# ---- design 1 ----
**Design 1: PDN straps and rails**

(3 px per um) Pins as bars on the die edge.
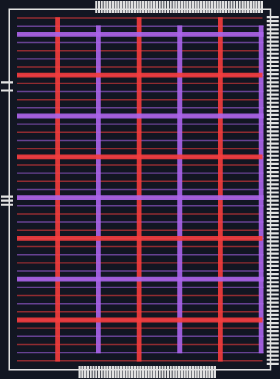
**Design 1: clock wiring as the flow saved it**

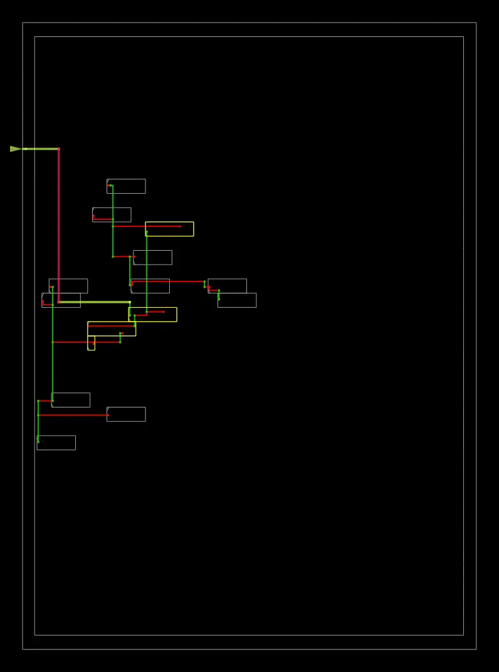
--- src/rtl/arbiter_pkg.sv ---
// Shared types and response codes for the Avalon-MM round-robin arbiter.
package arbiter_pkg;

  typedef enum logic {
    IDLE = 1'b0,
    BUSY = 1'b1
  } state_e;

  localparam logic [1:0] RESP_OKAY   = 2'b00;
  localparam logic [1:0] RESP_SLVERR = 2'b10;

endpackage

--- src/rtl/rr_onehot_picker.sv ---
// Round-robin one-hot picker: first set bit of req at or after rr_ptr, cyclically.
module rr_onehot_picker #(
  parameter int unsigned N     = 2,
  parameter int unsigned PTR_W = $clog2(N)
) (
  input  logic [N-1:0]     req,
  input  logic [PTR_W-1:0] rr_ptr,
  output logic [N-1:0]     pick
);

  localparam int unsigned W2 = 2 * N;

  logic [W2-1:0] dbl;
  logic [W2-1:0] mask;
  logic [W2-1:0] masked;
  logic [W2-1:0] lowest;

  // Upper copy of req catches the wrap-around once bits below rr_ptr are masked off.
  always_comb begin
    dbl    = {req, req};
    mask   = ~((W2'(1) << rr_ptr) - W2'(1));
    masked = dbl & mask;
    lowest = masked & (~masked + W2'(1));
    pick   = lowest[N-1:0] | lowest[W2-1:N];
  end

endmodule

--- src/rtl/avalon_mm_rr_arbiter.sv ---
// Round-robin arbiter sharing one Avalon-MM control slave between NUM_MASTERS requesters,
// one transaction at a time, with a watchdog that completes stuck transfers with SLVERR.
module avalon_mm_rr_arbiter
  import arbiter_pkg::*;
#(
  parameter int unsigned NUM_MASTERS    = 2,
  parameter int unsigned ADDR_WIDTH     = 4,
  parameter int unsigned DATA_WIDTH     = 32,
  parameter int unsigned TIMEOUT_CYCLES = 64
) (
  input  logic                                clk,
  input  logic                                rst,
  input  logic [NUM_MASTERS*ADDR_WIDTH-1:0]   m_address,
  input  logic [NUM_MASTERS-1:0]              m_read,
  input  logic [NUM_MASTERS-1:0]              m_write,
  input  logic [NUM_MASTERS*DATA_WIDTH-1:0]   m_writedata,
  input  logic [NUM_MASTERS*DATA_WIDTH/8-1:0] m_byteenable,
  output logic [DATA_WIDTH-1:0]               m_readdata,
  output logic [1:0]                          m_response,
  output logic [NUM_MASTERS-1:0]              m_waitrequest,
  output logic [ADDR_WIDTH-1:0]               s_address,
  output logic                                s_read,
  output logic                                s_write,
  output logic [DATA_WIDTH-1:0]               s_writedata,
  output logic [DATA_WIDTH/8-1:0]             s_byteenable,
  input  logic [DATA_WIDTH-1:0]               s_readdata,
  input  logic [1:0]                          s_response,
  input  logic                                s_waitrequest,
  output logic [NUM_MASTERS-1:0]              grant,
  output logic                                timeout_err
);

  localparam int unsigned BE_WIDTH = DATA_WIDTH / 8;
  localparam int unsigned PTR_W    = $clog2(NUM_MASTERS);
  localparam int unsigned WD_W     = (TIMEOUT_CYCLES > 1) ? $clog2(TIMEOUT_CYCLES) : 1;
  localparam logic [WD_W-1:0] WD_LAST =
    WD_W'((TIMEOUT_CYCLES > 0) ? TIMEOUT_CYCLES - 1 : 0);
  localparam logic [PTR_W-1:0] PTR_LAST = PTR_W'(NUM_MASTERS - 1);
  localparam bit WD_EN = (TIMEOUT_CYCLES > 0);

  state_e                 state_q, state_d;
  logic [NUM_MASTERS-1:0] grant_q, grant_d;
  logic [PTR_W-1:0]       gidx_q, gidx_d;
  logic [PTR_W-1:0]       rr_ptr_q, rr_ptr_d;
  logic [WD_W-1:0]        wd_cnt_q, wd_cnt_d;

  logic [NUM_MASTERS-1:0] req;
  logic [NUM_MASTERS-1:0] pick;
  logic [PTR_W-1:0]       pick_idx;
  logic                   busy;
  logic                   g_read;
  logic                   g_write;
  logic                   g_req;
  logic                   wd_fire;
  logic                   done;

  assign req   = m_read | m_write;
  assign grant = grant_q;

  rr_onehot_picker #(
    .N     (NUM_MASTERS),
    .PTR_W (PTR_W)
  ) u_picker (
    .req    (req),
    .rr_ptr (rr_ptr_q),
    .pick   (pick)
  );

  always_comb begin
    pick_idx = '0;
    for (int i = 0; i < NUM_MASTERS; i++) begin
      if (pick[i]) pick_idx = PTR_W'(i);
    end
  end

  // AND-OR mux of the granted master's payload; grant_q is zero while idle.
  always_comb begin
    s_address    = '0;
    s_writedata  = '0;
    s_byteenable = '0;
    for (int i = 0; i < NUM_MASTERS; i++) begin
      s_address    |= m_address[i*ADDR_WIDTH +: ADDR_WIDTH]     & {ADDR_WIDTH{grant_q[i]}};
      s_writedata  |= m_writedata[i*DATA_WIDTH +: DATA_WIDTH]   & {DATA_WIDTH{grant_q[i]}};
      s_byteenable |= m_byteenable[i*BE_WIDTH +: BE_WIDTH]      & {BE_WIDTH{grant_q[i]}};
    end
  end

  always_comb begin
    busy    = (state_q == BUSY);
    g_read  = |(m_read & grant_q);
    g_write = |(m_write & grant_q);
    g_req   = g_read | g_write;
    // A slave completion on the expiry cycle takes precedence over the watchdog.
    wd_fire = WD_EN && busy && g_req && s_waitrequest && (wd_cnt_q == WD_LAST);
    done    = busy && g_req && !s_waitrequest;
  end

  // Next state and transfer-phase outputs.
  always_comb begin
    state_d       = state_q;
    grant_d       = grant_q;
    gidx_d        = gidx_q;
    rr_ptr_d      = rr_ptr_q;
    wd_cnt_d      = wd_cnt_q;
    s_read        = 1'b0;
    s_write       = 1'b0;
    m_waitrequest = '1;
    m_readdata    = '0;
    m_response    = RESP_OKAY;
    timeout_err   = 1'b0;

    case (state_q)
      IDLE: begin
        if (|req) begin
          state_d  = BUSY;
          grant_d  = pick;
          gidx_d   = pick_idx;
          wd_cnt_d = '0;
        end
      end
      BUSY: begin
        s_read        = g_read && !wd_fire;
        s_write       = g_write && !g_read && !wd_fire;
        m_waitrequest = ~grant_q | {NUM_MASTERS{s_waitrequest && !wd_fire}};
        timeout_err   = wd_fire;
        if (done) begin
          m_readdata = s_readdata;
          m_response = s_response;
        end else if (wd_fire) begin
          m_response = RESP_SLVERR;
        end
        if (done || wd_fire || !g_req) begin
          state_d  = IDLE;
          grant_d  = '0;
          rr_ptr_d = (gidx_q == PTR_LAST) ? '0 : gidx_q + PTR_W'(1);
        end else begin
          wd_cnt_d = wd_cnt_q + WD_W'(1);
        end
      end
      default: begin
        state_d = IDLE;
        grant_d = '0;
      end
    endcase
  end

  always_ff @(posedge clk) begin
    if (rst) begin
      state_q  <= IDLE;
      grant_q  <= '0;
      gidx_q   <= '0;
      rr_ptr_q <= '0;
      wd_cnt_q <= '0;
    end else begin
      state_q  <= state_d;
      grant_q  <= grant_d;
      gidx_q   <= gidx_d;
      rr_ptr_q <= rr_ptr_d;
      wd_cnt_q <= wd_cnt_d;
    end
  end

endmodule

--- config.mk ---
export PLATFORM = sky130hd
export DESIGN_NAME = avalon_mm_rr_arbiter
export DESIGN_NICKNAME = d
export VERILOG_FILES = /design/src/rtl/arbiter_pkg.sv /design/src/rtl/rr_onehot_picker.sv /design/src/rtl/avalon_mm_rr_arbiter.sv
export SDC_FILE = /design/constraint.sdc
export NUM_CORES = 1
export LEC_CHECK = 0
export ABC_AREA = 1
export CAP_MARGIN = 20
export CELL_PAD_IN_SITES_DETAIL_PLACEMENT = 1
export CELL_PAD_IN_SITES_GLOBAL_PLACEMENT = 1
export CORE_ASPECT_RATIO = 1.4
export CORE_MARGIN = 2
export CORE_UTILIZATION = 14
export DETAILED_ROUTE_END_ITERATION = 7
export PLACE_DENSITY_LB_ADDON = 0.1
export SLEW_MARGIN = 20
export SYNTH_ARGS = -nofsm -noshare
export SYNTH_HDL_FRONTEND = slang
export SYNTH_SLANG_ARGS = --single-unit
--- constraint.sdc ---
create_clock -name clk -period 2.7 [get_ports clk]
set_clock_uncertainty 0.1 [all_clocks]
set_input_delay 0.81 -clock clk [delete_from_list [all_inputs] [get_ports clk]]
set_output_delay 0.81 -clock clk [all_outputs]
set_load 0.005 [all_outputs]
==> impl_metrics.env <==
# source this file to load flow results
export IMPL_grt_usage=0.164
export IMPL_finalSetupViolations=22
export IMPL_hp_class="register to register"
export IMPL_largest_register_ff_count=6
export IMPL_wl_per_cell_um=16.9
export IMPL_comb_power_share=0.550
export IMPL_topCombFamilyByArea="AND-OR/OR-AND gates"
export IMPL_comb_multi_input_count=143
export IMPL_tapCellCount=110
export IMPL_clock_cell_area_share=0.0204
export IMPL_synth_cells=216
export IMPL_edf_count=0
export IMPL_grt_start_max_net_pins=44
export IMPL_rsz0062_at_grt="true"
export IMPL_layout_setup_ws_ns=-0.0883
export IMPL_status="finished, violations left"
export IMPL_async_reset_ff_frac=0
export IMPL_crit_slowest_cell="nor2_4"
export IMPL_slew_headroom=0.699
export IMPL_leakagePower_nw=1.94
export IMPL_antenna_found_initial=0
export IMPL_maxCapViolations=0
export IMPL_violations="setup timing"
About 'PDN straps and rails' of design 1:
[VSS] red
[VDD] purple
met5 straps: 8
rows: 42

About 'clock wiring as the flow saved it' of design 1:
clk ins delay skew pair: 0.24 ns
Power Clock: 0.270 mW
CLK BUF: 4
TritonCTS buffer count: 3

==> per-stage QoR <==
step                setup slack (ns)  total power [mW]  hold WS (ns)  cells  instance area (sq um)
global route                  -0.157              1.07         0.360    543                   3870
finish                       -0.0883              1.00         0.334    543                   3870
CTS                           -0.155             0.987         0.337    539                   3650
global placement              -0.757             0.719         0.322    525                   3520
detailed placement            -0.820             0.723         0.331    525                   3520
floorplan                      0.296             0.353         0.306    216                   1340
==> what timing repair did <==
| item | CTS | global route |
|---|---|---|
| setup endpoints to repair | 79 | 38 |
| setup buffers | 7 | 3 |
| gates cloned | 3 | 1 |
| pin swaps | 8 | 4 |
| gates resized | 227 | 65 |
==> layer usage <==
layer,vias to the layer above,GRT usage,part of all wire
met1,1075,0.182,0.37
met3,4,0.0420,0.080
li1,1138,-,-
met4,0,0.0254,0.0070
met2,103,0.312,0.54
met5,-,0,0
==> path summary, 6_finish.rpt <==
kind,start,to,slack [ns]
max,m_read[1],s_read,-0.09
min,gidx_q,rr_ptr_q,0.33
max reg2reg,grant[0],wd_cnt_q[3],0.87
min reg2reg,gidx_q,rr_ptr_q,0.33

# ---- design 2 ----
**Design 2: PDN straps and rails**

(1 px per um) Pins as bars on the die edge.
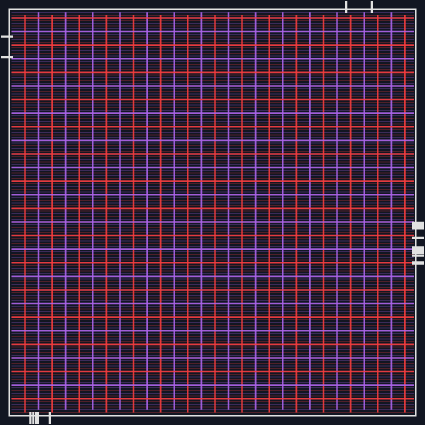
**Design 2: cell density map**

(1 px per um) 20 x 20 tiles, from black (low) to pale yellow (high), 0 to 100% covered.
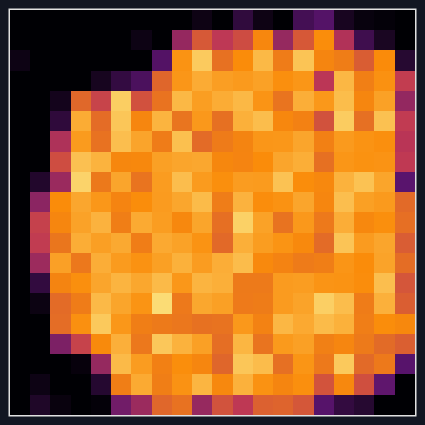
<file path="src/rtl/ram_cmd_pkg.sv">
// Command encoding shared by the command RAM and anything that builds or decodes its words.
package ram_cmd_pkg;

    localparam int CMD_W = 2;

    typedef enum logic [CMD_W-1:0] {
        WR_ADDR = 2'b00,
        WR_DATA = 2'b01,
        RD_ADDR = 2'b10,
        RD_DATA = 2'b11
    } cmd_e;

endpackage

</file>
<file path="src/rtl/ram_addr_ctr.sv">
// Address register with range check, armed flag and optional wrapping post-increment.
// One instance tracks the write side, another the read side.
module ram_addr_ctr #(
    parameter int WORD      = 8,
    parameter int MEM_DEPTH = 256,
    parameter int AUTO_INC  = 0
) (
    input  logic                         clk,
    input  logic                         rst,
    input  logic                         load,
    input  logic [WORD-1:0]              load_val,
    input  logic                         inc,
    output logic [$clog2(MEM_DEPTH)-1:0] addr,
    output logic                         armed,
    output logic                         range_err
);

    localparam int AW = $clog2(MEM_DEPTH);
    localparam logic [WORD:0] DEPTH_W = (WORD + 1)'(MEM_DEPTH);
    localparam logic [AW:0]   LAST_W  = (AW + 1)'(MEM_DEPTH - 1);

    logic [AW-1:0] addr_q, addr_d;
    logic          armed_q, armed_d;
    logic [AW:0]   addr_inc;

    // Extra bit on both sides so a depth of exactly 2**WORD still compares correctly.
    assign range_err = load && ({1'b0, load_val} >= DEPTH_W);
    assign addr_inc  = {1'b0, addr_q} + (AW + 1)'(1);

    always_comb begin
        addr_d  = addr_q;
        armed_d = armed_q;
        if (load) begin
            if (range_err) begin
                armed_d = 1'b0;
            end else begin
                addr_d  = load_val[AW-1:0];
                armed_d = 1'b1;
            end
        end else if (inc && armed_q && (AUTO_INC != 0)) begin
            addr_d = (addr_inc > LAST_W) ? '0 : addr_inc[AW-1:0];
        end
    end

    always_ff @(posedge clk) begin
        if (rst) begin
            addr_q  <= '0;
            armed_q <= 1'b0;
        end else begin
            addr_q  <= addr_d;
            armed_q <= armed_d;
        end
    end

    assign addr  = addr_q;
    assign armed = armed_q;

endmodule

</file>
<file path="src/rtl/spi_ram_burst.sv">
// Command RAM behind the SPI slave: decodes 2-bit commands, owns the memory array
// and the registered dout / tx_valid / err outputs.
module spi_ram_burst
    import ram_cmd_pkg::*;
#(
    parameter int WORD      = 8,
    parameter int MEM_DEPTH = 256,
    parameter int AUTO_INC  = 0
) (
    input  logic              clk,
    input  logic              rst,
    input  logic [WORD+1:0]   din,
    input  logic              rx_valid,
    output logic [WORD-1:0]   dout,
    output logic              tx_valid,
    output logic              err
);

    localparam int AW = $clog2(MEM_DEPTH);

    cmd_e            cmd;
    logic [WORD-1:0] payload;

    logic [AW-1:0]   wr_addr, rd_addr;
    logic            wr_armed, rd_armed;
    logic            wr_range_err, rd_range_err;
    logic            wr_load, wr_inc, rd_load, rd_inc, mem_we;

    logic [WORD-1:0] dout_q, dout_d;
    logic            tx_valid_q, tx_valid_d;
    logic            err_q, err_d;

    logic [WORD-1:0] mem [MEM_DEPTH];

    assign cmd     = cmd_e'(din[WORD+1:WORD]);
    assign payload = din[WORD-1:0];

    ram_addr_ctr #(
        .WORD      (WORD),
        .MEM_DEPTH (MEM_DEPTH),
        .AUTO_INC  (AUTO_INC)
    ) u_wr_ctr (
        .clk       (clk),
        .rst       (rst),
        .load      (wr_load),
        .load_val  (payload),
        .inc       (wr_inc),
        .addr      (wr_addr),
        .armed     (wr_armed),
        .range_err (wr_range_err)
    );

    ram_addr_ctr #(
        .WORD      (WORD),
        .MEM_DEPTH (MEM_DEPTH),
        .AUTO_INC  (AUTO_INC)
    ) u_rd_ctr (
        .clk       (clk),
        .rst       (rst),
        .load      (rd_load),
        .load_val  (payload),
        .inc       (rd_inc),
        .addr      (rd_addr),
        .armed     (rd_armed),
        .range_err (rd_range_err)
    );

    always_comb begin
        wr_load    = 1'b0;
        wr_inc     = 1'b0;
        rd_load    = 1'b0;
        rd_inc     = 1'b0;
        mem_we     = 1'b0;
        dout_d     = dout_q;
        tx_valid_d = 1'b0;
        err_d      = 1'b0;
        if (rx_valid) begin
            case (cmd)
                WR_ADDR: begin
                    wr_load = 1'b1;
                    err_d   = wr_range_err;
                end
                WR_DATA: begin
                    if (wr_armed) begin
                        mem_we = 1'b1;
                        wr_inc = 1'b1;
                    end else begin
                        err_d = 1'b1;
                    end
                end
                RD_ADDR: begin
                    rd_load = 1'b1;
                    err_d   = rd_range_err;
                end
                RD_DATA: begin
                    if (rd_armed) begin
                        dout_d     = mem[rd_addr];
                        tx_valid_d = 1'b1;
                        rd_inc     = 1'b1;
                    end else begin
                        err_d = 1'b1;
                    end
                end
                default: err_d = 1'b1;
            endcase
        end
    end

    // Memory is deliberately not reset; a command arriving with rst is dropped.
    always_ff @(posedge clk) begin
        if (mem_we && !rst) begin
            mem[wr_addr] <= payload;
        end
    end

    always_ff @(posedge clk) begin
        if (rst) begin
            dout_q     <= '0;
            tx_valid_q <= 1'b0;
            err_q      <= 1'b0;
        end else begin
            dout_q     <= dout_d;
            tx_valid_q <= tx_valid_d;
            err_q      <= err_d;
        end
    end

    assign dout     = dout_q;
    assign tx_valid = tx_valid_q;
    assign err      = err_q;

endmodule

</file>
<file path="config.mk">
export PLATFORM = sky130hd
export DESIGN_NAME = spi_ram_burst
export DESIGN_NICKNAME = d
export VERILOG_FILES = /design/src/rtl/ram_cmd_pkg.sv /design/src/rtl/ram_addr_ctr.sv /design/src/rtl/spi_ram_burst.sv
export SDC_FILE = /design/constraint.sdc
export NUM_CORES = 2
export LEC_CHECK = 0
export CAP_MARGIN = 30
export CORE_UTILIZATION = 50
export CTS_CLUSTER_DIAMETER = 30
export DETAILED_ROUTE_END_ITERATION = 16
export MAX_ROUTING_LAYER = met4
export PLACE_DENSITY = 0.69
export REMOVE_ABC_BUFFERS = 1
export SYNTH_ARGS = -nofsm -noshare
export SYNTH_HDL_FRONTEND = slang
export SYNTH_HIERARCHICAL = 1
export SYNTH_SLANG_ARGS = --single-unit
</file>
<file path="constraint.sdc">
create_clock -name clk -period 7.86 [get_ports clk]
set_input_delay 1.572 -clock clk [delete_from_list [all_inputs] [get_ports clk]]
set_output_delay 1.572 -clock clk [all_outputs]
set_load 0.05 [all_outputs]
</file>
==> impl_metrics.env <==
# source this file to load flow results
export IMPL_post_cts_setup_buffers=0
export IMPL_slew_violations=0
export IMPL_cts_sinks=2076
export IMPL_yosys_warnings=6
export IMPL_layout_nets=4405
export IMPL_vdd_drop_max_mv=0.186
export IMPL_min_path_cells=2
export IMPL_top_power_group="the clock network"
export IMPL_boundaryPins=23
export IMPL_grt_pass1_wl_um=299000
export IMPL_lay_top_count="edfxtp_1"
export IMPL_place_ws_ns=2.93
export IMPL_setup_tns_ns=0
export IMPL_crit_path_end_kind="register"
export IMPL_clock_latency_ns=0.96
export IMPL_status="finished, final reports clean"
export IMPL_drt_iter0_drc=5319
export IMPL_pg_clk_mw=16.3
export IMPL_finClkSkew_ns=0.0980
export IMPL_logic_area_sq_um=17400
export IMPL_nNonClkBuffers=119
export IMPL_ant_nets=0
export IMPL_final_clkbuf_count=412
Notes on 'PDN straps and rails' of design 2 above:
[VSS] red
[VDD] purple
met1 rails: 148
met4 straps: 29
signal pins: 23
rows: 147
met5 straps: 29

Notes on 'cell density map' of design 2 above:
tiles over 75% full: 42%
mean over tiles: 57%
fullest tile: 92%

## through the flow
stage	instances	util	total power, mW	area (sq um)
5_1_grt	6855	0.599	29.8	96300
3_3_place_gp	6150	0.517	13.1	83200
4_1_cts	6848	0.598	29.3	96300
6_report	6855	0.599	29.2	96300
2_1_floorplan	3889	-	13.1	79400
3_5_place_dp	6163	0.518	13.1	83400
## worst max-delay path, cell delays in order (launching register included)
cell       delay [ns]
dfxtp_4          0.79
buf_4            0.47
buf_4            0.54
mux4_2           0.60
a211oi_1         0.55
a22oi_1          0.28
a21oi_1          0.50
a2111oi_0        0.13
buf_4            0.19
a211o_1          0.26
## metal layers
layer	wire length, um	global-route usage	share of wire	up-vias
met3	21700	0.0594	0.11	446
met4	7150	0.0930	0.035	0
met5	0	-	0	-
met2	96700	0.389	0.47	2580
li1	-	-	-	17700
met1	80600	0.357	0.39	22000
## sequential cells by signal (all words and copies together) (netlist names)
| name | count |
|---|---|
| u_wr_ctr/armed | 1 |
| u_rd_ctr/addr | 8 |
| mem | 2048 |
| u_rd_ctr/armed | 1 |
| u_wr_ctr/addr | 8 |
| err | 1 |
| dout | 8 |
| tx_valid | 1 |

# ---- design 3 ----
File: config.mk
export PLATFORM = sky130hd
export DESIGN_NAME = regs_bank_sb_flat
export DESIGN_NICKNAME = d
export VERILOG_FILES = /design/src/rtl/regs_bank_pkg.sv /design/src/rtl/regs_bank_sb_if.sv /design/src/rtl/regs_bank_sb_scoreboard.sv /design/src/rtl/regs_bank_sb.sv /design/src/flat_wrapper.sv
export SDC_FILE = /design/constraint.sdc
export NUM_CORES = 1
export LEC_CHECK = 0
export ABC_AREA = 1
export CAP_MARGIN = 20
export CORE_MARGIN = 5
export CORE_UTILIZATION = 59
export DETAILED_ROUTE_END_ITERATION = 6
export GPL_ROUTABILITY_DRIVEN = 1
export PLACE_DENSITY_LB_ADDON = 0.15
export SLEW_MARGIN = 20
export SYNTH_ARGS = -nofsm -noshare
export SYNTH_HDL_FRONTEND = slang
export SYNTH_HIERARCHICAL = 1
export SYNTH_SLANG_ARGS = --single-unit
File: constraint.sdc
create_clock -name clock -period 1.5 [get_ports clock]
set_clock_uncertainty 0.2 [all_clocks]
set_input_delay 0.3 -clock clock [delete_from_list [all_inputs] [get_ports clock]]
set_output_delay 0.3 -clock clock [all_outputs]
set_load 0.01 [all_outputs]
File: src/rtl/regs_bank_pkg.sv
// +---------------------------------------------------------------------+
// | regs_bank_pkg : shared defaults and helpers for the register bank   |
// | Revision 1.0                                                        |
// +---------------------------------------------------------------------+
`default_nettype none

package regs_bank_pkg;

  localparam int c_data_w   = 16;
  localparam int c_addr_w   = 3;
  localparam int c_zero_reg = 1;

  // True when the index is the hardwired-zero register.
  function automatic logic is_zero_index(input int zero_reg, input int idx);
    return (zero_reg != 0) && (idx == 0);
  endfunction

endpackage

`default_nettype wire

File: src/rtl/regs_bank_sb_if.sv
// +---------------------------------------------------------------------+
// | regs_bank_sb_if : write, read and reservation ports of the bank     |
// | Revision 1.0                                                        |
// +---------------------------------------------------------------------+
`default_nettype none

interface regs_bank_sb_if
  import regs_bank_pkg::*;
#(
  parameter int DATA_W = c_data_w,
  parameter int ADDR_W = c_addr_w
);

  logic              regWrite;
  logic [ADDR_W-1:0] writeAddr;
  logic [DATA_W-1:0] dataToWrite;
  logic              readEn;
  logic [ADDR_W-1:0] reg1;
  logic [ADDR_W-1:0] reg2;
  logic              reserveEn;
  logic [ADDR_W-1:0] reserveAddr;
  logic [DATA_W-1:0] data1;
  logic [DATA_W-1:0] data2;
  logic              pending1;
  logic              pending2;

  modport master (
    output regWrite, writeAddr, dataToWrite, readEn, reg1, reg2,
           reserveEn, reserveAddr,
    input  data1, data2, pending1, pending2
  );

  modport slave (
    input  regWrite, writeAddr, dataToWrite, readEn, reg1, reg2,
           reserveEn, reserveAddr,
    output data1, data2, pending1, pending2
  );

endinterface

`default_nettype wire

File: src/rtl/regs_bank_sb_scoreboard.sv
// +---------------------------------------------------------------------+
// | regs_scoreboard : one pending bit per register, set wins over clear |
// | Revision 1.0                                                        |
// +---------------------------------------------------------------------+
`default_nettype none

module regs_scoreboard #(
  parameter int ADDR_W   = 3,
  parameter int ZERO_REG = 1
) (
  input  wire logic              clock,
  input  wire logic              resetN,
  input  wire logic              set,
  input  wire logic [ADDR_W-1:0] setAddr,
  input  wire logic              clr,
  input  wire logic [ADDR_W-1:0] clrAddr,
  input  wire logic [ADDR_W-1:0] qAddr1,
  input  wire logic [ADDR_W-1:0] qAddr2,
  output logic                   qPending1,
  output logic                   qPending2
);

  localparam int DEPTH = 2 ** ADDR_W;

  logic [DEPTH-1:0] r_pending;
  logic [DEPTH-1:0] w_pending_next;

  genvar gi;
  generate
    for (gi = 0; gi < DEPTH; gi++) begin : g_bit
      if ((ZERO_REG != 0) && (gi == 0)) begin : g_zero
        assign w_pending_next[gi] = 1'b0;
      end else begin : g_live
        assign w_pending_next[gi] =
            (set && (setAddr == ADDR_W'(gi))) ? 1'b1 :
            (clr && (clrAddr == ADDR_W'(gi))) ? 1'b0 : r_pending[gi];
      end
    end
  endgenerate

  always_ff @(posedge clock or negedge resetN) begin
    if (!resetN) r_pending <= '0;
    else         r_pending <= w_pending_next;
  end

  // Queries see the post-edge value so a read captures this cycle's updates.
  assign qPending1 = w_pending_next[qAddr1];
  assign qPending2 = w_pending_next[qAddr2];

endmodule

`default_nettype wire

File: src/rtl/regs_bank_sb.sv
// +---------------------------------------------------------------------+
// | regs_bank_sb : register bank, write-first bypass, pending scoreboard|
// | Revision 1.0                                                        |
// +---------------------------------------------------------------------+
`default_nettype none

module regs_bank_sb
  import regs_bank_pkg::*;
#(
  parameter int DATA_W   = c_data_w,
  parameter int ADDR_W   = c_addr_w,
  parameter int ZERO_REG = c_zero_reg
) (
  input  wire logic     clock,
  input  wire logic     resetN,
  regs_bank_sb_if.slave bus
);

  localparam int DEPTH = 2 ** ADDR_W;

  logic [DATA_W-1:0] r_regs [DEPTH];
  logic [DATA_W-1:0] r_data1, r_data2;
  logic              r_pending1, r_pending2;
  logic [DATA_W-1:0] w_rd1, w_rd2;
  logic              w_wr_en;
  logic              w_pend1, w_pend2;

  assign w_wr_en = bus.regWrite && !is_zero_index(ZERO_REG, int'(bus.writeAddr));

  always_ff @(posedge clock or negedge resetN) begin
    if (!resetN) begin
      for (int i = 0; i < DEPTH; i++) r_regs[i] <= '0;
    end else if (w_wr_en) begin
      r_regs[bus.writeAddr] <= bus.dataToWrite;
    end
  end

  // Write-first: a same-cycle write to the read index forwards the new data.
  always_comb begin
    w_rd1 = r_regs[bus.reg1];
    if (is_zero_index(ZERO_REG, int'(bus.reg1)))         w_rd1 = '0;
    else if (w_wr_en && (bus.writeAddr == bus.reg1))     w_rd1 = bus.dataToWrite;
  end

  always_comb begin
    w_rd2 = r_regs[bus.reg2];
    if (is_zero_index(ZERO_REG, int'(bus.reg2)))         w_rd2 = '0;
    else if (w_wr_en && (bus.writeAddr == bus.reg2))     w_rd2 = bus.dataToWrite;
  end

  regs_scoreboard #(
    .ADDR_W   (ADDR_W),
    .ZERO_REG (ZERO_REG)
  ) u_scoreboard (
    .clock     (clock),
    .resetN    (resetN),
    .set       (bus.reserveEn),
    .setAddr   (bus.reserveAddr),
    .clr       (bus.regWrite),
    .clrAddr   (bus.writeAddr),
    .qAddr1    (bus.reg1),
    .qAddr2    (bus.reg2),
    .qPending1 (w_pend1),
    .qPending2 (w_pend2)
  );

  always_ff @(posedge clock or negedge resetN) begin
    if (!resetN) begin
      r_data1    <= '0;
      r_data2    <= '0;
      r_pending1 <= 1'b0;
      r_pending2 <= 1'b0;
    end else if (bus.readEn) begin
      r_data1    <= w_rd1;
      r_data2    <= w_rd2;
      r_pending1 <= w_pend1;
      r_pending2 <= w_pend2;
    end
  end

  assign bus.data1    = r_data1;
  assign bus.data2    = r_data2;
  assign bus.pending1 = r_pending1;
  assign bus.pending2 = r_pending2;

endmodule

`default_nettype wire

File: src/flat_wrapper.sv
// flat-port wrapper written by rule: the top's interface ports become plain ports
module regs_bank_sb_flat import regs_bank_pkg::*;
#(
  parameter int DATA_W   = c_data_w,
  parameter int ADDR_W   = c_addr_w,
  parameter int ZERO_REG = c_zero_reg
)
  (clock, resetN, bus_regWrite, bus_writeAddr, bus_dataToWrite, bus_readEn, bus_reg1, bus_reg2, bus_reserveEn, bus_reserveAddr, bus_data1, bus_data2, bus_pending1, bus_pending2);
  regs_bank_sb_if #(.DATA_W(DATA_W), .ADDR_W(ADDR_W)) bus_i ();
  input  wire logic clock;
  input  wire logic resetN;
  input wire logic [$bits(bus_i.regWrite)-1:0] bus_regWrite;
  input wire logic [$bits(bus_i.writeAddr)-1:0] bus_writeAddr;
  input wire logic [$bits(bus_i.dataToWrite)-1:0] bus_dataToWrite;
  input wire logic [$bits(bus_i.readEn)-1:0] bus_readEn;
  input wire logic [$bits(bus_i.reg1)-1:0] bus_reg1;
  input wire logic [$bits(bus_i.reg2)-1:0] bus_reg2;
  input wire logic [$bits(bus_i.reserveEn)-1:0] bus_reserveEn;
  input wire logic [$bits(bus_i.reserveAddr)-1:0] bus_reserveAddr;
  output wire logic [$bits(bus_i.data1)-1:0] bus_data1;
  output wire logic [$bits(bus_i.data2)-1:0] bus_data2;
  output wire logic [$bits(bus_i.pending1)-1:0] bus_pending1;
  output wire logic [$bits(bus_i.pending2)-1:0] bus_pending2;
  assign bus_i.regWrite = bus_regWrite;
  assign bus_i.writeAddr = bus_writeAddr;
  assign bus_i.dataToWrite = bus_dataToWrite;
  assign bus_i.readEn = bus_readEn;
  assign bus_i.reg1 = bus_reg1;
  assign bus_i.reg2 = bus_reg2;
  assign bus_i.reserveEn = bus_reserveEn;
  assign bus_i.reserveAddr = bus_reserveAddr;
  assign bus_data1 = bus_i.data1;
  assign bus_data2 = bus_i.data2;
  assign bus_pending1 = bus_i.pending1;
  assign bus_pending2 = bus_i.pending2;
  regs_bank_sb #(.DATA_W(DATA_W), .ADDR_W(ADDR_W), .ZERO_REG(ZERO_REG)) u_core (.clock(clock), .resetN(resetN), .bus(bus_i));
endmodule
**Design 3: cell density map**

(3 px per um) 14 x 14 tiles, from black (low) to pale yellow (high), 0 to 100% covered.
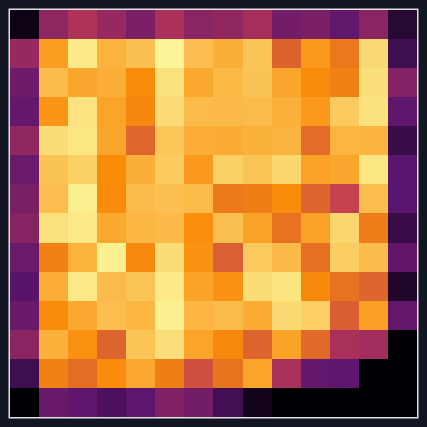
fullest tile: 98%
tiles over 75% full: 53%
densest ninth of the die: middle
mean over tiles: 65%
nearly empty tiles: 4.6%

**Design 3: metal 2**

(3 px per um)
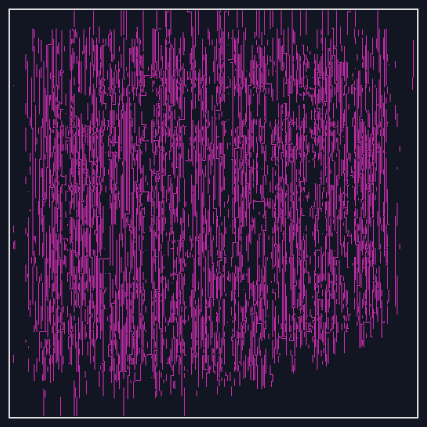
main direction: vertical
share of all routed wire: 47%
longest straight run: 74.3 um

==> impl_metrics.env <==
# source this file to load flow results
export IMPL_synthFlopType="dfrtp_1"
export IMPL_cts_tree="built"
export IMPL_design_area_sq_um=12200
export IMPL_yosys_area_sq_um=9310
export IMPL_cp_required_ns=1.69
export IMPL_synth_adder_area_share=0
export IMPL_clock_latency_ns=0.44
export IMPL_comb_multi_input_count=1031
export IMPL_pg_clk_mw=4.44
export IMPL_most_common_layout_cells="637 x nand2_1, 176 x nand3_1, 169 x dfrtp_1"
export IMPL_simple_gate_share=0.405
export IMPL_arrival_ns=1.68
export IMPL_n_antenna_cell=0
export IMPL_status="finished, final reports clean"
export IMPL_synth_area_mux_share=0
export IMPL_vias=10000
export IMPL_comb_area_frac=0.385
export IMPL_async_reset_ff_frac=1.00
export IMPL_coreArea_sq_um=15700
export IMPL_r2r_cells=11
export IMPL_switchingPower_mw=4.49
export IMPL_synth_cells=1352
export IMPL_dp_cells=1659
export IMPL_fp_dieH_um=136
export IMPL_synth_flops=169
export IMPL_syn_area_per_cell_sq_um=6.89
export IMPL_place_hpwl_um=20400
export IMPL_slew_headroom=0.710
==> metal layers <==
metal	part of all wire	vias up	GRT usage
met1	0.37	4685	0.449
met2	0.47	629	0.540
met5	0	-	0
met3	0.099	121	0.0724
li1	-	4578	-
met4	0.059	0	0.227
==> through the flow <==
stage / setup TNS (ns) / setup WS [ns] / total power, mW
final: 0 / 0.00179 / 13.7
after global routing: -0.0719 / -0.0188 / 14.4
after CTS: -0.000487 / -0.000487 / 13.6
after detailed placement: -83.50 / -0.680 / 9.15
after global placement: -77.06 / -0.661 / 9.03
after floorplan: 0 / 0.00998 / 7.66
==> state kept, by name (all words and copies together), names as in the netlist <==
register / cells
u_core/bus.pending2: 1
u_core/bus.data1: 16
u_core/bus.data2: 16
u_core/bus.pending1: 1
u_core/u_scoreboard/r_pending: 7
u_core/r_regs: 128
==> worst max-delay path: stages <==
cell	delay (ns)
dlygate4sd2_1	0.24
buf_6	0.14
buf_4	0.14
nand2_2	0.06
nand2_2	0.06
nor2_4	0.22
nand3_4	0.21
nand3_1	0.15
nand3_1	0.09
nand2_1	0.06

# ---- design 4 ----
**Design 4: metal 2**

(3 px per um)
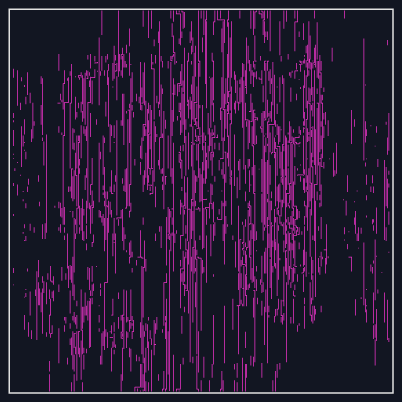
**Design 4: cell density map**

(3 px per um) 13 x 13 tiles, from black (low) to pale yellow (high), 0 to 100% covered.
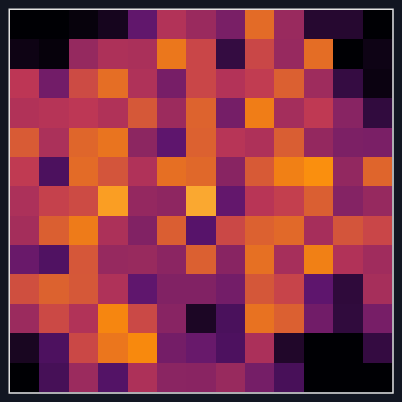
`src/rtl/branch_redirect_pc.sv`:
```
// Fetch-stage PC unit: sequential fetch, branch/jump redirect, IF flush,
// and a parked redirect while instruction memory is not ready.
module branch_redirect_pc #(
    parameter logic [31:0] RESET_PC = 32'h0000_0000,
    parameter int          CNT_W    = 16
) (
    input  logic             clk,
    input  logic             rst,
    input  logic             id_stall,
    input  logic             if_wait,
    input  logic             br_valid,
    input  logic             zero,
    input  logic [31:0]      br_target,
    input  logic             jmp_valid,
    input  logic [31:0]      jmp_target,
    output logic [31:0]      pc,
    output logic [31:0]      pc_plus4,
    output logic             if_flush,
    output logic             pending,
    output logic [CNT_W-1:0] taken_cnt
);

    typedef enum logic {RUN, PEND} state_t;

    state_t           state_q, state_d;
    logic [31:0]      pc_q, pc_d;
    logic [31:0]      tgt_q, tgt_d;
    logic [CNT_W-1:0] cnt_q, cnt_d;

    logic        req;
    logic        acc;
    logic [31:0] tgt_raw;
    logic [31:0] tgt;
    logic        unused_tgt_lsb;

    assign req     = jmp_valid | (br_valid & zero);
    assign acc     = req & ~id_stall & ~rst;
    assign tgt_raw = jmp_valid ? jmp_target : br_target;
    assign tgt     = {tgt_raw[31:2], 2'b00};

    assign unused_tgt_lsb = ^tgt_raw[1:0];

    assign pc        = pc_q;
    assign pc_plus4  = pc_q + 32'd4;
    assign if_flush  = acc;
    assign pending   = (state_q == PEND);
    assign taken_cnt = cnt_q;

    always_comb begin
        state_d = state_q;
        pc_d    = pc_q;
        tgt_d   = tgt_q;
        cnt_d   = cnt_q;
        unique case (state_q)
            RUN: begin
                if (acc && !if_wait) begin
                    pc_d = tgt;
                end else if (acc) begin
                    tgt_d   = tgt;
                    state_d = PEND;
                end else if (!(id_stall || if_wait)) begin
                    pc_d = pc_plus4;
                end
            end
            PEND: begin
                // A fresh redirect supersedes the parked one
                if (acc && !if_wait) begin
                    pc_d    = tgt;
                    state_d = RUN;
                end else if (acc) begin
                    tgt_d = tgt;
                end else if (!if_wait) begin
                    pc_d    = tgt_q;
                    state_d = RUN;
                end
            end
            default: state_d = RUN;
        endcase
        if (acc && (cnt_q != {CNT_W{1'b1}})) begin
            cnt_d = cnt_q + CNT_W'(1);
        end
    end

    always_ff @(posedge clk) begin
        if (rst) begin
            state_q <= RUN;
            pc_q    <= RESET_PC;
            tgt_q   <= 32'h0;
            cnt_q   <= '0;
        end else begin
            state_q <= state_d;
            pc_q    <= pc_d;
            tgt_q   <= tgt_d;
            cnt_q   <= cnt_d;
        end
    end

endmodule

```
`config.mk`:
```
export PLATFORM = sky130hd
export DESIGN_NAME = branch_redirect_pc
export DESIGN_NICKNAME = d
export VERILOG_FILES = /design/src/rtl/branch_redirect_pc.sv
export SDC_FILE = /design/constraint.sdc
export NUM_CORES = 1
export LEC_CHECK = 0
export CORE_UTILIZATION = 30
export CTS_BUF_LIST = sky130_fd_sc_hd__clkbuf_16
export DETAILED_ROUTE_END_ITERATION = 16
export HOLD_SLACK_MARGIN = 0.03
export PLACE_DENSITY_LB_ADDON = 0.12
export SLEW_MARGIN = 5
export SYNTH_ARGS = -nofsm -noshare
export SYNTH_HDL_FRONTEND = slang
export SYNTH_SLANG_ARGS = --single-unit
```
`constraint.sdc`:
```
create_clock -name clk -period 4 [get_ports clk]
set_input_delay 1.2 -clock clk [delete_from_list [all_inputs] [get_ports clk]]
set_output_delay 1.2 -clock clk [all_outputs]
set_load 0.01 [all_outputs]
```
==> impl_metrics.env <==
# source this file to load flow results
export IMPL_status="finished, final reports clean"
export IMPL_most_common_layout_cells="142 x clkdlybuf4s50_1, 80 x nand2_1, 65 x dfxtp_1"
export IMPL_crit_chain="nand4_4 > or4_4 > nor3_2 > xor2_1 > clkdlybuf4s50_1"
export IMPL_async_reset_ff_frac=0
export IMPL_synth_area_sq_um=4720
export IMPL_arrival_ns=2.64
export IMPL_post_cts_setup_buffers=1
export IMPL_worst_pin_slew_ns=1.11
export IMPL_top_area_cell="dfxtp_1"
export IMPL_ys_cells=599
export IMPL_swShare=0.246
export IMPL_finalSetupViolations=0
export IMPL_min_period_ns=3.84
export IMPL_grtUsageMet3=0.0389
export IMPL_n_antenna_cell=0
export IMPL_postCtsHoldBufs=0
export IMPL_grt_overflow=0
export IMPL_top_power_group="the clock network"
Notes on 'metal 2' of design 4 above:
nets with wire on the layer: 686
share of all routed wire: 44%
longest straight run: 51.0 um

Notes on 'cell density map' of design 4 above:
mean over tiles: 41%
emptiest ninth of the die: bottom right
tiles over 75% full: 1.8%
nearly empty tiles: 7.1%

==> cells by family after synthesis <==
| logic type | synth area share |
|---|---|
| and+or+nand+nor | 0.279 |
| AOI/OAI and AO/OA | 0.179 |
| adders and majority gates | 0.00530 |
| xor gates and xnor gates | 0.0724 |
| buffers and inverters | 0.0493 |
| DFF | 0.327 |
| other | 0.000795 |
| muxes | 0.0870 |
==> layout make-up <==
type	count	area, sq um
clock buffers	9	225
clock inverters	7	131
fillers	1534	8340
inverters	12	45.0
multi-input cells	471	3010
flip-flops and latches	77	1560
well taps	211	264
repair buffers	175	1680
==> sequential cells by signal, indices dropped and copies added (netlist names) <==
register and count:
pc 30, tgt_q 30, taken_cnt 16, pending 1
==> path summary, 6_finish.rpt <==
check                           startpoint            to  cells after the start
worst max-delay path                 pc[5]  pc_plus4[30]                      5
worst min-delay path              tgt_q[8]      tgt_q[8]                      2
worst max register to register     pending        pc[29]                      8
worst min register to register    tgt_q[8]      tgt_q[8]                      2
==> worst min-delay path, delay by kind of cell (launching register included) <==
kind             cells  cell delay (ns)
AND-OR/OR-AND        1             0.06
flip-flops           1             0.31
AND/OR/NAND/NOR      1             0.05

# ---- design 5 ----
**Design 5: metal 2**

(4 px per um)
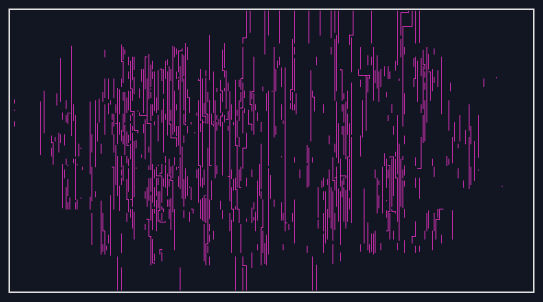
**Design 5: where the registers sit**

(4 px per um)
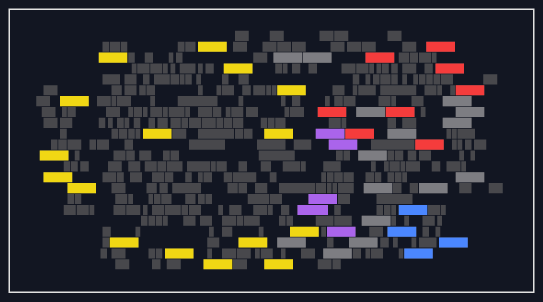
**Design 5: cell density map**

(4 px per um) 13 x 7 tiles, from black (low) to pale yellow (high), 0 to 100% covered.
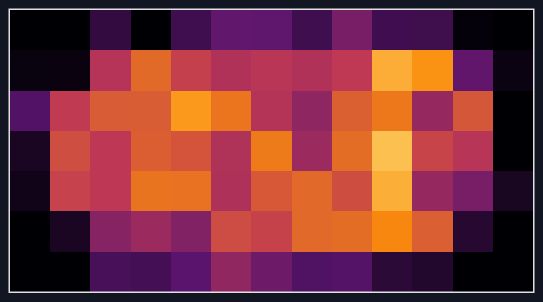
`src/rtl/enc_conditioner.sv`:
```
// Quadrature encoder front end: two-flop synchroniser and persistence filter per
// phase, a start-up init window, and a Gray-code decoder with position and error count.
module enc_conditioner #(
  parameter int FILT_LEN  = 4,
  parameter int POS_WIDTH = 16
) (
  input  logic                 clk,
  input  logic                 rst,
  input  logic                 enc_a,
  input  logic                 enc_b,
  input  logic                 clr_pos,
  output logic                 enc_a_o,
  output logic                 enc_b_o,
  output logic                 step_o,
  output logic                 dir_o,
  output logic [POS_WIDTH-1:0] pos_o,
  output logic                 err_o,
  output logic [7:0]           err_cnt_o
);

  localparam logic [3:0]           CNT_MAX  = 4'(FILT_LEN - 1);
  localparam logic [4:0]           INIT_LEN = 5'(FILT_LEN + 2);
  localparam logic [POS_WIDTH-1:0] POS_ONE  = POS_WIDTH'(1);

  typedef enum logic [1:0] {MV_NONE, MV_FWD, MV_REV, MV_ERR} move_e;

  logic                 a_meta_q, a_meta_d, a_sync_q, a_sync_d;
  logic                 b_meta_q, b_meta_d, b_sync_q, b_sync_d;
  logic                 a_filt_q, a_filt_d, b_filt_q, b_filt_d;
  logic [3:0]           a_cnt_q, a_cnt_d, b_cnt_q, b_cnt_d;
  logic [4:0]           init_cnt_q, init_cnt_d;
  logic [1:0]           prev_q, prev_d;
  logic                 step_q, step_d, dir_q, dir_d, err_q, err_d;
  logic [POS_WIDTH-1:0] pos_q, pos_d, pos_nxt_s;
  logic [7:0]           err_cnt_q, err_cnt_d;
  logic                 init_active_s;
  move_e                move_s;

  // Returns {filtered, cnt}: a change is accepted only after FILT_LEN differing samples.
  function automatic logic [4:0] filt_step(input logic sync_v, input logic filt_v,
                                           input logic [3:0] cnt_v);
    logic [4:0] r;
    if (sync_v == filt_v) begin
      r = {filt_v, 4'd0};
    end else if (cnt_v == CNT_MAX) begin
      r = {sync_v, 4'd0};
    end else begin
      r = {filt_v, cnt_v + 4'd1};
    end
    return r;
  endfunction

  // State pairs are {A,B}; forward order is 00 -> 10 -> 11 -> 01 -> 00.
  function automatic move_e decode(input logic [1:0] p, input logic [1:0] c);
    move_e m;
    case ({p, c})
      4'b0010, 4'b1011, 4'b1101, 4'b0100: m = MV_FWD;
      4'b0001, 4'b0111, 4'b1110, 4'b1000: m = MV_REV;
      4'b0011, 4'b1100, 4'b0110, 4'b1001: m = MV_ERR;
      default:                            m = MV_NONE;
    endcase
    return m;
  endfunction

  assign init_active_s = (init_cnt_q != INIT_LEN);

  always_comb begin
    a_meta_d   = enc_a;
    a_sync_d   = a_meta_q;
    b_meta_d   = enc_b;
    b_sync_d   = b_meta_q;
    init_cnt_d = init_cnt_q;
    prev_d     = {a_filt_q, b_filt_q};
    move_s     = decode(prev_q, {a_filt_q, b_filt_q});
    // During init the filters track the pins directly so a resting non-00 state is silent.
    if (init_active_s) begin
      init_cnt_d = init_cnt_q + 5'd1;
      a_filt_d   = a_sync_q;
      a_cnt_d    = 4'd0;
      b_filt_d   = b_sync_q;
      b_cnt_d    = 4'd0;
      move_s     = MV_NONE;
    end else begin
      {a_filt_d, a_cnt_d} = filt_step(a_sync_q, a_filt_q, a_cnt_q);
      {b_filt_d, b_cnt_d} = filt_step(b_sync_q, b_filt_q, b_cnt_q);
    end

    step_d    = 1'b0;
    err_d     = 1'b0;
    dir_d     = dir_q;
    pos_nxt_s = pos_q;
    err_cnt_d = err_cnt_q;
    case (move_s)
      MV_FWD: begin
        step_d    = 1'b1;
        dir_d     = 1'b1;
        pos_nxt_s = pos_q + POS_ONE;
      end
      MV_REV: begin
        step_d    = 1'b1;
        dir_d     = 1'b0;
        pos_nxt_s = pos_q - POS_ONE;
      end
      MV_ERR: begin
        err_d     = 1'b1;
        err_cnt_d = (err_cnt_q != 8'hFF) ? err_cnt_q + 8'd1 : err_cnt_q;
      end
      default: begin
        step_d = 1'b0;
      end
    endcase
    pos_d = clr_pos ? {POS_WIDTH{1'b0}} : pos_nxt_s;
  end

  always_ff @(posedge clk) begin
    if (rst) begin
      a_meta_q   <= 1'b0;
      a_sync_q   <= 1'b0;
      b_meta_q   <= 1'b0;
      b_sync_q   <= 1'b0;
      a_filt_q   <= 1'b0;
      b_filt_q   <= 1'b0;
      a_cnt_q    <= 4'd0;
      b_cnt_q    <= 4'd0;
      init_cnt_q <= 5'd0;
      prev_q     <= 2'b00;
      step_q     <= 1'b0;
      dir_q      <= 1'b0;
      err_q      <= 1'b0;
      pos_q      <= {POS_WIDTH{1'b0}};
      err_cnt_q  <= 8'd0;
    end else begin
      a_meta_q   <= a_meta_d;
      a_sync_q   <= a_sync_d;
      b_meta_q   <= b_meta_d;
      b_sync_q   <= b_sync_d;
      a_filt_q   <= a_filt_d;
      b_filt_q   <= b_filt_d;
      a_cnt_q    <= a_cnt_d;
      b_cnt_q    <= b_cnt_d;
      init_cnt_q <= init_cnt_d;
      prev_q     <= prev_d;
      step_q     <= step_d;
      dir_q      <= dir_d;
      err_q      <= err_d;
      pos_q      <= pos_d;
      err_cnt_q  <= err_cnt_d;
    end
  end

  assign enc_a_o   = a_filt_q;
  assign enc_b_o   = b_filt_q;
  assign step_o    = step_q;
  assign dir_o     = dir_q;
  assign err_o     = err_q;
  assign pos_o     = pos_q;
  assign err_cnt_o = err_cnt_q;

endmodule

```
`config.mk`:
```
export PLATFORM = sky130hd
export DESIGN_NAME = enc_conditioner
export DESIGN_NICKNAME = d
export VERILOG_FILES = /design/src/rtl/enc_conditioner.sv
export SDC_FILE = /design/constraint.sdc
export NUM_CORES = 1
export LEC_CHECK = 0
export CORE_ASPECT_RATIO = 0.5
export CORE_MARGIN = 5
export CORE_UTILIZATION = 40
export CTS_BUF_LIST = sky130_fd_sc_hd__clkbuf_16
export DETAILED_ROUTE_END_ITERATION = 6
export PLACE_DENSITY = 0.59
export REMOVE_ABC_BUFFERS = 1
export SLEW_MARGIN = 10
export SYNTH_ARGS = -nofsm -noshare
export SYNTH_HDL_FRONTEND = slang
export SYNTH_SLANG_ARGS = --single-unit
```
`constraint.sdc`:
```
create_clock -name clk -period 3.37 [get_ports clk]
set_input_delay 0.674 -clock clk [delete_from_list [all_inputs] [get_ports clk]]
set_output_delay 0.674 -clock clk [all_outputs]
set_load 0.05 [all_outputs]
```
==> impl_metrics.env <==
# source this file to load flow results
export IMPL_crit_path_start="init_cnt_q[0]"
export IMPL_arrival_ns=3.30
export IMPL_warnings=28
export IMPL_simple_gate_share=0.274
export IMPL_postCtsHoldBufs=0
export IMPL_worst_pin_slew_ns=0.525
export IMPL_synthXorXnorAreaFrac=0.0721
export IMPL_max_freq_mhz=320
export IMPL_drive_gt1_frac=0.0940
export IMPL_hp_class="register to register"
export IMPL_path_buffers=2
export IMPL_yosys_area_sq_um=2920
export IMPL_met1_usage=0.225
export IMPL_status="finished, final reports clean"
export IMPL_fin_crit_sh=0.928
export IMPL_coreArea_sq_um=7210
export IMPL_aoi_share=0.212
export IMPL_finalSetupViolations=0
export IMPL_crit_chain="inv_1 > ha_1 > and4bb_2 > nand2_2 > ha_4 > buf_12 > or3b_4 > o2bb2a_4 > o32ai_2 > mux2_2 > nor3_1 > nor3_2"
export IMPL_lay_top_count="dfxtp_1"
export IMPL_ant_nets=0
export IMPL_holdWs_ns=0.438
export IMPL_place_port_buffers=33
export IMPL_drc=0
export IMPL_finalHoldViolCount=0
Notes on 'metal 2' of design 5 above:
nets with wire on the layer: 324
wire length on this layer: 3170 um

Notes on 'where the registers sit' of design 5 above:
[b_cnt_q] blue | placed flops: 4 | where: bottom right
[pos_o] yellow | placed flops: 16
[err_cnt_o] red | placed flops: 8
[init_cnt_q] purple | placed flops: 5

Notes on 'cell density map' of design 5 above:
fullest tile: 86%
nearly empty tiles: 14%
densest ninth of the die: middle
mean over tiles: 37%
tiles over 75% full: 5.5%

power breakdown:
group          switching [mW]  internal, mW  leakage (nW)
logic                  0.0244        0.0182         0.701
registers             0.00709         0.575         0.388
clock network           0.237         0.353        0.0840
routing by layer:
layer,wire length [um],up-vias
li1,-,1337
met1,3490,1272
met2,3170,66
met3,375,9
met4,86,0
met5,0,-
through the flow:
step	power, mW	utilization	instances	TNS [ns]	setup WS (ns)
floorplan	0.616	-	335	-2.42	-0.446
global placement	0.635	0.461	471	0	0.245
detailed placement	0.638	0.461	471	0	0.0929
CTS	1.23	0.485	479	0	0.0686
global route	1.26	0.488	479	0	0.0157
finish	1.21	0.488	479	0	0.242
final cells by class:
type,instances,area [sq um],share of cell area
inverter,10,37.5,0.0107
clock buffer,5,125,0.0355
clock inverter,3,47.5,0.0135
multi-input combinational,277,1830,0.521
tap,96,120,0.0341
sequential,48,962,0.273
timing repair buffer,40,395,0.112
path summary, 6_finish.rpt:
kind          endpoint  slack (ns)  cells after the start
max reg2reg  pos_o[10]        0.24                     12
max          pos_o[10]        0.24                     12
min reg2reg   b_sync_q        0.44                      1
min           b_sync_q        0.44                      1

# ---- design 6 ----
**Design 6: cell density map**

(4 px per um) 5 x 7 tiles, from black (low) to pale yellow (high), 0 to 100% covered.
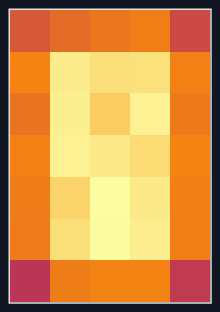
**Design 6: PDN straps and rails**

(4 px per um) Pins as bars on the die edge.
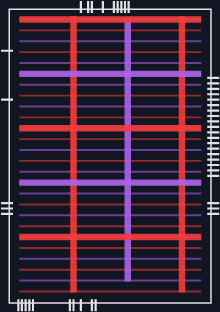
==> src/rtl/alu_seq_pkg.sv <==
// Shared definitions for the sequenced ALU decoder: opcodes, FSM states,
// carry-mode encoding and the per-opcode operand-field table.
package alu_seq_pkg;

  // Sequencer states
  typedef enum logic [1:0] {
    S_IDLE  = 2'd0,
    S_ISSUE = 2'd1,
    S_SHIFT = 2'd2,
    S_MUL   = 2'd3
  } state_e;

  // Carry-mode field INSTR[9:8]
  typedef enum logic [1:0] {
    CM_ZERO  = 2'd0,
    CM_ONE   = 2'd1,
    CM_CARRY = 2'd2,
    CM_MSB   = 2'd3
  } carry_mode_e;

  // Decoded operation class; OP_ILL covers every unlisted opcode
  typedef enum logic [3:0] {
    OP_ILL = 4'd0,
    OP_ADR = 4'd1,
    OP_ADM = 4'd2,
    OP_ADI = 4'd3,
    OP_SBR = 4'd4,
    OP_SBM = 4'd5,
    OP_SBI = 4'd6,
    OP_MLR = 4'd7,
    OP_XSL = 4'd8,
    OP_XSR = 4'd9,
    OP_BBO = 4'd10,
    OP_STK = 4'd11,
    OP_LDR = 4'd12,
    OP_STI = 4'd13,
    OP_JMR = 4'd14
  } op_e;

  // Opcode values of INSTR[15:11]; adm and sbm each own two codes
  localparam logic [4:0] OPC_ADR   = 5'b00001;
  localparam logic [4:0] OPC_ADM_A = 5'b00010;
  localparam logic [4:0] OPC_ADM_B = 5'b00011;
  localparam logic [4:0] OPC_ADI   = 5'b00100;
  localparam logic [4:0] OPC_SBR   = 5'b00101;
  localparam logic [4:0] OPC_SBM_A = 5'b00110;
  localparam logic [4:0] OPC_SBM_B = 5'b00111;
  localparam logic [4:0] OPC_SBI   = 5'b01000;
  localparam logic [4:0] OPC_MLR   = 5'b01001;
  localparam logic [4:0] OPC_XSL   = 5'b01010;
  localparam logic [4:0] OPC_XSR   = 5'b01011;
  localparam logic [4:0] OPC_BBO   = 5'b01100;
  localparam logic [4:0] OPC_STK   = 5'b01101;
  localparam logic [4:0] OPC_LDR   = 5'b01110;
  localparam logic [4:0] OPC_STI   = 5'b01111;
  localparam logic [4:0] OPC_JMR   = 5'b11100;

  // Datapath selects produced for one operation
  typedef struct packed {
    logic [2:0] rn;
    logic [2:0] rm;
    logic [1:0] rx;
    logic [1:0] op;
    logic [2:0] cout;
    logic       add_sub;
  } fields_t;

  function automatic op_e decode_op(input logic [4:0] opc);
    op_e r;
    case (opc)
      OPC_ADR:              r = OP_ADR;
      OPC_ADM_A, OPC_ADM_B: r = OP_ADM;
      OPC_ADI:              r = OP_ADI;
      OPC_SBR:              r = OP_SBR;
      OPC_SBM_A, OPC_SBM_B: r = OP_SBM;
      OPC_SBI:              r = OP_SBI;
      OPC_MLR:              r = OP_MLR;
      OPC_XSL:              r = OP_XSL;
      OPC_XSR:              r = OP_XSR;
      OPC_BBO:              r = OP_BBO;
      OPC_STK:              r = OP_STK;
      OPC_LDR:              r = OP_LDR;
      OPC_STI:              r = OP_STI;
      OPC_JMR:              r = OP_JMR;
      default:              r = OP_ILL;
    endcase
    return r;
  endfunction

  // Operand-field table. rm: 1=register, 2=memory, 3=immediate, 4=stack.
  // op: 0=adder, 1=multiplier, 2=shifter, 3=logic. add_sub=1 means add.
  function automatic fields_t field_table(input op_e op);
    fields_t f;
    //            rn    rm    rx    op    cout  add
    case (op)
      OP_ADR:  f = {3'd1, 3'd1, 2'd0, 2'd0, 3'd1, 1'b1};
      OP_ADM:  f = {3'd1, 3'd2, 2'd0, 2'd0, 3'd1, 1'b1};
      OP_ADI:  f = {3'd1, 3'd3, 2'd0, 2'd0, 3'd1, 1'b1};
      OP_SBR:  f = {3'd1, 3'd1, 2'd0, 2'd0, 3'd2, 1'b0};
      OP_SBM:  f = {3'd1, 3'd2, 2'd0, 2'd0, 3'd2, 1'b0};
      OP_SBI:  f = {3'd1, 3'd3, 2'd0, 2'd0, 3'd2, 1'b0};
      OP_MLR:  f = {3'd1, 3'd1, 2'd1, 2'd1, 3'd3, 1'b1};
      OP_XSL:  f = {3'd1, 3'd0, 2'd2, 2'd2, 3'd4, 1'b0};
      OP_XSR:  f = {3'd1, 3'd0, 2'd2, 2'd2, 3'd5, 1'b0};
      OP_BBO:  f = {3'd2, 3'd1, 2'd0, 2'd3, 3'd0, 1'b0};
      OP_STK:  f = {3'd3, 3'd4, 2'd3, 2'd0, 3'd0, 1'b1};
      OP_LDR:  f = {3'd4, 3'd1, 2'd0, 2'd0, 3'd0, 1'b1};
      OP_STI:  f = {3'd5, 3'd3, 2'd0, 2'd0, 3'd0, 1'b1};
      OP_JMR:  f = {3'd6, 3'd1, 2'd0, 2'd0, 3'd0, 1'b1};
      default: f = '0;
    endcase
    return f;
  endfunction

  // Picks 0, 1, carry or Rm MSB according to the carry mode
  function automatic logic carry_select(input carry_mode_e cm, input logic c, input logic m);
    logic r;
    case (cm)
      CM_ZERO:  r = 1'b0;
      CM_ONE:   r = 1'b1;
      CM_CARRY: r = c;
      CM_MSB:   r = m;
      default:  r = 1'b0;
    endcase
    return r;
  endfunction

endpackage

==> src/rtl/alu_step_counter.sv <==
// Loadable down-counter used to pace shift and multiply iterations.
// It is loaded with (steps-1) so the zero flag marks the final step.
module alu_step_counter
  import alu_seq_pkg::*;
#(
  parameter int W = 5
) (
  input  logic         i_clk,
  input  logic         i_rst,
  input  logic         i_load,
  input  logic [W-1:0] i_load_val,
  input  logic         i_dec,
  output logic         o_zero
);

  logic [W-1:0] r_count;

  // Load on acceptance, otherwise count down to zero and stick there
  always_ff @(posedge i_clk or posedge i_rst) begin
    if (i_rst) begin
      r_count <= '0;
    end else if (i_load) begin
      r_count <= i_load_val;
    end else if (i_dec && (r_count != '0)) begin
      r_count <= r_count - W'(1);
    end
  end

  assign o_zero = (r_count == '0);

endmodule

==> src/rtl/alu_seq_decoder.sv <==
// Multi-cycle ALU instruction sequencer: accepts one instruction at a time,
// then emits one issue cycle or a run of shift/multiply step cycles.
module alu_seq_decoder
  import alu_seq_pkg::*;
#(
  parameter int WIDTH   = 16,
  parameter int SHAMT_W = $clog2(WIDTH) + 1
) (
  input  logic        CLK,
  input  logic        RESET,
  input  logic [15:0] INSTR,
  input  logic        INSTR_VALID,
  output logic        INSTR_READY,
  input  logic        CARRY,
  input  logic        RM_MSB,
  output logic [2:0]  RN_SEL,
  output logic [2:0]  RM_SEL,
  output logic [1:0]  RX_SEL,
  output logic [1:0]  OP_SEL,
  output logic [2:0]  COUT_SEL,
  output logic        ADD_SUB,
  output logic        CIN,
  output logic        MULT,
  output logic        BBO,
  output logic        SHIFT_RIGHT,
  output logic        SHIFT_IN,
  output logic        SHIFT_STEP,
  output logic        MUL_STEP,
  output logic        OP_VALID,
  output logic        OP_LAST,
  output logic        ILLEGAL
);

  state_e       r_state;
  state_e       w_next;
  op_e          r_op;
  carry_mode_e  r_cm;
  logic         r_carry;
  logic         r_rmmsb;

  op_e          w_in_op;
  logic [SHAMT_W-1:0] w_in_raw;
  logic [SHAMT_W-1:0] w_in_amt;
  logic [SHAMT_W-1:0] w_load_val;
  logic         w_accept;
  logic         w_cnt_zero;
  logic         w_cm_bit;
  fields_t      w_fields;
  logic         w_unused_bits;

  assign w_in_op  = decode_op(INSTR[15:11]);
  assign w_in_raw = SHAMT_W'(INSTR[7:4]);
  assign w_in_amt = (w_in_raw > SHAMT_W'(WIDTH)) ? SHAMT_W'(WIDTH) : w_in_raw;
  assign w_accept = INSTR_VALID && (r_state == S_IDLE);
  assign w_load_val = (w_in_op == OP_MLR) ? SHAMT_W'(WIDTH - 1) : (w_in_amt - SHAMT_W'(1));
  assign w_fields = field_table(r_op);
  assign w_cm_bit = carry_select(r_cm, r_carry, r_rmmsb);
  assign w_unused_bits = ^{INSTR[10], INSTR[3:0]};

  alu_step_counter #(.W(SHAMT_W)) u_step_counter (
    .i_clk      (CLK),
    .i_rst      (RESET),
    .i_load     (w_accept),
    .i_load_val (w_load_val),
    .i_dec      ((r_state == S_SHIFT) || (r_state == S_MUL)),
    .o_zero     (w_cnt_zero)
  );

  // State register plus the decoded instruction captured at acceptance
  always_ff @(posedge CLK or posedge RESET) begin
    if (RESET) begin
      r_state <= S_IDLE;
      r_op    <= OP_ILL;
      r_cm    <= CM_ZERO;
      r_carry <= 1'b0;
      r_rmmsb <= 1'b0;
    end else begin
      r_state <= w_next;
      if (w_accept) begin
        r_op    <= w_in_op;
        r_cm    <= carry_mode_e'(INSTR[9:8]);
        r_carry <= CARRY;
        r_rmmsb <= RM_MSB;
      end
    end
  end

  // Next-state sequencing and control outputs, all zero outside OP_VALID
  always_comb begin
    w_next      = r_state;
    INSTR_READY = 1'b0;
    RN_SEL      = '0;
    RM_SEL      = '0;
    RX_SEL      = '0;
    OP_SEL      = '0;
    COUT_SEL    = '0;
    ADD_SUB     = 1'b0;
    CIN         = 1'b0;
    MULT        = 1'b0;
    BBO         = 1'b0;
    SHIFT_RIGHT = 1'b0;
    SHIFT_IN    = 1'b0;
    SHIFT_STEP  = 1'b0;
    MUL_STEP    = 1'b0;
    OP_VALID    = 1'b0;
    OP_LAST     = 1'b0;
    ILLEGAL     = 1'b0;

    case (r_state)
      S_IDLE: begin
        INSTR_READY = 1'b1;
        if (INSTR_VALID) begin
          if (w_in_op == OP_MLR) begin
            w_next = S_MUL;
          end else if (((w_in_op == OP_XSL) || (w_in_op == OP_XSR)) && (w_in_amt != '0)) begin
            w_next = S_SHIFT;
          end else begin
            w_next = S_ISSUE;
          end
        end
      end
      S_ISSUE: w_next = S_IDLE;
      S_SHIFT, S_MUL: begin
        if (w_cnt_zero) begin
          w_next = S_IDLE;
        end
      end
      default: w_next = S_IDLE;
    endcase

    if (r_state != S_IDLE) begin
      OP_VALID = 1'b1;
      OP_LAST  = (r_state == S_ISSUE) || w_cnt_zero;
      if (r_op == OP_ILL) begin
        ILLEGAL = 1'b1;
      end else begin
        RN_SEL     = w_fields.rn;
        RM_SEL     = w_fields.rm;
        RX_SEL     = w_fields.rx;
        OP_SEL     = w_fields.op;
        COUT_SEL   = w_fields.cout;
        ADD_SUB    = w_fields.add_sub;
        BBO        = (r_op == OP_BBO);
        MULT       = (r_op == OP_MLR);
        MUL_STEP   = (r_state == S_MUL);
        SHIFT_STEP = (r_state == S_SHIFT);
        case (r_op)
          OP_ADR, OP_ADM, OP_ADI: CIN = w_cm_bit;
          OP_SBR:                 CIN = ~w_cm_bit;
          OP_SBM, OP_SBI:         CIN = 1'b1;
          default:                CIN = 1'b0;
        endcase
        if ((r_op == OP_XSL) || (r_op == OP_XSR)) begin
          SHIFT_IN    = w_cm_bit;
          SHIFT_RIGHT = (r_op == OP_XSR);
        end
      end
    end
  end

endmodule

==> config.mk <==
export PLATFORM = sky130hd
export DESIGN_NAME = alu_seq_decoder
export DESIGN_NICKNAME = d
export VERILOG_FILES = /design/src/rtl/alu_seq_pkg.sv /design/src/rtl/alu_step_counter.sv /design/src/rtl/alu_seq_decoder.sv
export SDC_FILE = /design/constraint.sdc
export NUM_CORES = 1
export LEC_CHECK = 0
export CAP_MARGIN = 30
export CORE_ASPECT_RATIO = 1.5
export CORE_MARGIN = 2
export CORE_UTILIZATION = 42
export CTS_BUF_LIST = sky130_fd_sc_hd__clkbuf_4
export DETAILED_ROUTE_END_ITERATION = 8
export PLACE_DENSITY_LB_ADDON = 0.2
export REMOVE_ABC_BUFFERS = 1
export SETUP_SLACK_MARGIN = 0.02
export SLEW_MARGIN = 0
export SYNTH_ARGS = -nofsm -noshare
export SYNTH_HDL_FRONTEND = slang
export SYNTH_SLANG_ARGS = --single-unit
==> constraint.sdc <==
create_clock -name CLK -period 1.6 [get_ports CLK]
set_clock_uncertainty 0.05 [all_clocks]
set_input_delay 0.16 -clock CLK [delete_from_list [all_inputs] [get_ports CLK]]
set_output_delay 0.16 -clock CLK [all_outputs]
set_load 0.03 [all_outputs]
==> impl_metrics.env <==
# source this file to load flow results
export IMPL_areaGrowthSynthToFinish_pct=120
export IMPL_violations="setup timing"
export IMPL_n_antenna_cell=0
export IMPL_simple_gate_share=0.294
export IMPL_met1_usage=0.298
export IMPL_routed_via_density=6.25
export IMPL_fp_dieH_um=73.1
export IMPL_cts_buffers=3
export IMPL_crit_path_start="u_step_counter.r_count[0]"
export IMPL_status="finished, violations left"
export IMPL_synth_flops=15
export IMPL_max_freq_mhz=469
export IMPL_layout_setup_ws_ns=-0.531
export IMPL_antenna_found_initial=0
export IMPL_crit_slowest_cell="dfrtp_1"
export IMPL_finalSetupViolations=30
export IMPL_synthFlopType="dfrtp_1"
About 'cell density map' of design 6:
densest ninth of the die: middle
tiles over 75% full: 43%
mean over tiles: 79%
fullest tile: 99%

About 'PDN straps and rails' of design 6:
[VDD] purple
[VSS] red
met1 rails: 26
signal pins: 46

-- report_power, final --
group	switching, mW	total (mW)	internal [mW]
clock	0.148	0.241	0.0929
sequential	0.252	0.820	0.568
combinational	2.97	5.51	2.54
total	3.38	6.57	3.20
-- through the flow --
| step | hold WS [ns] | area (sq um) | setup slack, ns | utilization |
|---|---|---|---|---|
| after floorplan | 0.0115 | 1300 | -1.17 | - |
| after global placement | 0.428 | 1980 | -0.185 | 0.640 |
| after detailed placement | 0.436 | 1980 | -0.259 | 0.640 |
| after CTS | 0.212 | 2510 | -0.397 | 0.810 |
| after global routing | 0.233 | 2940 | -0.562 | 0.950 |
| final | 0.172 | 2940 | -0.531 | 0.950 |
-- area by class of cell --
cell class | instances | area [sq um]
clock buffer | 3 | 22.5
sequential | 15 | 380
tap | 40 | 50.0
multi-input combinational | 140 | 1320
clock inverter | 1 | 5.00
fill | 81 | 155
inverter | 12 | 70.1
timing repair buffer | 112 | 1100
-- registers in the layout, indices dropped and copies added, names as in the netlist --
register	flops
u_step_counter.r_count	5
r_op	4
r_cm	2
r_state	2
r_carry	1
r_rmmsb	1

# ---- design 7 ----
**Design 7: cell density map**

(8 px per um) 9 x 9 tiles, from black (low) to pale yellow (high), 0 to 100% covered.
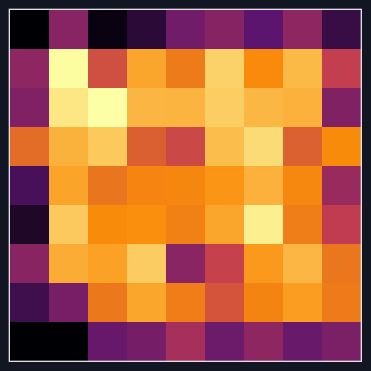
**Design 7: metal 2**

(8 px per um)
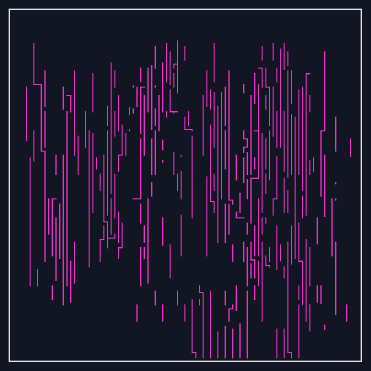
**Design 7: PDN straps and rails**

(8 px per um) Pins as bars on the die edge.
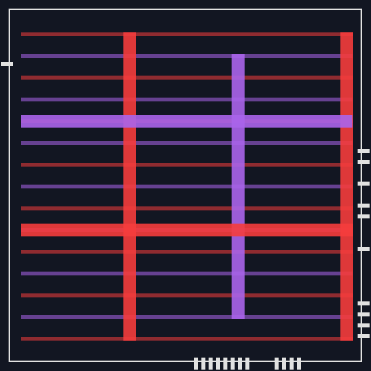
==> config.mk <==
export PLATFORM = sky130hd
export DESIGN_NAME = pad_output_sampler_flat
export DESIGN_NICKNAME = d
export VERILOG_FILES = /design/src/rtl/pad_output_sampler_pkg.sv /design/src/rtl/pad_output_sampler_if.sv /design/src/rtl/pad_sat_counter.sv /design/src/rtl/pad_output_sampler.sv /design/src/flat_wrapper.sv
export SDC_FILE = /design/constraint.sdc
export NUM_CORES = 1
export LEC_CHECK = 0
export ABC_AREA = 1
export CAP_MARGIN = 25
export CORE_UTILIZATION = 51
export DETAILED_ROUTE_END_ITERATION = 16
export GPL_ROUTABILITY_DRIVEN = 0
export PLACE_DENSITY = 0.86
export SYNTH_ARGS = -nofsm -noshare
export SYNTH_HDL_FRONTEND = slang
export SYNTH_SLANG_ARGS = --single-unit
==> constraint.sdc <==
create_clock -name eclk -period 2.5 [get_ports eclk]
set_input_delay 0.25 -clock eclk [delete_from_list [all_inputs] [get_ports eclk]]
set_output_delay 0.25 -clock eclk [all_outputs]
set_load 0.05 [all_outputs]
==> src/rtl/pad_output_sampler_pkg.sv <==
// Shared types and defaults for the pad output sampler: FSM state encoding,
// default thresholds and the signed rail values of a default-width node.
package pad_output_sampler_pkg;

  typedef enum logic [1:0] {
    S_LO     = 2'd0,
    S_CHK_HI = 2'd1,
    S_HI     = 2'd2,
    S_CHK_LO = 2'd3
  } state_t;

  localparam int W_DEF       = 16;
  localparam int VTH_HI_DEF  = 4096;
  localparam int VTH_LO_DEF  = -4096;
  localparam int FILT_DEF    = 4;
  localparam int V_RAIL_HI   = 32767;
  localparam int V_RAIL_LO   = -32768;

endpackage

==> src/rtl/pad_output_sampler_if.sv <==
// Node-to-pin bus: sampled node voltage and enable in, filtered pin level and
// edge strobes out. PAD_SAMPLER_GLITCH_CNT_EN adds the glitch_cnt signal.
interface pad_output_sampler_if #(
  parameter int W = 16
);
  logic                en;
  logic signed [W-1:0] v;
  logic                p;
  logic                p_rise;
  logic                p_fall;
  logic                settled;
`ifdef PAD_SAMPLER_GLITCH_CNT_EN
  logic [7:0]          glitch_cnt;

  modport master (output en, v, input p, p_rise, p_fall, settled, glitch_cnt);
  modport slave  (input en, v, output p, p_rise, p_fall, settled, glitch_cnt);
`else
  modport master (output en, v, input p, p_rise, p_fall, settled);
  modport slave  (input en, v, output p, p_rise, p_fall, settled);
`endif
endinterface

==> src/rtl/pad_sat_counter.sv <==
// 8-bit saturating up-counter with synchronous clear (priority) and increment
// enable; sticks at 255 rather than wrapping.
module pad_sat_counter (
  input  logic       clk,
  input  logic       rst_n,
  input  logic       clr,
  input  logic       inc,
  output logic [7:0] cnt
);

  logic [7:0] cnt_q, cnt_d;

  function automatic logic [7:0] sat_inc(input logic [7:0] x);
    return (x == 8'hFF) ? x : x + 8'd1;
  endfunction

  always_comb begin
    cnt_d = cnt_q;
    if (clr)      cnt_d = 8'd0;
    else if (inc) cnt_d = sat_inc(cnt_q);
  end

  always_ff @(posedge clk) begin
    if (!rst_n) cnt_q <= 8'd0;
    else        cnt_q <= cnt_d;
  end

  assign cnt = cnt_q;

endmodule

==> src/rtl/pad_output_sampler.sv <==
// Schmitt-band + consecutive-sample filter turning a signed node voltage into a
// clean pin level with registered edge strobes. Option: PAD_SAMPLER_GLITCH_CNT_EN.
module pad_output_sampler
  import pad_output_sampler_pkg::*;
#(
  parameter int W           = W_DEF,
  parameter int VTH_HI      = VTH_HI_DEF,
  parameter int VTH_LO      = VTH_LO_DEF,
  parameter int FILT_CYCLES = FILT_DEF
) (
  input  logic                 eclk,
  input  logic                 erst_n,
  pad_output_sampler_if.slave  bus
);

  localparam logic signed [W-1:0] TH_HI  = W'(VTH_HI);
  localparam logic signed [W-1:0] TH_LO  = W'(VTH_LO);
  localparam logic [8:0]          FILT_N = 9'(FILT_CYCLES);

  state_t     state_q, state_d;
  logic       p_rise_q, p_rise_d;
  logic       p_fall_q, p_fall_d;
  logic       cnt_clr, cnt_inc;
  logic [7:0] cnt;
  logic       qual_hi, qual_lo, cnt_done;

  // Full-width signed compares: the rails cannot overflow.
  assign qual_hi  = (bus.v >= TH_HI);
  assign qual_lo  = (bus.v <= TH_LO);
  assign cnt_done = (({1'b0, cnt} + 9'd1) == FILT_N);

  pad_sat_counter u_filt_cnt (
    .clk   (eclk),
    .rst_n (erst_n),
    .clr   (cnt_clr),
    .inc   (cnt_inc),
    .cnt   (cnt)
  );

  always_ff @(posedge eclk) begin
    if (!erst_n) begin
      state_q  <= S_LO;
      p_rise_q <= 1'b0;
      p_fall_q <= 1'b0;
    end else begin
      state_q  <= state_d;
      p_rise_q <= p_rise_d;
      p_fall_q <= p_fall_d;
    end
  end

  always_comb begin
    state_d = state_q;
    if (bus.en) begin
      case (state_q)
        S_LO:     if (qual_hi) state_d = (FILT_CYCLES == 1) ? S_HI : S_CHK_HI;
        S_CHK_HI: if (!qual_hi) state_d = S_LO;
                  else if (cnt_done) state_d = S_HI;
        S_HI:     if (qual_lo) state_d = (FILT_CYCLES == 1) ? S_LO : S_CHK_LO;
        S_CHK_LO: if (!qual_lo) state_d = S_HI;
                  else if (cnt_done) state_d = S_LO;
        default:  state_d = S_LO;
      endcase
    end
  end

  // Any break in a qualifying run clears the filter count; en low freezes it.
  always_comb begin
    cnt_clr  = 1'b0;
    cnt_inc  = 1'b0;
    p_rise_d = 1'b0;
    p_fall_d = 1'b0;
    if (bus.en) begin
      case (state_q)
        S_LO: if (qual_hi) begin
          if (FILT_CYCLES == 1) p_rise_d = 1'b1;
          else                  cnt_inc  = 1'b1;
        end
        S_CHK_HI: begin
          if (!qual_hi)      cnt_clr = 1'b1;
          else if (cnt_done) begin cnt_clr = 1'b1; p_rise_d = 1'b1; end
          else               cnt_inc = 1'b1;
        end
        S_HI: if (qual_lo) begin
          if (FILT_CYCLES == 1) p_fall_d = 1'b1;
          else                  cnt_inc  = 1'b1;
        end
        S_CHK_LO: begin
          if (!qual_lo)      cnt_clr = 1'b1;
          else if (cnt_done) begin cnt_clr = 1'b1; p_fall_d = 1'b1; end
          else               cnt_inc = 1'b1;
        end
        default: cnt_clr = 1'b1;
      endcase
    end
  end

  assign bus.p       = (state_q == S_HI) || (state_q == S_CHK_LO);
  assign bus.settled = (state_q == S_LO) || (state_q == S_HI);
  assign bus.p_rise  = p_rise_q;
  assign bus.p_fall  = p_fall_q;

`ifdef PAD_SAMPLER_GLITCH_CNT_EN
  logic glitch_abort;

  assign glitch_abort = bus.en &&
                        (((state_q == S_CHK_HI) && !qual_hi) ||
                         ((state_q == S_CHK_LO) && !qual_lo));

  pad_sat_counter u_glitch_cnt (
    .clk   (eclk),
    .rst_n (erst_n),
    .clr   (1'b0),
    .inc   (glitch_abort),
    .cnt   (bus.glitch_cnt)
  );
`endif

endmodule

==> src/flat_wrapper.sv <==
// flat-port wrapper written by rule: the top's interface ports become plain ports
module pad_output_sampler_flat import pad_output_sampler_pkg::*;
#(
  parameter int W           = W_DEF,
  parameter int VTH_HI      = VTH_HI_DEF,
  parameter int VTH_LO      = VTH_LO_DEF,
  parameter int FILT_CYCLES = FILT_DEF
)
  (eclk, erst_n, bus_en, bus_v, bus_p, bus_p_rise, bus_p_fall, bus_settled);
  pad_output_sampler_if #(.W(W)) bus_i ();
  input  logic eclk;
  input  logic erst_n;
  input wire logic [$bits(bus_i.en)-1:0] bus_en;
  input wire logic [$bits(bus_i.v)-1:0] bus_v;
  output wire logic [$bits(bus_i.p)-1:0] bus_p;
  output wire logic [$bits(bus_i.p_rise)-1:0] bus_p_rise;
  output wire logic [$bits(bus_i.p_fall)-1:0] bus_p_fall;
  output wire logic [$bits(bus_i.settled)-1:0] bus_settled;
  assign bus_i.en = bus_en;
  assign bus_i.v = bus_v;
  assign bus_p = bus_i.p;
  assign bus_p_rise = bus_i.p_rise;
  assign bus_p_fall = bus_i.p_fall;
  assign bus_settled = bus_i.settled;
  pad_output_sampler #(.W(W), .VTH_HI(VTH_HI), .VTH_LO(VTH_LO), .FILT_CYCLES(FILT_CYCLES)) u_core (.eclk(eclk), .erst_n(erst_n), .bus(bus_i));
endmodule
==> impl_metrics.env <==
# source this file to load flow results
export IMPL_fp_dieH_um=43.8
export IMPL_place_hpwl_um=1620
export IMPL_power_density_nw_per_um2=405
export IMPL_aoi_share=0.104
export IMPL_row_count=14
export IMPL_crit_end="bus_settled"
export IMPL_slowest_delay_ns=0.72
export IMPL_edf_count=0
export IMPL_fillerInstances=132
export IMPL_fin_crit_sh=0.791
export IMPL_drc=5
export IMPL_finalHoldViolCount=0
export IMPL_ff2ff_setup_slack_ns=0.80
export IMPL_postCtsHoldBufs=0
export IMPL_crit_chain="inv_1 > clkdlybuf4s50_1"
export IMPL_violations="DRC"
export IMPL_async_reset_ff_frac=0
export IMPL_ys_cells=134
export IMPL_status="finished, violations left"
export IMPL_critPathTopFamily="buffers and inverters"
export IMPL_setup_tns_ns=0
export IMPL_grt_start_max_net_pins=10
export IMPL_synth_flops=12
export IMPL_crit_slowest_cell="clkdlybuf4s50_1"
export IMPL_min_period_ns=1.98
About 'cell density map' of design 7:
nearly empty tiles: 3.7%
tiles over 75% full: 36%
fullest tile: 100%
mean over tiles: 59%

About 'metal 2' of design 7:
share of all routed wire: 50%
wire length on this layer: 1040 um
nets with wire on the layer: 145
main direction: vertical

About 'PDN straps and rails' of design 7:
[VDD] purple
[VSS] red
met1 rails: 15
signal pins: 23
rows: 14
met5 straps: 2

## layer usage
metal / wire, um / GRT usage
met3: 111 / 0.0750
met5: 0 / 0
met4: 24 / 0.0938
met1: 913 / 0.298
met2: 1040 / 0.481
## report_power, final
group	internal, mW	switching [mW]	total, mW
clock	0.0888	0.0727	0.161
combinational	0.0478	0.0539	0.102
sequential	0.196	0.00950	0.205
total	0.332	0.136	0.468
## Yosys cell counts (2+ instances only)
cell	instances	area, sq um
xor2_1	2	17.5
nor2_2	2	12.5
nand3b_1	2	15.0
nand2_1	37	139
nand3_2	3	30.0
nand2_4	2	22.5
a21oi_2	8	70.1
dfxtp_1	12	240
nand4_1	2	12.5
nand2_2	3	18.8
nor2_1	19	71.3
inv_1	16	60.1
nor2_4	2	22.5
nand2_8	2	40.0
nand3_1	13	65.1
## registers in the layout (all words and copies together) (netlist names)
name,flops
u_core.u_filt_cnt.cnt,8
u_core.bus.p_fall,1
u_core.state_q,2
u_core.bus.p_rise,1
## per-stage QoR
stage | worst slack, ns | std cells
after floorplan | 1.01 | 134
after global placement | 0.624 | 170
after detailed placement | 0.556 | 170
after CTS | 0.538 | 174
after global routing | 0.474 | 174
final | 0.523 | 174

# ---- design 8 ----
**Design 8: cell density map**

(4 px per um) 9 x 9 tiles, from black (low) to pale yellow (high), 0 to 100% covered.
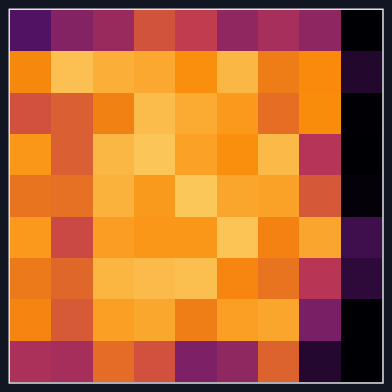
**Design 8: where the registers sit**

(4 px per um)
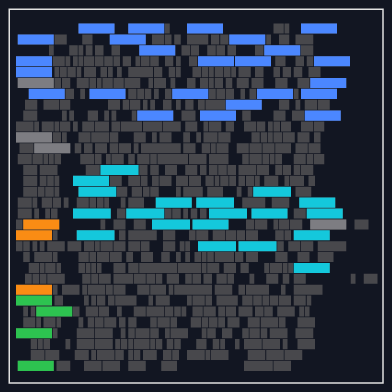
**config.mk**
```make
export PLATFORM = sky130hd
export DESIGN_NAME = game_tick_controller
export DESIGN_NICKNAME = d
export VERILOG_FILES = /design/src/rtl/game_pkg.sv /design/src/rtl/tick_divider.sv /design/src/rtl/game_tick_controller.sv
export SDC_FILE = /design/constraint.sdc
export NUM_CORES = 1
export LEC_CHECK = 0
export ABC_CLOCK_PERIOD_IN_PS = 4700
export CORE_UTILIZATION = 59
export DETAILED_ROUTE_END_ITERATION = 8
export GPL_TIMING_DRIVEN = 0
export PLACE_DENSITY = 0.84
export SYNTH_ARGS = -nofsm -noshare
export SYNTH_HDL_FRONTEND = slang
export SYNTH_SLANG_ARGS = --single-unit
```
**constraint.sdc**
```tcl
create_clock -name clock -period 4.7 [get_ports clock]
set_input_delay 1.41 -clock clock [delete_from_list [all_inputs] [get_ports clock]]
set_output_delay 1.41 -clock clock [all_outputs]
set_load 0.01 [all_outputs]
```
**src/rtl/game_pkg.sv**
```systemverilog
// rtl/game_pkg.sv - shared state encodings, default periods and the period rule for the game tick controller
//
// Purpose: types and helpers shared by game_tick_controller and tick_divider.
//   game_state_e  : 2-bit game run state (IDLE/RUN/PAUSE/OVER)
//   DEF_*         : default timing/level constants (50 MHz board, 4 Hz start speed)
//   calc_period() : level-dependent tick period with a floor, no unsigned underflow

package game_pkg;

  typedef enum logic [1:0] {
    ST_IDLE  = 2'd0,
    ST_RUN   = 2'd1,
    ST_PAUSE = 2'd2,
    ST_OVER  = 2'd3
  } game_state_e;

  localparam int DEF_BASE_PERIOD      = 12500000;
  localparam int DEF_STEP_PERIOD      = 1250000;
  localparam int DEF_MIN_PERIOD       = 2500000;
  localparam int DEF_CNT_W            = 24;
  localparam int DEF_LEVEL_W          = 4;
  localparam int DEF_MAX_LEVEL        = 8;
  localparam int DEF_APPLES_PER_LEVEL = 5;

  // max(base - level*step, min) evaluated without ever subtracting past zero.
  // The product is formed wide enough that it cannot wrap for any legal
  // level/step combination, so the comparison against (base - min) is exact.
  function automatic logic [63:0] calc_period(input logic [31:0] level,
                                               input logic [31:0] base_p,
                                               input logic [31:0] step_p,
                                               input logic [31:0] min_p);
    logic [63:0] prod;
    prod = 64'(level) * 64'(step_p);
    if (base_p <= min_p) begin
      calc_period = 64'(min_p);
    end else if (prod >= 64'(base_p - min_p)) begin
      calc_period = 64'(min_p);
    end else begin
      calc_period = 64'(base_p) - prod;
    end
  endfunction

endpackage

```
**src/rtl/tick_divider.sv**
```systemverilog
// rtl/tick_divider.sv - reloadable period counter producing a one-cycle tick and a toggling legacy clock
//
// Purpose: counts enabled cycles and emits a tick when the count reaches the
// active period; the next period is sampled only at that wrap, so a period in
// progress is never shortened.
// Ports:
//   clock          in   system clock
//   reset          in   asynchronous, active-high
//   enable_i       in   count this cycle (game running and staying in RUN)
//   clear_i        in   restart: count <= 0, period <= period_i, tick <= 0
//   period_i       in   period loaded on clear or at the wrap
//   tick_o         out  registered one-cycle tick
//   tick_toggle_o  out  registered, inverts on every tick

module tick_divider #(
  parameter int CNT_W        = 24,
  parameter int RESET_PERIOD = 12500000
) (
  input  logic             clock,
  input  logic             reset,
  input  logic             enable_i,
  input  logic             clear_i,
  input  logic [CNT_W-1:0] period_i,
  output logic             tick_o,
  output logic             tick_toggle_o
);

  logic [CNT_W-1:0] cnt_q, cnt_d;
  logic [CNT_W-1:0] period_q, period_d;
  logic             tick_q, tick_d;
  logic             toggle_q, toggle_d;
  logic             wrap;

  assign wrap = (cnt_q == period_q - CNT_W'(1));

  always_comb begin
    cnt_d    = cnt_q;
    period_d = period_q;
    tick_d   = 1'b0;
    toggle_d = toggle_q;
    if (clear_i) begin
      cnt_d    = '0;
      period_d = period_i;
    end else if (enable_i) begin
      if (wrap) begin
        cnt_d    = '0;
        tick_d   = 1'b1;
        toggle_d = ~toggle_q;
        period_d = period_i;
      end else begin
        cnt_d = cnt_q + CNT_W'(1);
      end
    end
  end

  always_ff @(posedge clock or posedge reset) begin
    if (reset) begin
      cnt_q    <= '0;
      period_q <= CNT_W'(RESET_PERIOD);
      tick_q   <= 1'b0;
      toggle_q <= 1'b0;
    end else begin
      cnt_q    <= cnt_d;
      period_q <= period_d;
      tick_q   <= tick_d;
      toggle_q <= toggle_d;
    end
  end

  assign tick_o        = tick_q;
  assign tick_toggle_o = toggle_q;

endmodule

```
**src/rtl/game_tick_controller.sv**
```systemverilog
// rtl/game_tick_controller.sv - game run-state FSM, apple/level tracking and level-dependent tick generation
//
// Purpose: owns the game run state and speed level and drives the game-step
// tick consumed by the snake, collision and scoreboard blocks.
// Ports:
//   clock           in   system clock
//   reset           in   asynchronous, active-high
//   start_i         in   pulse: begin/restart game (IDLE or OVER only)
//   pause_toggle_i  in   pulse: RUN <-> PAUSE
//   collision_i     in   pulse: game over (beats pause and apple)
//   apple_eaten_i   in   pulse: apple consumed (RUN only)
//   tick_o          out  one-cycle game-step enable
//   tick_toggle_o   out  legacy screen clock, inverts on every tick
//   level_o         out  current speed level
//   state_o         out  0=IDLE 1=RUN 2=PAUSE 3=OVER
//   running_o       out  high iff state is RUN (decoded, not registered)

module game_tick_controller
  import game_pkg::*;
#(
  parameter int BASE_PERIOD      = DEF_BASE_PERIOD,
  parameter int STEP_PERIOD      = DEF_STEP_PERIOD,
  parameter int MIN_PERIOD       = DEF_MIN_PERIOD,
  parameter int CNT_W            = DEF_CNT_W,
  parameter int LEVEL_W          = DEF_LEVEL_W,
  parameter int MAX_LEVEL        = DEF_MAX_LEVEL,
  parameter int APPLES_PER_LEVEL = DEF_APPLES_PER_LEVEL
) (
  input  logic               clock,
  input  logic               reset,
  input  logic               start_i,
  input  logic               pause_toggle_i,
  input  logic               collision_i,
  input  logic               apple_eaten_i,
  output logic               tick_o,
  output logic               tick_toggle_o,
  output logic [LEVEL_W-1:0] level_o,
  output logic [1:0]         state_o,
  output logic               running_o
);

  localparam int APPLE_W = (APPLES_PER_LEVEL > 1) ? $clog2(APPLES_PER_LEVEL) : 1;
  localparam logic [APPLE_W-1:0] APPLE_LAST = APPLE_W'(APPLES_PER_LEVEL - 1);
  localparam logic [LEVEL_W-1:0] LEVEL_MAX  = LEVEL_W'(MAX_LEVEL);
  localparam logic [CNT_W-1:0]   BASE_P     = CNT_W'(BASE_PERIOD);

  game_state_e        state_q;
  logic [LEVEL_W-1:0] level_q;
  logic [APPLE_W-1:0] apple_cnt_q;

  logic             in_run;
  logic             start_run;
  logic             leave_run;
  logic             div_enable;
  logic [CNT_W-1:0] next_period;
  logic [CNT_W-1:0] div_period;

  assign in_run    = (state_q == ST_RUN);
  assign start_run = start_i && ((state_q == ST_IDLE) || (state_q == ST_OVER));
  assign leave_run = in_run && (collision_i || pause_toggle_i);

  // The counter is frozen on the edge that leaves RUN, so a tick can never
  // appear in PAUSE/OVER and a paused game resumes exactly where it stopped.
  assign div_enable = in_run && !leave_run;

  // Uses the registered level, so an apple landing on the wrap cycle only
  // changes the period at the following tick boundary.
  assign next_period = CNT_W'(calc_period(32'(level_q), 32'(BASE_PERIOD),
                                          32'(STEP_PERIOD), 32'(MIN_PERIOD)));
  assign div_period  = start_run ? BASE_P : next_period;

  always_ff @(posedge clock or posedge reset) begin
    if (reset) begin
      state_q     <= ST_IDLE;
      level_q     <= '0;
      apple_cnt_q <= '0;
    end else begin
      case (state_q)
        ST_IDLE, ST_OVER: begin
          if (start_i) begin
            state_q     <= ST_RUN;
            level_q     <= '0;
            apple_cnt_q <= '0;
          end
        end
        ST_RUN: begin
          // A collision drops any apple eaten in the same cycle.
          if (collision_i) begin
            state_q <= ST_OVER;
          end else begin
            if (pause_toggle_i) begin
              state_q <= ST_PAUSE;
            end
            if (apple_eaten_i) begin
              if (apple_cnt_q == APPLE_LAST) begin
                apple_cnt_q <= '0;
                if (level_q < LEVEL_MAX) begin
                  level_q <= level_q + LEVEL_W'(1);
                end
              end else begin
                apple_cnt_q <= apple_cnt_q + APPLE_W'(1);
              end
            end
          end
        end
        ST_PAUSE: begin
          if (collision_i) begin
            state_q <= ST_OVER;
          end else if (pause_toggle_i) begin
            state_q <= ST_RUN;
          end
        end
        default: state_q <= ST_IDLE;
      endcase
    end
  end

  tick_divider #(
    .CNT_W        (CNT_W),
    .RESET_PERIOD (BASE_PERIOD)
  ) u_tick_divider (
    .clock         (clock),
    .reset         (reset),
    .enable_i      (div_enable),
    .clear_i       (start_run),
    .period_i      (div_period),
    .tick_o        (tick_o),
    .tick_toggle_o (tick_toggle_o)
  );

  assign level_o   = level_q;
  assign state_o   = state_q;
  assign running_o = in_run;

endmodule

```
==> impl_metrics.env <==
# source this file to load flow results
export IMPL_coreArea_sq_um=7890
export IMPL_min_path_cells=1
export IMPL_fp_dieH_um=93.0
export IMPL_cp_required_ns=4.94
export IMPL_htree_levels=2
export IMPL_cpMostUsedCell="inv_1"
export IMPL_post_cts_setup_buffers=0
export IMPL_finalHoldViolCount=0
export IMPL_max_freq_mhz=223
export IMPL_postSynthSeqShare=0.279
export IMPL_cts_tree="built"
export IMPL_crit_fanout=8
export IMPL_boundaryPins=15
export IMPL_status="finished, final reports clean"
export IMPL_grt_pass1_vias=4575
export IMPL_ff2ff_setup_slack_ns=0.22
export IMPL_synth_cells=566
export IMPL_crit_slowest_cell="dfrtp_1"
export IMPL_fillerInstances=625
About 'cell density map' of design 8:
fullest tile: 88%
nearly empty tiles: 7.4%
densest ninth of the die: middle
tiles over 75% full: 41%

About 'where the registers sit' of design 8:
[level_o] green | placed flops: 4 | where: bottom left
[u_tick_divider.cnt_q] blue | placed flops: 24
[u_tick_divider.period_q] cyan | placed flops: 19
[apple_cnt_q] orange | placed flops: 3

==> sequential cells by signal, summed over array words and instances, names as in the netlist <==
register / cells
apple_cnt_q: 3
level_o: 4
state_o: 2
u_tick_divider.cnt_q: 24
u_tick_divider.period_q: 19
u_tick_divider.tick_o: 1
u_tick_divider.tick_toggle_o: 1
==> metal layers <==
layer,vias up,GRT usage,part of all wire,routed length (um)
met3,38,0.0488,0.066,839
li1,2156,-,-,-
met5,-,0,0,0
met2,196,0.499,0.47,5890
met4,0,0.0936,0.022,277
met1,2233,0.434,0.45,5650
==> area by class of cell <==
class | instances | area (sq um) | area share
inverter | 34 | 128 | 0.0239
clock inverter | 2 | 12.5 | 0.00234
clock buffer | 6 | 82.6 | 0.0155
timing repair buffer | 15 | 160 | 0.0300
tap | 102 | 128 | 0.0239
buffer | 20 | 105 | 0.0197
sequential | 54 | 1370 | 0.256
multi-input combinational | 458 | 3360 | 0.629
==> power breakdown <==
part	internal [mW]	total (mW)	switching, mW	leakage [nW]
combinational	0.694	1.78	1.09	1.46
sequential	0.511	0.594	0.0827	0.703
clock	0.119	0.280	0.161	0.0472

# ---- design 9 ----
**Design 9: cell density map**

(4 px per um) 10 x 6 tiles, from black (low) to pale yellow (high), 0 to 100% covered.
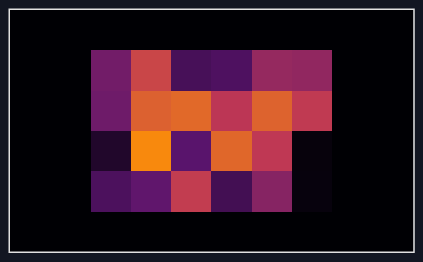
[src/rtl/crossing_pkg.sv]
`default_nettype none
// ============================================================================
// Module   : crossing_pkg
// Purpose  : Shared state encodings and constants for the crossing request stage.
// Revision : 1.0 - initial release
// ============================================================================
package crossing_pkg;

    localparam logic [1:0] ST_IDLE    = 2'b00;
    localparam logic [1:0] ST_PENDING = 2'b01;
    localparam logic [1:0] ST_SERVING = 2'b10;

    localparam logic [7:0] REQ_COUNT_MAX = 8'd255;

    // walk input is bit WALK_BIT of the controller's lightseq bus
    localparam int WALK_BIT = 4;

    typedef enum logic [1:0] {
        IDLE    = ST_IDLE,
        PENDING = ST_PENDING,
        SERVING = ST_SERVING
    } state_t;

endpackage
`default_nettype wire

[src/rtl/button_debounce.sv]
`default_nettype none
// ============================================================================
// Module   : button_debounce
// Purpose  : 2-flop synchroniser, counter debounce and one-cycle press pulse.
// Revision : 1.0 - initial release
// ============================================================================
module button_debounce #(
    parameter int DEBOUNCE_CYCLES = 16
) (
    input  logic clock,
    input  logic reset,
    input  logic btn,
    output logic press
);

    localparam int             CNT_W    = $clog2(DEBOUNCE_CYCLES + 1);
    localparam logic [CNT_W-1:0] CNT_LAST = CNT_W'(DEBOUNCE_CYCLES - 1);
    localparam logic [CNT_W-1:0] CNT_ONE  = CNT_W'(1);

    logic             sync_a;
    logic             sync_b;
    logic             deb;
    logic             deb_q;
    logic [CNT_W-1:0] cnt;

    always_ff @(posedge clock or negedge reset) begin
        if (!reset) begin
            sync_a <= 1'b0;
            sync_b <= 1'b0;
            deb    <= 1'b0;
            deb_q  <= 1'b0;
            cnt    <= '0;
        end else begin
            sync_a <= btn;
            sync_b <= sync_a;
            deb_q  <= deb;
            // any return to the accepted level restarts the stability count
            if (sync_b == deb) begin
                cnt <= '0;
            end else if (cnt == CNT_LAST) begin
                deb <= sync_b;
                cnt <= '0;
            end else begin
                cnt <= cnt + CNT_ONE;
            end
        end
    end

    assign press = deb & ~deb_q;

endmodule
`default_nettype wire

[src/rtl/crossing_request.sv]
`default_nettype none
// ============================================================================
// Module   : crossing_request
// Purpose  : Debounced pedestrian/cyclist request latch driving start and WAIT.
//            Optional accepted-request counter enabled by CROSSING_REQ_COUNT_EN.
// Revision : 1.0 - initial release
// ============================================================================
module crossing_request
    import crossing_pkg::*;
#(
    parameter int DEBOUNCE_CYCLES = 16
) (
    input  logic       clock,
    input  logic       reset,
    input  logic       ped_btn,
    input  logic       cyc_btn,
    input  logic       walk,
    output logic       start,
    output logic       wait_lamp
`ifdef CROSSING_REQ_COUNT_EN
    ,
    output logic [7:0] req_count
`endif
);

    logic   ped_press;
    logic   cyc_press;
    logic   req;
    state_t state;

    button_debounce #(.DEBOUNCE_CYCLES(DEBOUNCE_CYCLES)) u_ped_deb (
        .clock (clock),
        .reset (reset),
        .btn   (ped_btn),
        .press (ped_press)
    );

    button_debounce #(.DEBOUNCE_CYCLES(DEBOUNCE_CYCLES)) u_cyc_deb (
        .clock (clock),
        .reset (reset),
        .btn   (cyc_btn),
        .press (cyc_press)
    );

    assign req = ped_press | cyc_press;

    // presses are only looked at in IDLE: absorbed while pending, locked out while serving
    always_ff @(posedge clock or negedge reset) begin
        if (!reset) begin
            state     <= IDLE;
            start     <= 1'b0;
            wait_lamp <= 1'b0;
        end else begin
            case (state)
                IDLE: begin
                    if (req) begin
                        state     <= PENDING;
                        start     <= 1'b1;
                        wait_lamp <= 1'b1;
                    end
                end
                PENDING: begin
                    if (walk) begin
                        state     <= SERVING;
                        start     <= 1'b0;
                        wait_lamp <= 1'b0;
                    end
                end
                SERVING: begin
                    if (!walk) begin
                        state <= IDLE;
                    end
                end
                default: begin
                    state     <= IDLE;
                    start     <= 1'b0;
                    wait_lamp <= 1'b0;
                end
            endcase
        end
    end

`ifdef CROSSING_REQ_COUNT_EN
    always_ff @(posedge clock or negedge reset) begin
        if (!reset) begin
            req_count <= 8'd0;
        end else if (state == IDLE && req && req_count != REQ_COUNT_MAX) begin
            req_count <= req_count + 8'd1;
        end
    end
`endif

endmodule
`default_nettype wire

[config.mk]
export PLATFORM = sky130hd
export DESIGN_NAME = crossing_request
export DESIGN_NICKNAME = d
export VERILOG_FILES = /design/src/rtl/crossing_pkg.sv /design/src/rtl/button_debounce.sv /design/src/rtl/crossing_request.sv
export SDC_FILE = /design/constraint.sdc
export NUM_CORES = 1
export LEC_CHECK = 0
export ABC_CLOCK_PERIOD_IN_PS = 1500
export CAP_MARGIN = 20
export CELL_PAD_IN_SITES_DETAIL_PLACEMENT = 0
export CELL_PAD_IN_SITES_GLOBAL_PLACEMENT = 1
export CORE_ASPECT_RATIO = 0.5
export CORE_MARGIN = 10
export CORE_UTILIZATION = 25
export CTS_BUF_LIST = sky130_fd_sc_hd__clkbuf_8 sky130_fd_sc_hd__clkbuf_16
export DETAILED_ROUTE_END_ITERATION = 16
export GPL_ROUTABILITY_DRIVEN = 0
export PLACE_DENSITY = 0.55
export SYNTH_ARGS = -nofsm -noshare
export SYNTH_HDL_FRONTEND = slang
export SYNTH_HIERARCHICAL = 1
export SYNTH_SLANG_ARGS = --single-unit
[constraint.sdc]
create_clock -name clock -period 1.5 [get_ports clock]
set_clock_uncertainty 0.05 [all_clocks]
set_input_delay 0.3 -clock clock [delete_from_list [all_inputs] [get_ports clock]]
set_output_delay 0.3 -clock clock [all_outputs]
set_load 0.02 [all_outputs]
==> impl_metrics.env <==
# source this file to load flow results
export IMPL_status="finished, final reports clean"
export IMPL_critPathTopFamily="flip-flops"
export IMPL_die_x_um=101
export IMPL_root_buffer="clkbuf_8"
export IMPL_met1_usage=0.0421
export IMPL_swShare=0.222
export IMPL_post_cts_setup_buffers=0
export IMPL_synthDistinctLibCells=19
export IMPL_setup_tns_ns=0
export IMPL_internal_power_mw=0.813
export IMPL_slew_headroom=0.822
export IMPL_top_cell="dfrtp_1"
export IMPL_drc=0
export IMPL_wl_um=1230
export IMPL_netlist_top_cells_count="21 x dfrtp_1, 7 x nor2_1, 7 x xor2_1, 3 x and2_1"
export IMPL_layout_nets=80
export IMPL_wl_per_cell_um=11.0
export IMPL_areaGrowthSynthToFinish_pct=18.9
export IMPL_die_area_sq_um=6090
export IMPL_p_total_mw=1.04
export IMPL_slew_violations=0
export IMPL_crit_end="wait_lamp"
Notes on 'cell density map' of design 9 above:
densest ninth of the die: middle
fullest tile: 74%
mean over tiles: 15%
emptiest ninth of the die: bottom right

==> power groups by stage <==
stage	Combinational [mW]	Clock, mW	Sequential [mW]
6_report	0.0797	0.355	0.610
4_1_cts	0.0825	0.368	0.610
3_3_place_gp	0.0808	0	0.618
3_5_place_dp	0.0860	0	0.622
5_1_grt	0.0921	0.391	0.613
2_1_floorplan	0.0442	0	0.620
==> cell type report <==
cell class	count	area [sq um]
clock buffer	3	41.3
clock inverter	1	5.00
fill	300	2100
inverter	2	7.51
multi-input combinational	38	275
sequential	21	526
tap	40	50.0
timing repair buffer	7	65.1
==> metrics by stage <==
stage	cells	utilization	setup WS, ns	hold WS [ns]
5_1_grt	112	0.316	0.111	0.130
3_5_place_dp	108	0.302	0.133	0.295
4_1_cts	112	0.316	0.137	0.132
2_1_floorplan	62	-	0.283	-0.0456
3_3_place_gp	108	0.302	0.175	0.284
6_report	112	0.316	0.161	0.140
==> cell families after synthesis <==
family	count (synthesis)	share of synthesized area
and+or+nand+nor	23	0.163
DFF	21	0.644
xor gates and xnor gates	7	0.0752
AOI/OAI and AO/OA	4	0.0414
buffers and inverters	3	0.0184
muxes	2	0.0276
adders and majority gates	2	0.0307

# ---- design 10 ----
## config.mk

```make
export PLATFORM = sky130hd
export DESIGN_NAME = fwd_hazard_ctrl
export DESIGN_NICKNAME = d
export VERILOG_FILES = /design/src/rtl/fwd_hazard_ctrl.sv
export SDC_FILE = /design/constraint.sdc
export NUM_CORES = 1
export LEC_CHECK = 0
export ABC_AREA = 1
export CORE_UTILIZATION = 40
export DETAILED_ROUTE_END_ITERATION = 16
export GPL_TIMING_DRIVEN = 0
export HOLD_SLACK_MARGIN = 0.06
export PLACE_DENSITY = 0.69
export SLEW_MARGIN = 15
export SYNTH_ARGS = -nofsm -noshare
export SYNTH_HDL_FRONTEND = slang
export SYNTH_SLANG_ARGS = --single-unit
```

## constraint.sdc

```tcl
create_clock -name clk -period 1.8 [get_ports clk]
set_input_delay 0.36 -clock clk [delete_from_list [all_inputs] [get_ports clk]]
set_output_delay 0.36 -clock clk [all_outputs]
set_load 0.03 [all_outputs]
```

## src/rtl/fwd_hazard_ctrl.sv

```systemverilog
// Forwarding-select and load-use hazard controller for a five-stage pipeline.
// Tracks the EX/MA/WB destination registers and registers EX-stage operand selects.
module fwd_hazard_ctrl #(
    parameter int STALL_CNT_W = 16
) (
    input  logic                   clk,
    input  logic                   rst,
    input  logic                   holdIn,
    input  logic                   flushIn,
    input  logic [4:0]             IDrsIn,
    input  logic [4:0]             IDrtIn,
    input  logic                   IDuseRsIn,
    input  logic                   IDuseRtIn,
    input  logic                   IDregWriteIn,
    input  logic [4:0]             IDwriteRegIn,
    input  logic [1:0]             IDresKindIn,
    output logic [2:0]             forward1Out,
    output logic [2:0]             forward2Out,
    output logic                   stallOut,
    output logic [STALL_CNT_W-1:0] stallCntOut,
    output logic [26:0]            dbgShadowOut
);

    typedef struct packed {
        logic       valid;
        logic       reg_write;
        logic [4:0] write_reg;
        logic [1:0] res_kind;
    } shadow_t;

    shadow_t r_ex_s;
    shadow_t r_ma_s;
    shadow_t r_wb_s;
    logic [2:0]             r_fwd1;
    logic [2:0]             r_fwd2;
    logic [STALL_CNT_W-1:0] r_stall_cnt;

    logic [3:0] w_sel1;
    logic [3:0] w_sel2;
    logic       w_stall;
    logic       w_bubble;
    shadow_t    w_id_s;

    // Result bit 3 flags a load-use hazard; bits 2:0 are the mux select.
    function automatic logic [3:0] calc_sel(input logic [4:0] r, input logic use_r,
                                            input shadow_t ex_s, input shadow_t ma_s);
        logic [3:0] res;
        res = 4'd0;
        if (use_r && r != 5'd0) begin
            if (ex_s.valid && ex_s.reg_write && ex_s.write_reg != 5'd0 && ex_s.write_reg == r) begin
                case (ex_s.res_kind)
                    2'd0:    res = 4'b0001;
                    2'd1:    res = 4'b0010;
                    2'd2:    res = 4'b0011;
                    default: res = 4'b1000;
                endcase
            end else if (ma_s.valid && ma_s.reg_write && ma_s.write_reg != 5'd0 &&
                         ma_s.write_reg == r) begin
                res = 4'b0100;
            end
        end
        return res;
    endfunction

    always_comb begin
        w_sel1   = calc_sel(IDrsIn, IDuseRsIn, r_ex_s, r_ma_s);
        w_sel2   = calc_sel(IDrtIn, IDuseRtIn, r_ex_s, r_ma_s);
        w_stall  = (w_sel1[3] | w_sel2[3]) & ~flushIn & ~holdIn;
        w_bubble = w_stall | flushIn;
        w_id_s.valid     = 1'b1;
        w_id_s.reg_write = IDregWriteIn;
        w_id_s.write_reg = IDwriteRegIn;
        w_id_s.res_kind  = IDresKindIn;
    end

    always_ff @(posedge clk or posedge rst) begin
        if (rst) begin
            r_ex_s      <= '0;
            r_ma_s      <= '0;
            r_wb_s      <= '0;
            r_fwd1      <= 3'd0;
            r_fwd2      <= 3'd0;
            r_stall_cnt <= '0;
        end else if (!holdIn) begin
            r_wb_s <= r_ma_s;
            r_ma_s <= r_ex_s;
            r_ex_s <= w_bubble ? shadow_t'(0) : w_id_s;
            r_fwd1 <= w_bubble ? 3'd0 : w_sel1[2:0];
            r_fwd2 <= w_bubble ? 3'd0 : w_sel2[2:0];
            if (w_stall && !(&r_stall_cnt))
                r_stall_cnt <= r_stall_cnt + {{(STALL_CNT_W-1){1'b0}}, 1'b1};
        end
    end

    assign forward1Out  = r_fwd1;
    assign forward2Out  = r_fwd2;
    assign stallOut     = w_stall;
    assign stallCntOut  = r_stall_cnt;
    assign dbgShadowOut = {r_ex_s, r_ma_s, r_wb_s};

endmodule
```

**Design 10: clock wiring as the flow saved it**

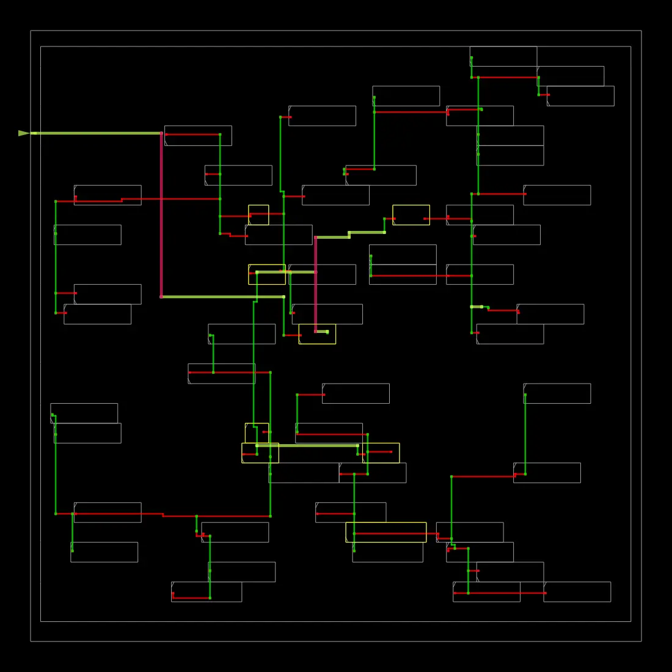
Power Clock: 0.799 mW
Flop Count: 49
clk ins delay skew pair: 0.30 ns

==> impl_metrics.env <==
# source this file to load flow results
export IMPL_status="finished, violations left"
export IMPL_violations="setup timing"
export IMPL_synth_flops=49
export IMPL_netlist_top_cells_count="86 x nand2_1, 51 x inv_1, 49 x dfrtp_1, 35 x nor2_1, 31 x o21ai_0"
export IMPL_power_density_nw_per_um2=653
export IMPL_finalSetupViolations=12
export IMPL_layout_setup_ws_ns=-0.219
export IMPL_cts_tree="built"
export IMPL_maxCapViolations=0
export IMPL_yosys_area_sq_um=2680
export IMPL_vias=2582
export IMPL_antenna_found_initial=0
export IMPL_top_cell="nand2_1"
export IMPL_areaGrowthSynthToFinish_pct=47.8
export IMPL_edf_count=0
export IMPL_fillerInstances=583
export IMPL_wl_per_cell_um=13.3
export IMPL_die_x_um=83.8
export IMPL_finalHoldViolCount=0
export IMPL_cts_resized=39
export IMPL_htree_levels=2
export IMPL_drc=0
export IMPL_clockBufferDepth=2
export IMPL_place_area_sq_um=3530
export IMPL_grt_pass1_wl_um=11600
export IMPL_crit_path_start_kind="register"
layout make-up:
type,instances,share of cell area
multi-input combinational,233,0.330
sequential,49,0.312
timing repair buffer,99,0.242
inverter,55,0.0538
tap,77,0.0244
clock buffer,5,0.0174
clock inverter,3,0.0117
buffer,6,0.00791
sequential cells by signal (all words and copies together) (netlist names):
register      cells
dbgShadowOut     27
stallCntOut      16
forward1Out       3
forward2Out       3
logic make-up after synthesis:
logic type,synth area share
and+or+nand+nor,0.311
DFF,0.458
xor gates and xnor gates,0.0557
AOI/OAI and AO/OA,0.0669
buffers and inverters,0.0893
adders and majority gates,0.0187
per-layer routing:
metal | wire [um] | GRT usage | vias up
li1 | - | - | 1295
met1 | 2910 | 0.246 | 1210
met2 | 3660 | 0.375 | 68
met3 | 383 | 0.0445 | 9
met4 | 79 | 0.0508 | 0
met5 | 0 | 0 | -
where the power goes:
| group | internal, mW | switching, mW | total (mW) |
|---|---|---|---|
| registers | 1.16 | 0.0663 | 1.23 |
| clock network | 0.416 | 0.383 | 0.799 |
| logic | 0.231 | 0.321 | 0.552 |
| total | 1.81 | 0.770 | 2.58 |

# ---- design 11 ----
**Design 11: PDN straps and rails**

(3 px per um) Pins as bars on the die edge.
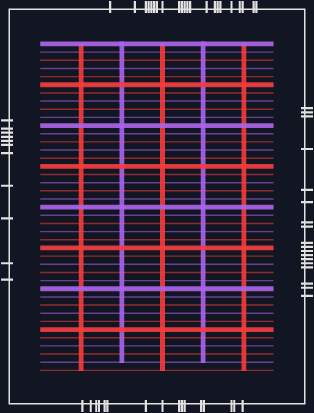
**Design 11: cell density map**

(3 px per um) 10 x 13 tiles, from black (low) to pale yellow (high), 0 to 100% covered.
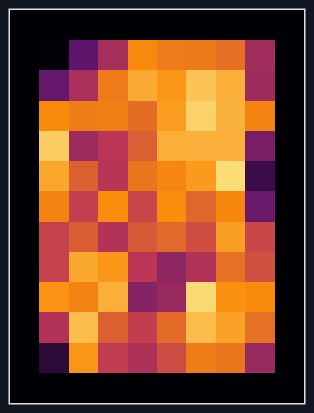
[config.mk]
export PLATFORM = sky130hd
export DESIGN_NAME = player_controller
export DESIGN_NICKNAME = d
export VERILOG_FILES = /design/src/rtl/player_controller.sv
export SDC_FILE = /design/constraint.sdc
export NUM_CORES = 1
export LEC_CHECK = 0
export ABC_AREA = 0
export CORE_AREA = 10 10 88 121
export CTS_CLUSTER_DIAMETER = 40
export DETAILED_ROUTE_END_ITERATION = 16
export DIE_AREA = 0 0 98 131
export PLACE_DENSITY = 0.91
export SLEW_MARGIN = 15
export SYNTH_ARGS = -nofsm -noshare
export SYNTH_HDL_FRONTEND = slang
export SYNTH_SLANG_ARGS = --single-unit
[constraint.sdc]
create_clock -name clk -period 4.3 [get_ports clk]
set_input_delay 0.645 -clock clk [delete_from_list [all_inputs] [get_ports clk]]
set_output_delay 0.645 -clock clk [all_outputs]
set_load 0.02 [all_outputs]
[src/rtl/player_controller.sv]
// Player sprite controller for the maze game.
// Holds the sprite position, steps it once per frame from the direction
// buttons, freezes it when the collision block reports win or game over,
// and drives the per-pixel `player` signal for the current scan point.
module player_controller #(
    parameter logic [9:0] START_X = 10'd20,
    parameter logic [9:0] START_Y = 10'd20,
    parameter logic [9:0] SIZE    = 10'd10,
    parameter logic [9:0] STEP    = 10'd2,
    parameter logic [9:0] X_MAX   = 10'd639,
    parameter logic [9:0] Y_MAX   = 10'd479
) (
    input  logic        clk,
    input  logic        rst,
    input  logic        frame_tick,
    input  logic        btn_up,
    input  logic        btn_down,
    input  logic        btn_left,
    input  logic        btn_right,
    input  logic        win,
    input  logic        game_over,
    input  logic [9:0]  xCount,
    input  logic [9:0]  yCount,
    output logic        player,
    output logic [9:0]  player_x,
    output logic [9:0]  player_y,
    output logic [15:0] move_count,
    output logic        active
);

    typedef enum logic [1:0] {
        IDLE   = 2'd0,
        PLAY   = 2'd1,
        FROZEN = 2'd2
    } state_t;

    // Largest legal top-left coordinate that still keeps the whole sprite on screen.
    localparam logic [10:0] X_LIMIT = {1'b0, X_MAX} - {1'b0, SIZE} + 11'd1;
    localparam logic [10:0] Y_LIMIT = {1'b0, Y_MAX} - {1'b0, SIZE} + 11'd1;

    state_t      r_state;
    logic [9:0]  r_x;
    logic [9:0]  r_y;
    logic [15:0] r_move_count;
    logic        r_active;

    logic [10:0] w_x_wide;
    logic [10:0] w_y_wide;
    logic [10:0] w_step_wide;
    logic [10:0] w_x_sum;
    logic [10:0] w_y_sum;
    logic [10:0] w_x_end;
    logic [10:0] w_y_end;
    logic [9:0]  w_x_next;
    logic [9:0]  w_y_next;
    logic        w_moved;
    logic        w_any_btn;
    logic        w_freeze;
    logic        w_in_x;
    logic        w_in_y;

    // All position arithmetic is done one bit wider so neither the step nor
    // the sprite extent can wrap around the 10-bit coordinate range.
    assign w_x_wide    = {1'b0, r_x};
    assign w_y_wide    = {1'b0, r_y};
    assign w_step_wide = {1'b0, STEP};
    assign w_x_sum     = w_x_wide + w_step_wide;
    assign w_y_sum     = w_y_wide + w_step_wide;
    assign w_x_end     = w_x_wide + {1'b0, SIZE};
    assign w_y_end     = w_y_wide + {1'b0, SIZE};

    assign w_any_btn = btn_up | btn_down | btn_left | btn_right;
    assign w_freeze  = win | game_over;

    // Candidate next position for this frame, clamped to the visible area;
    // opposing buttons on the same axis cancel out.
    always_comb begin
        w_x_next = r_x;
        w_y_next = r_y;
        if (btn_left && !btn_right) begin
            w_x_next = (w_x_wide < w_step_wide) ? 10'd0 : (r_x - STEP);
        end else if (btn_right && !btn_left) begin
            w_x_next = (w_x_sum > X_LIMIT) ? X_LIMIT[9:0] : w_x_sum[9:0];
        end
        if (btn_up && !btn_down) begin
            w_y_next = (w_y_wide < w_step_wide) ? 10'd0 : (r_y - STEP);
        end else if (btn_down && !btn_up) begin
            w_y_next = (w_y_sum > Y_LIMIT) ? Y_LIMIT[9:0] : w_y_sum[9:0];
        end
    end

    assign w_moved = (w_x_next != r_x) || (w_y_next != r_y);

    // Zero-latency sprite hit test so `player` lines up with the wall pixels
    // generated for the same scan point.
    assign w_in_x = ({1'b0, xCount} >= w_x_wide) && ({1'b0, xCount} < w_x_end);
    assign w_in_y = ({1'b0, yCount} >= w_y_wide) && ({1'b0, yCount} < w_y_end);
    assign player = w_in_x && w_in_y;

    // Game state machine; position only ever changes on a frame tick so a
    // frame is never drawn with a half-updated sprite, and a freeze request
    // always beats a move arriving on the same cycle.
    always_ff @(posedge clk) begin
        if (rst) begin
            r_state      <= IDLE;
            r_x          <= START_X;
            r_y          <= START_Y;
            r_move_count <= 16'd0;
            r_active     <= 1'b0;
        end else begin
            case (r_state)
                IDLE: begin
                    if (w_freeze) begin
                        r_state  <= FROZEN;
                        r_active <= 1'b0;
                    end else if (frame_tick && w_any_btn) begin
                        r_state  <= PLAY;
                        r_active <= 1'b1;
                        r_x      <= w_x_next;
                        r_y      <= w_y_next;
                        if (w_moved && (r_move_count != 16'hFFFF)) begin
                            r_move_count <= r_move_count + 16'd1;
                        end
                    end
                end
                PLAY: begin
                    if (w_freeze) begin
                        r_state  <= FROZEN;
                        r_active <= 1'b0;
                    end else begin
                        r_active <= 1'b1;
                        if (frame_tick) begin
                            r_x <= w_x_next;
                            r_y <= w_y_next;
                            if (w_moved && (r_move_count != 16'hFFFF)) begin
                                r_move_count <= r_move_count + 16'd1;
                            end
                        end
                    end
                end
                FROZEN: begin
                    r_active <= 1'b0;
                end
                default: begin
                    r_state  <= IDLE;
                    r_active <= 1'b0;
                end
            endcase
        end
    end

    assign player_x   = r_x;
    assign player_y   = r_y;
    assign move_count = r_move_count;
    assign active     = r_active;

endmodule

==> impl_metrics.env <==
# source this file to load flow results
export IMPL_p_total_mw=1.07
export IMPL_path_buffers=3
export IMPL_top_cell="a21oi_1"
export IMPL_largest_register_ff_count=16
export IMPL_grtUsageMet3=0.0399
export IMPL_ys_cells=645
export IMPL_vdd_drop_max_mv=0.260
export IMPL_status="finished, violations left"
export IMPL_r2r_start="player_y[1]"
export IMPL_top_power_group="the clock network"
export IMPL_postSynthSeqShare=0.170
export IMPL_crit_path_start="xCount[0]"
export IMPL_synthFlopType="dfxtp_1"
export IMPL_switchingPower_mw=0.315
export IMPL_clock_cell_area_share=0.0303
export IMPL_comb_multi_input_count=525
export IMPL_drc=1
export IMPL_violations="DRC"
## Picture notes: 'PDN straps and rails' of design 11
[VSS] red
[VDD] purple
met4 straps: 5
rows: 40

## Picture notes: 'cell density map' of design 11
fullest tile: 93%
densest ninth of the die: middle
nearly empty tiles: 33%
tiles over 75% full: 21%
emptiest ninth of the die: top left

[timing repair]
| action | 4_1_cts | 5_1_grt |
|---|---|---|
| hold buffers | 0 | 0 |
| endpoints found under the setup margin | 0 | 1 |
| resized | 0 | 7 |
[placed cells by master (no fill, tap or decap), drive strengths merged, types with 3 or more instances in the layout]
master / Yosys / layout
a2111oi: 3 / 3
a211o: 4 / 4
a211oi: 16 / 16
a21o: 7 / 7
a21oi: 55 / 55
a221oi: 3 / 3
a22oi: 4 / 4
a31oi: 13 / 13
and3: 11 / 11
and4: 7 / 7
buf: 9 / 30
clkbuf: 45 / 5
clkdlybuf4s50: 0 / 65
clkinv: 2 / 4
dfxtp: 39 / 39
ha: 45 / 45
inv: 25 / 25
mux2i: 4 / 4
nand2: 36 / 36
nand2b: 10 / 10
nand3: 29 / 29
nand4: 17 / 17
nor2: 43 / 43
nor2b: 11 / 11
nor3: 32 / 32
nor3b: 4 / 4
nor4: 6 / 6
o2111ai: 3 / 3
o211ai: 6 / 6
o21ai: 47 / 47
o221ai: 3 / 3
o22ai: 6 / 6
o311ai: 5 / 5
o31ai: 9 / 9
or2: 5 / 5
or3: 16 / 16
or4: 10 / 10
xnor2: 18 / 18
xor2: 3 / 3


==> notes/layouts.md <==
Pictures saved along the way, in no particular order.

Clock wiring as the flow saved it.
shot_01.png
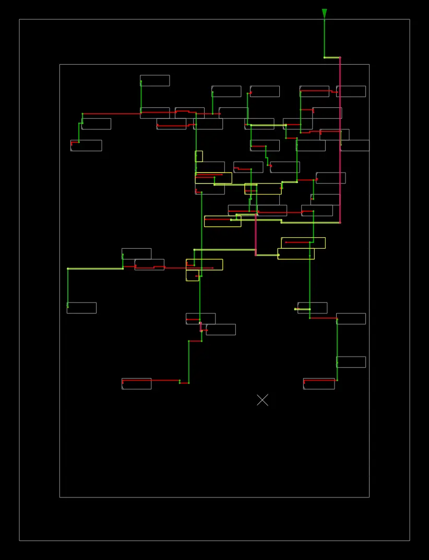
shot_02.png
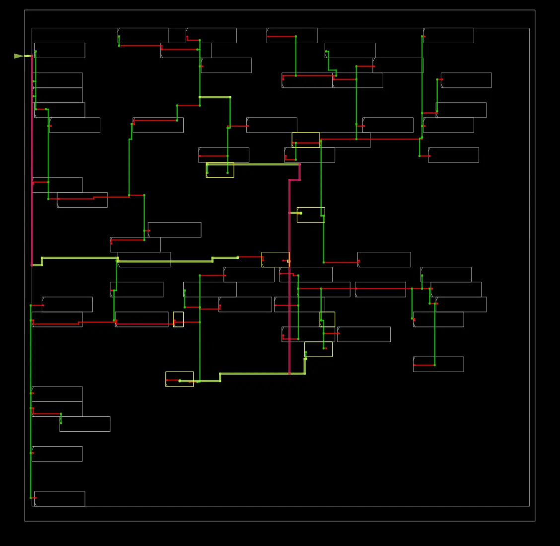
shot_03.png
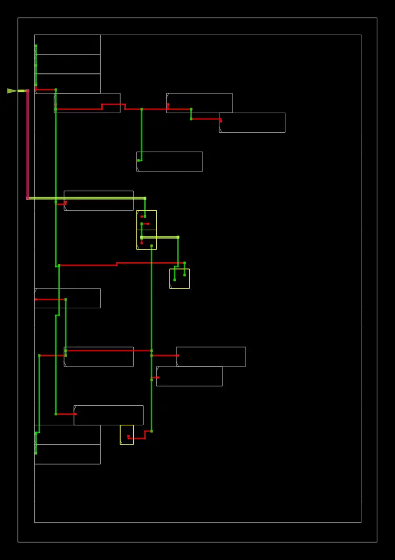
shot_04.png
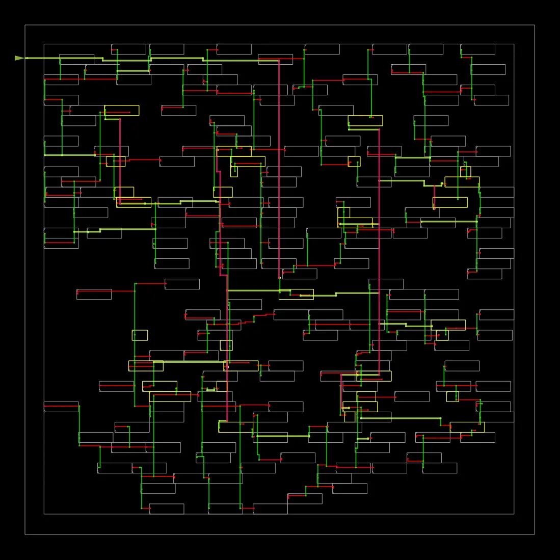
shot_05.png
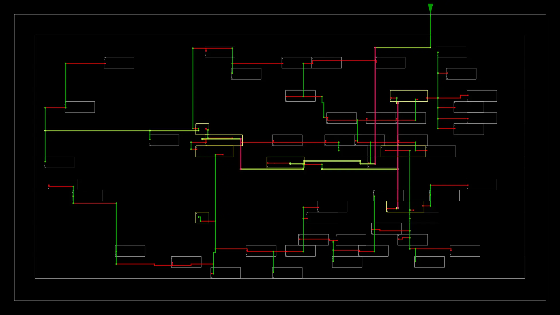
shot_06.png
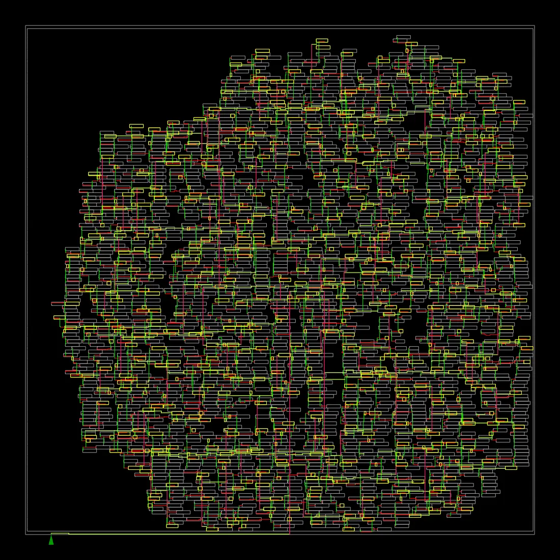
- shot_02.png = design 8
- shot_03.png = design 6
- shot_05.png = design 5
- shot_01.png = design 11
- shot_06.png = design 2
- shot_04.png = design 3
Of these, most sequential cells: shot_06.png


==> layout pictures side by side <==
Metal 2.
(a)
(1 px per um)
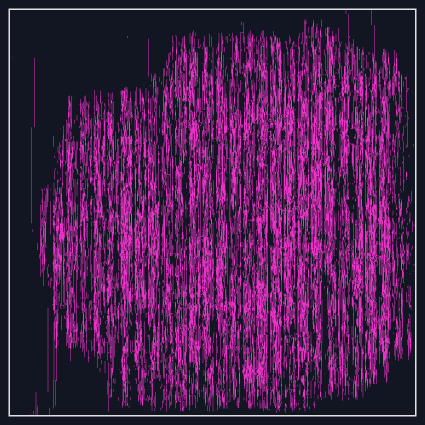
(b)
(4 px per um)
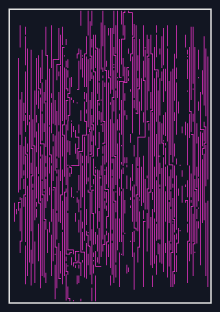
(c)
(4 px per um)
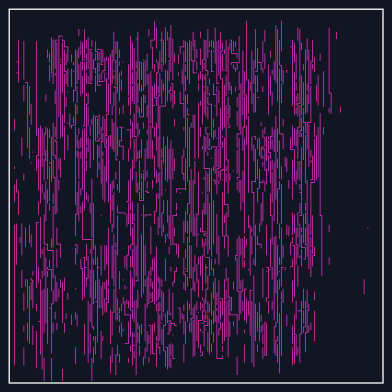
(d)
(4 px per um)
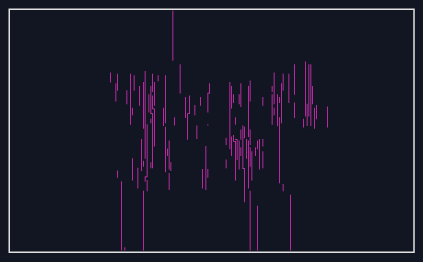
(e)
(3 px per um)
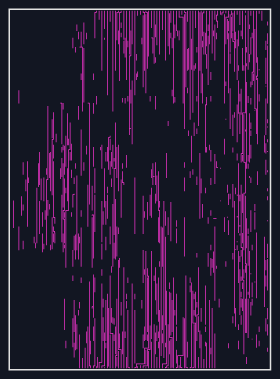
(f)
(3 px per um)
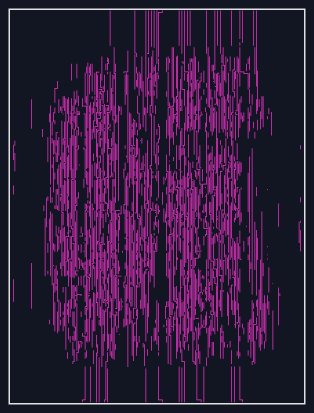
| from | picture |
|---|---|
| design 11 | (f) |
| design 8 | (c) |
| design 2 | (a) |
| design 9 | (d) |
| design 1 | (e) |
| design 6 | (b) |

No activity file was given, so power comes from the tool's default toggle rates.
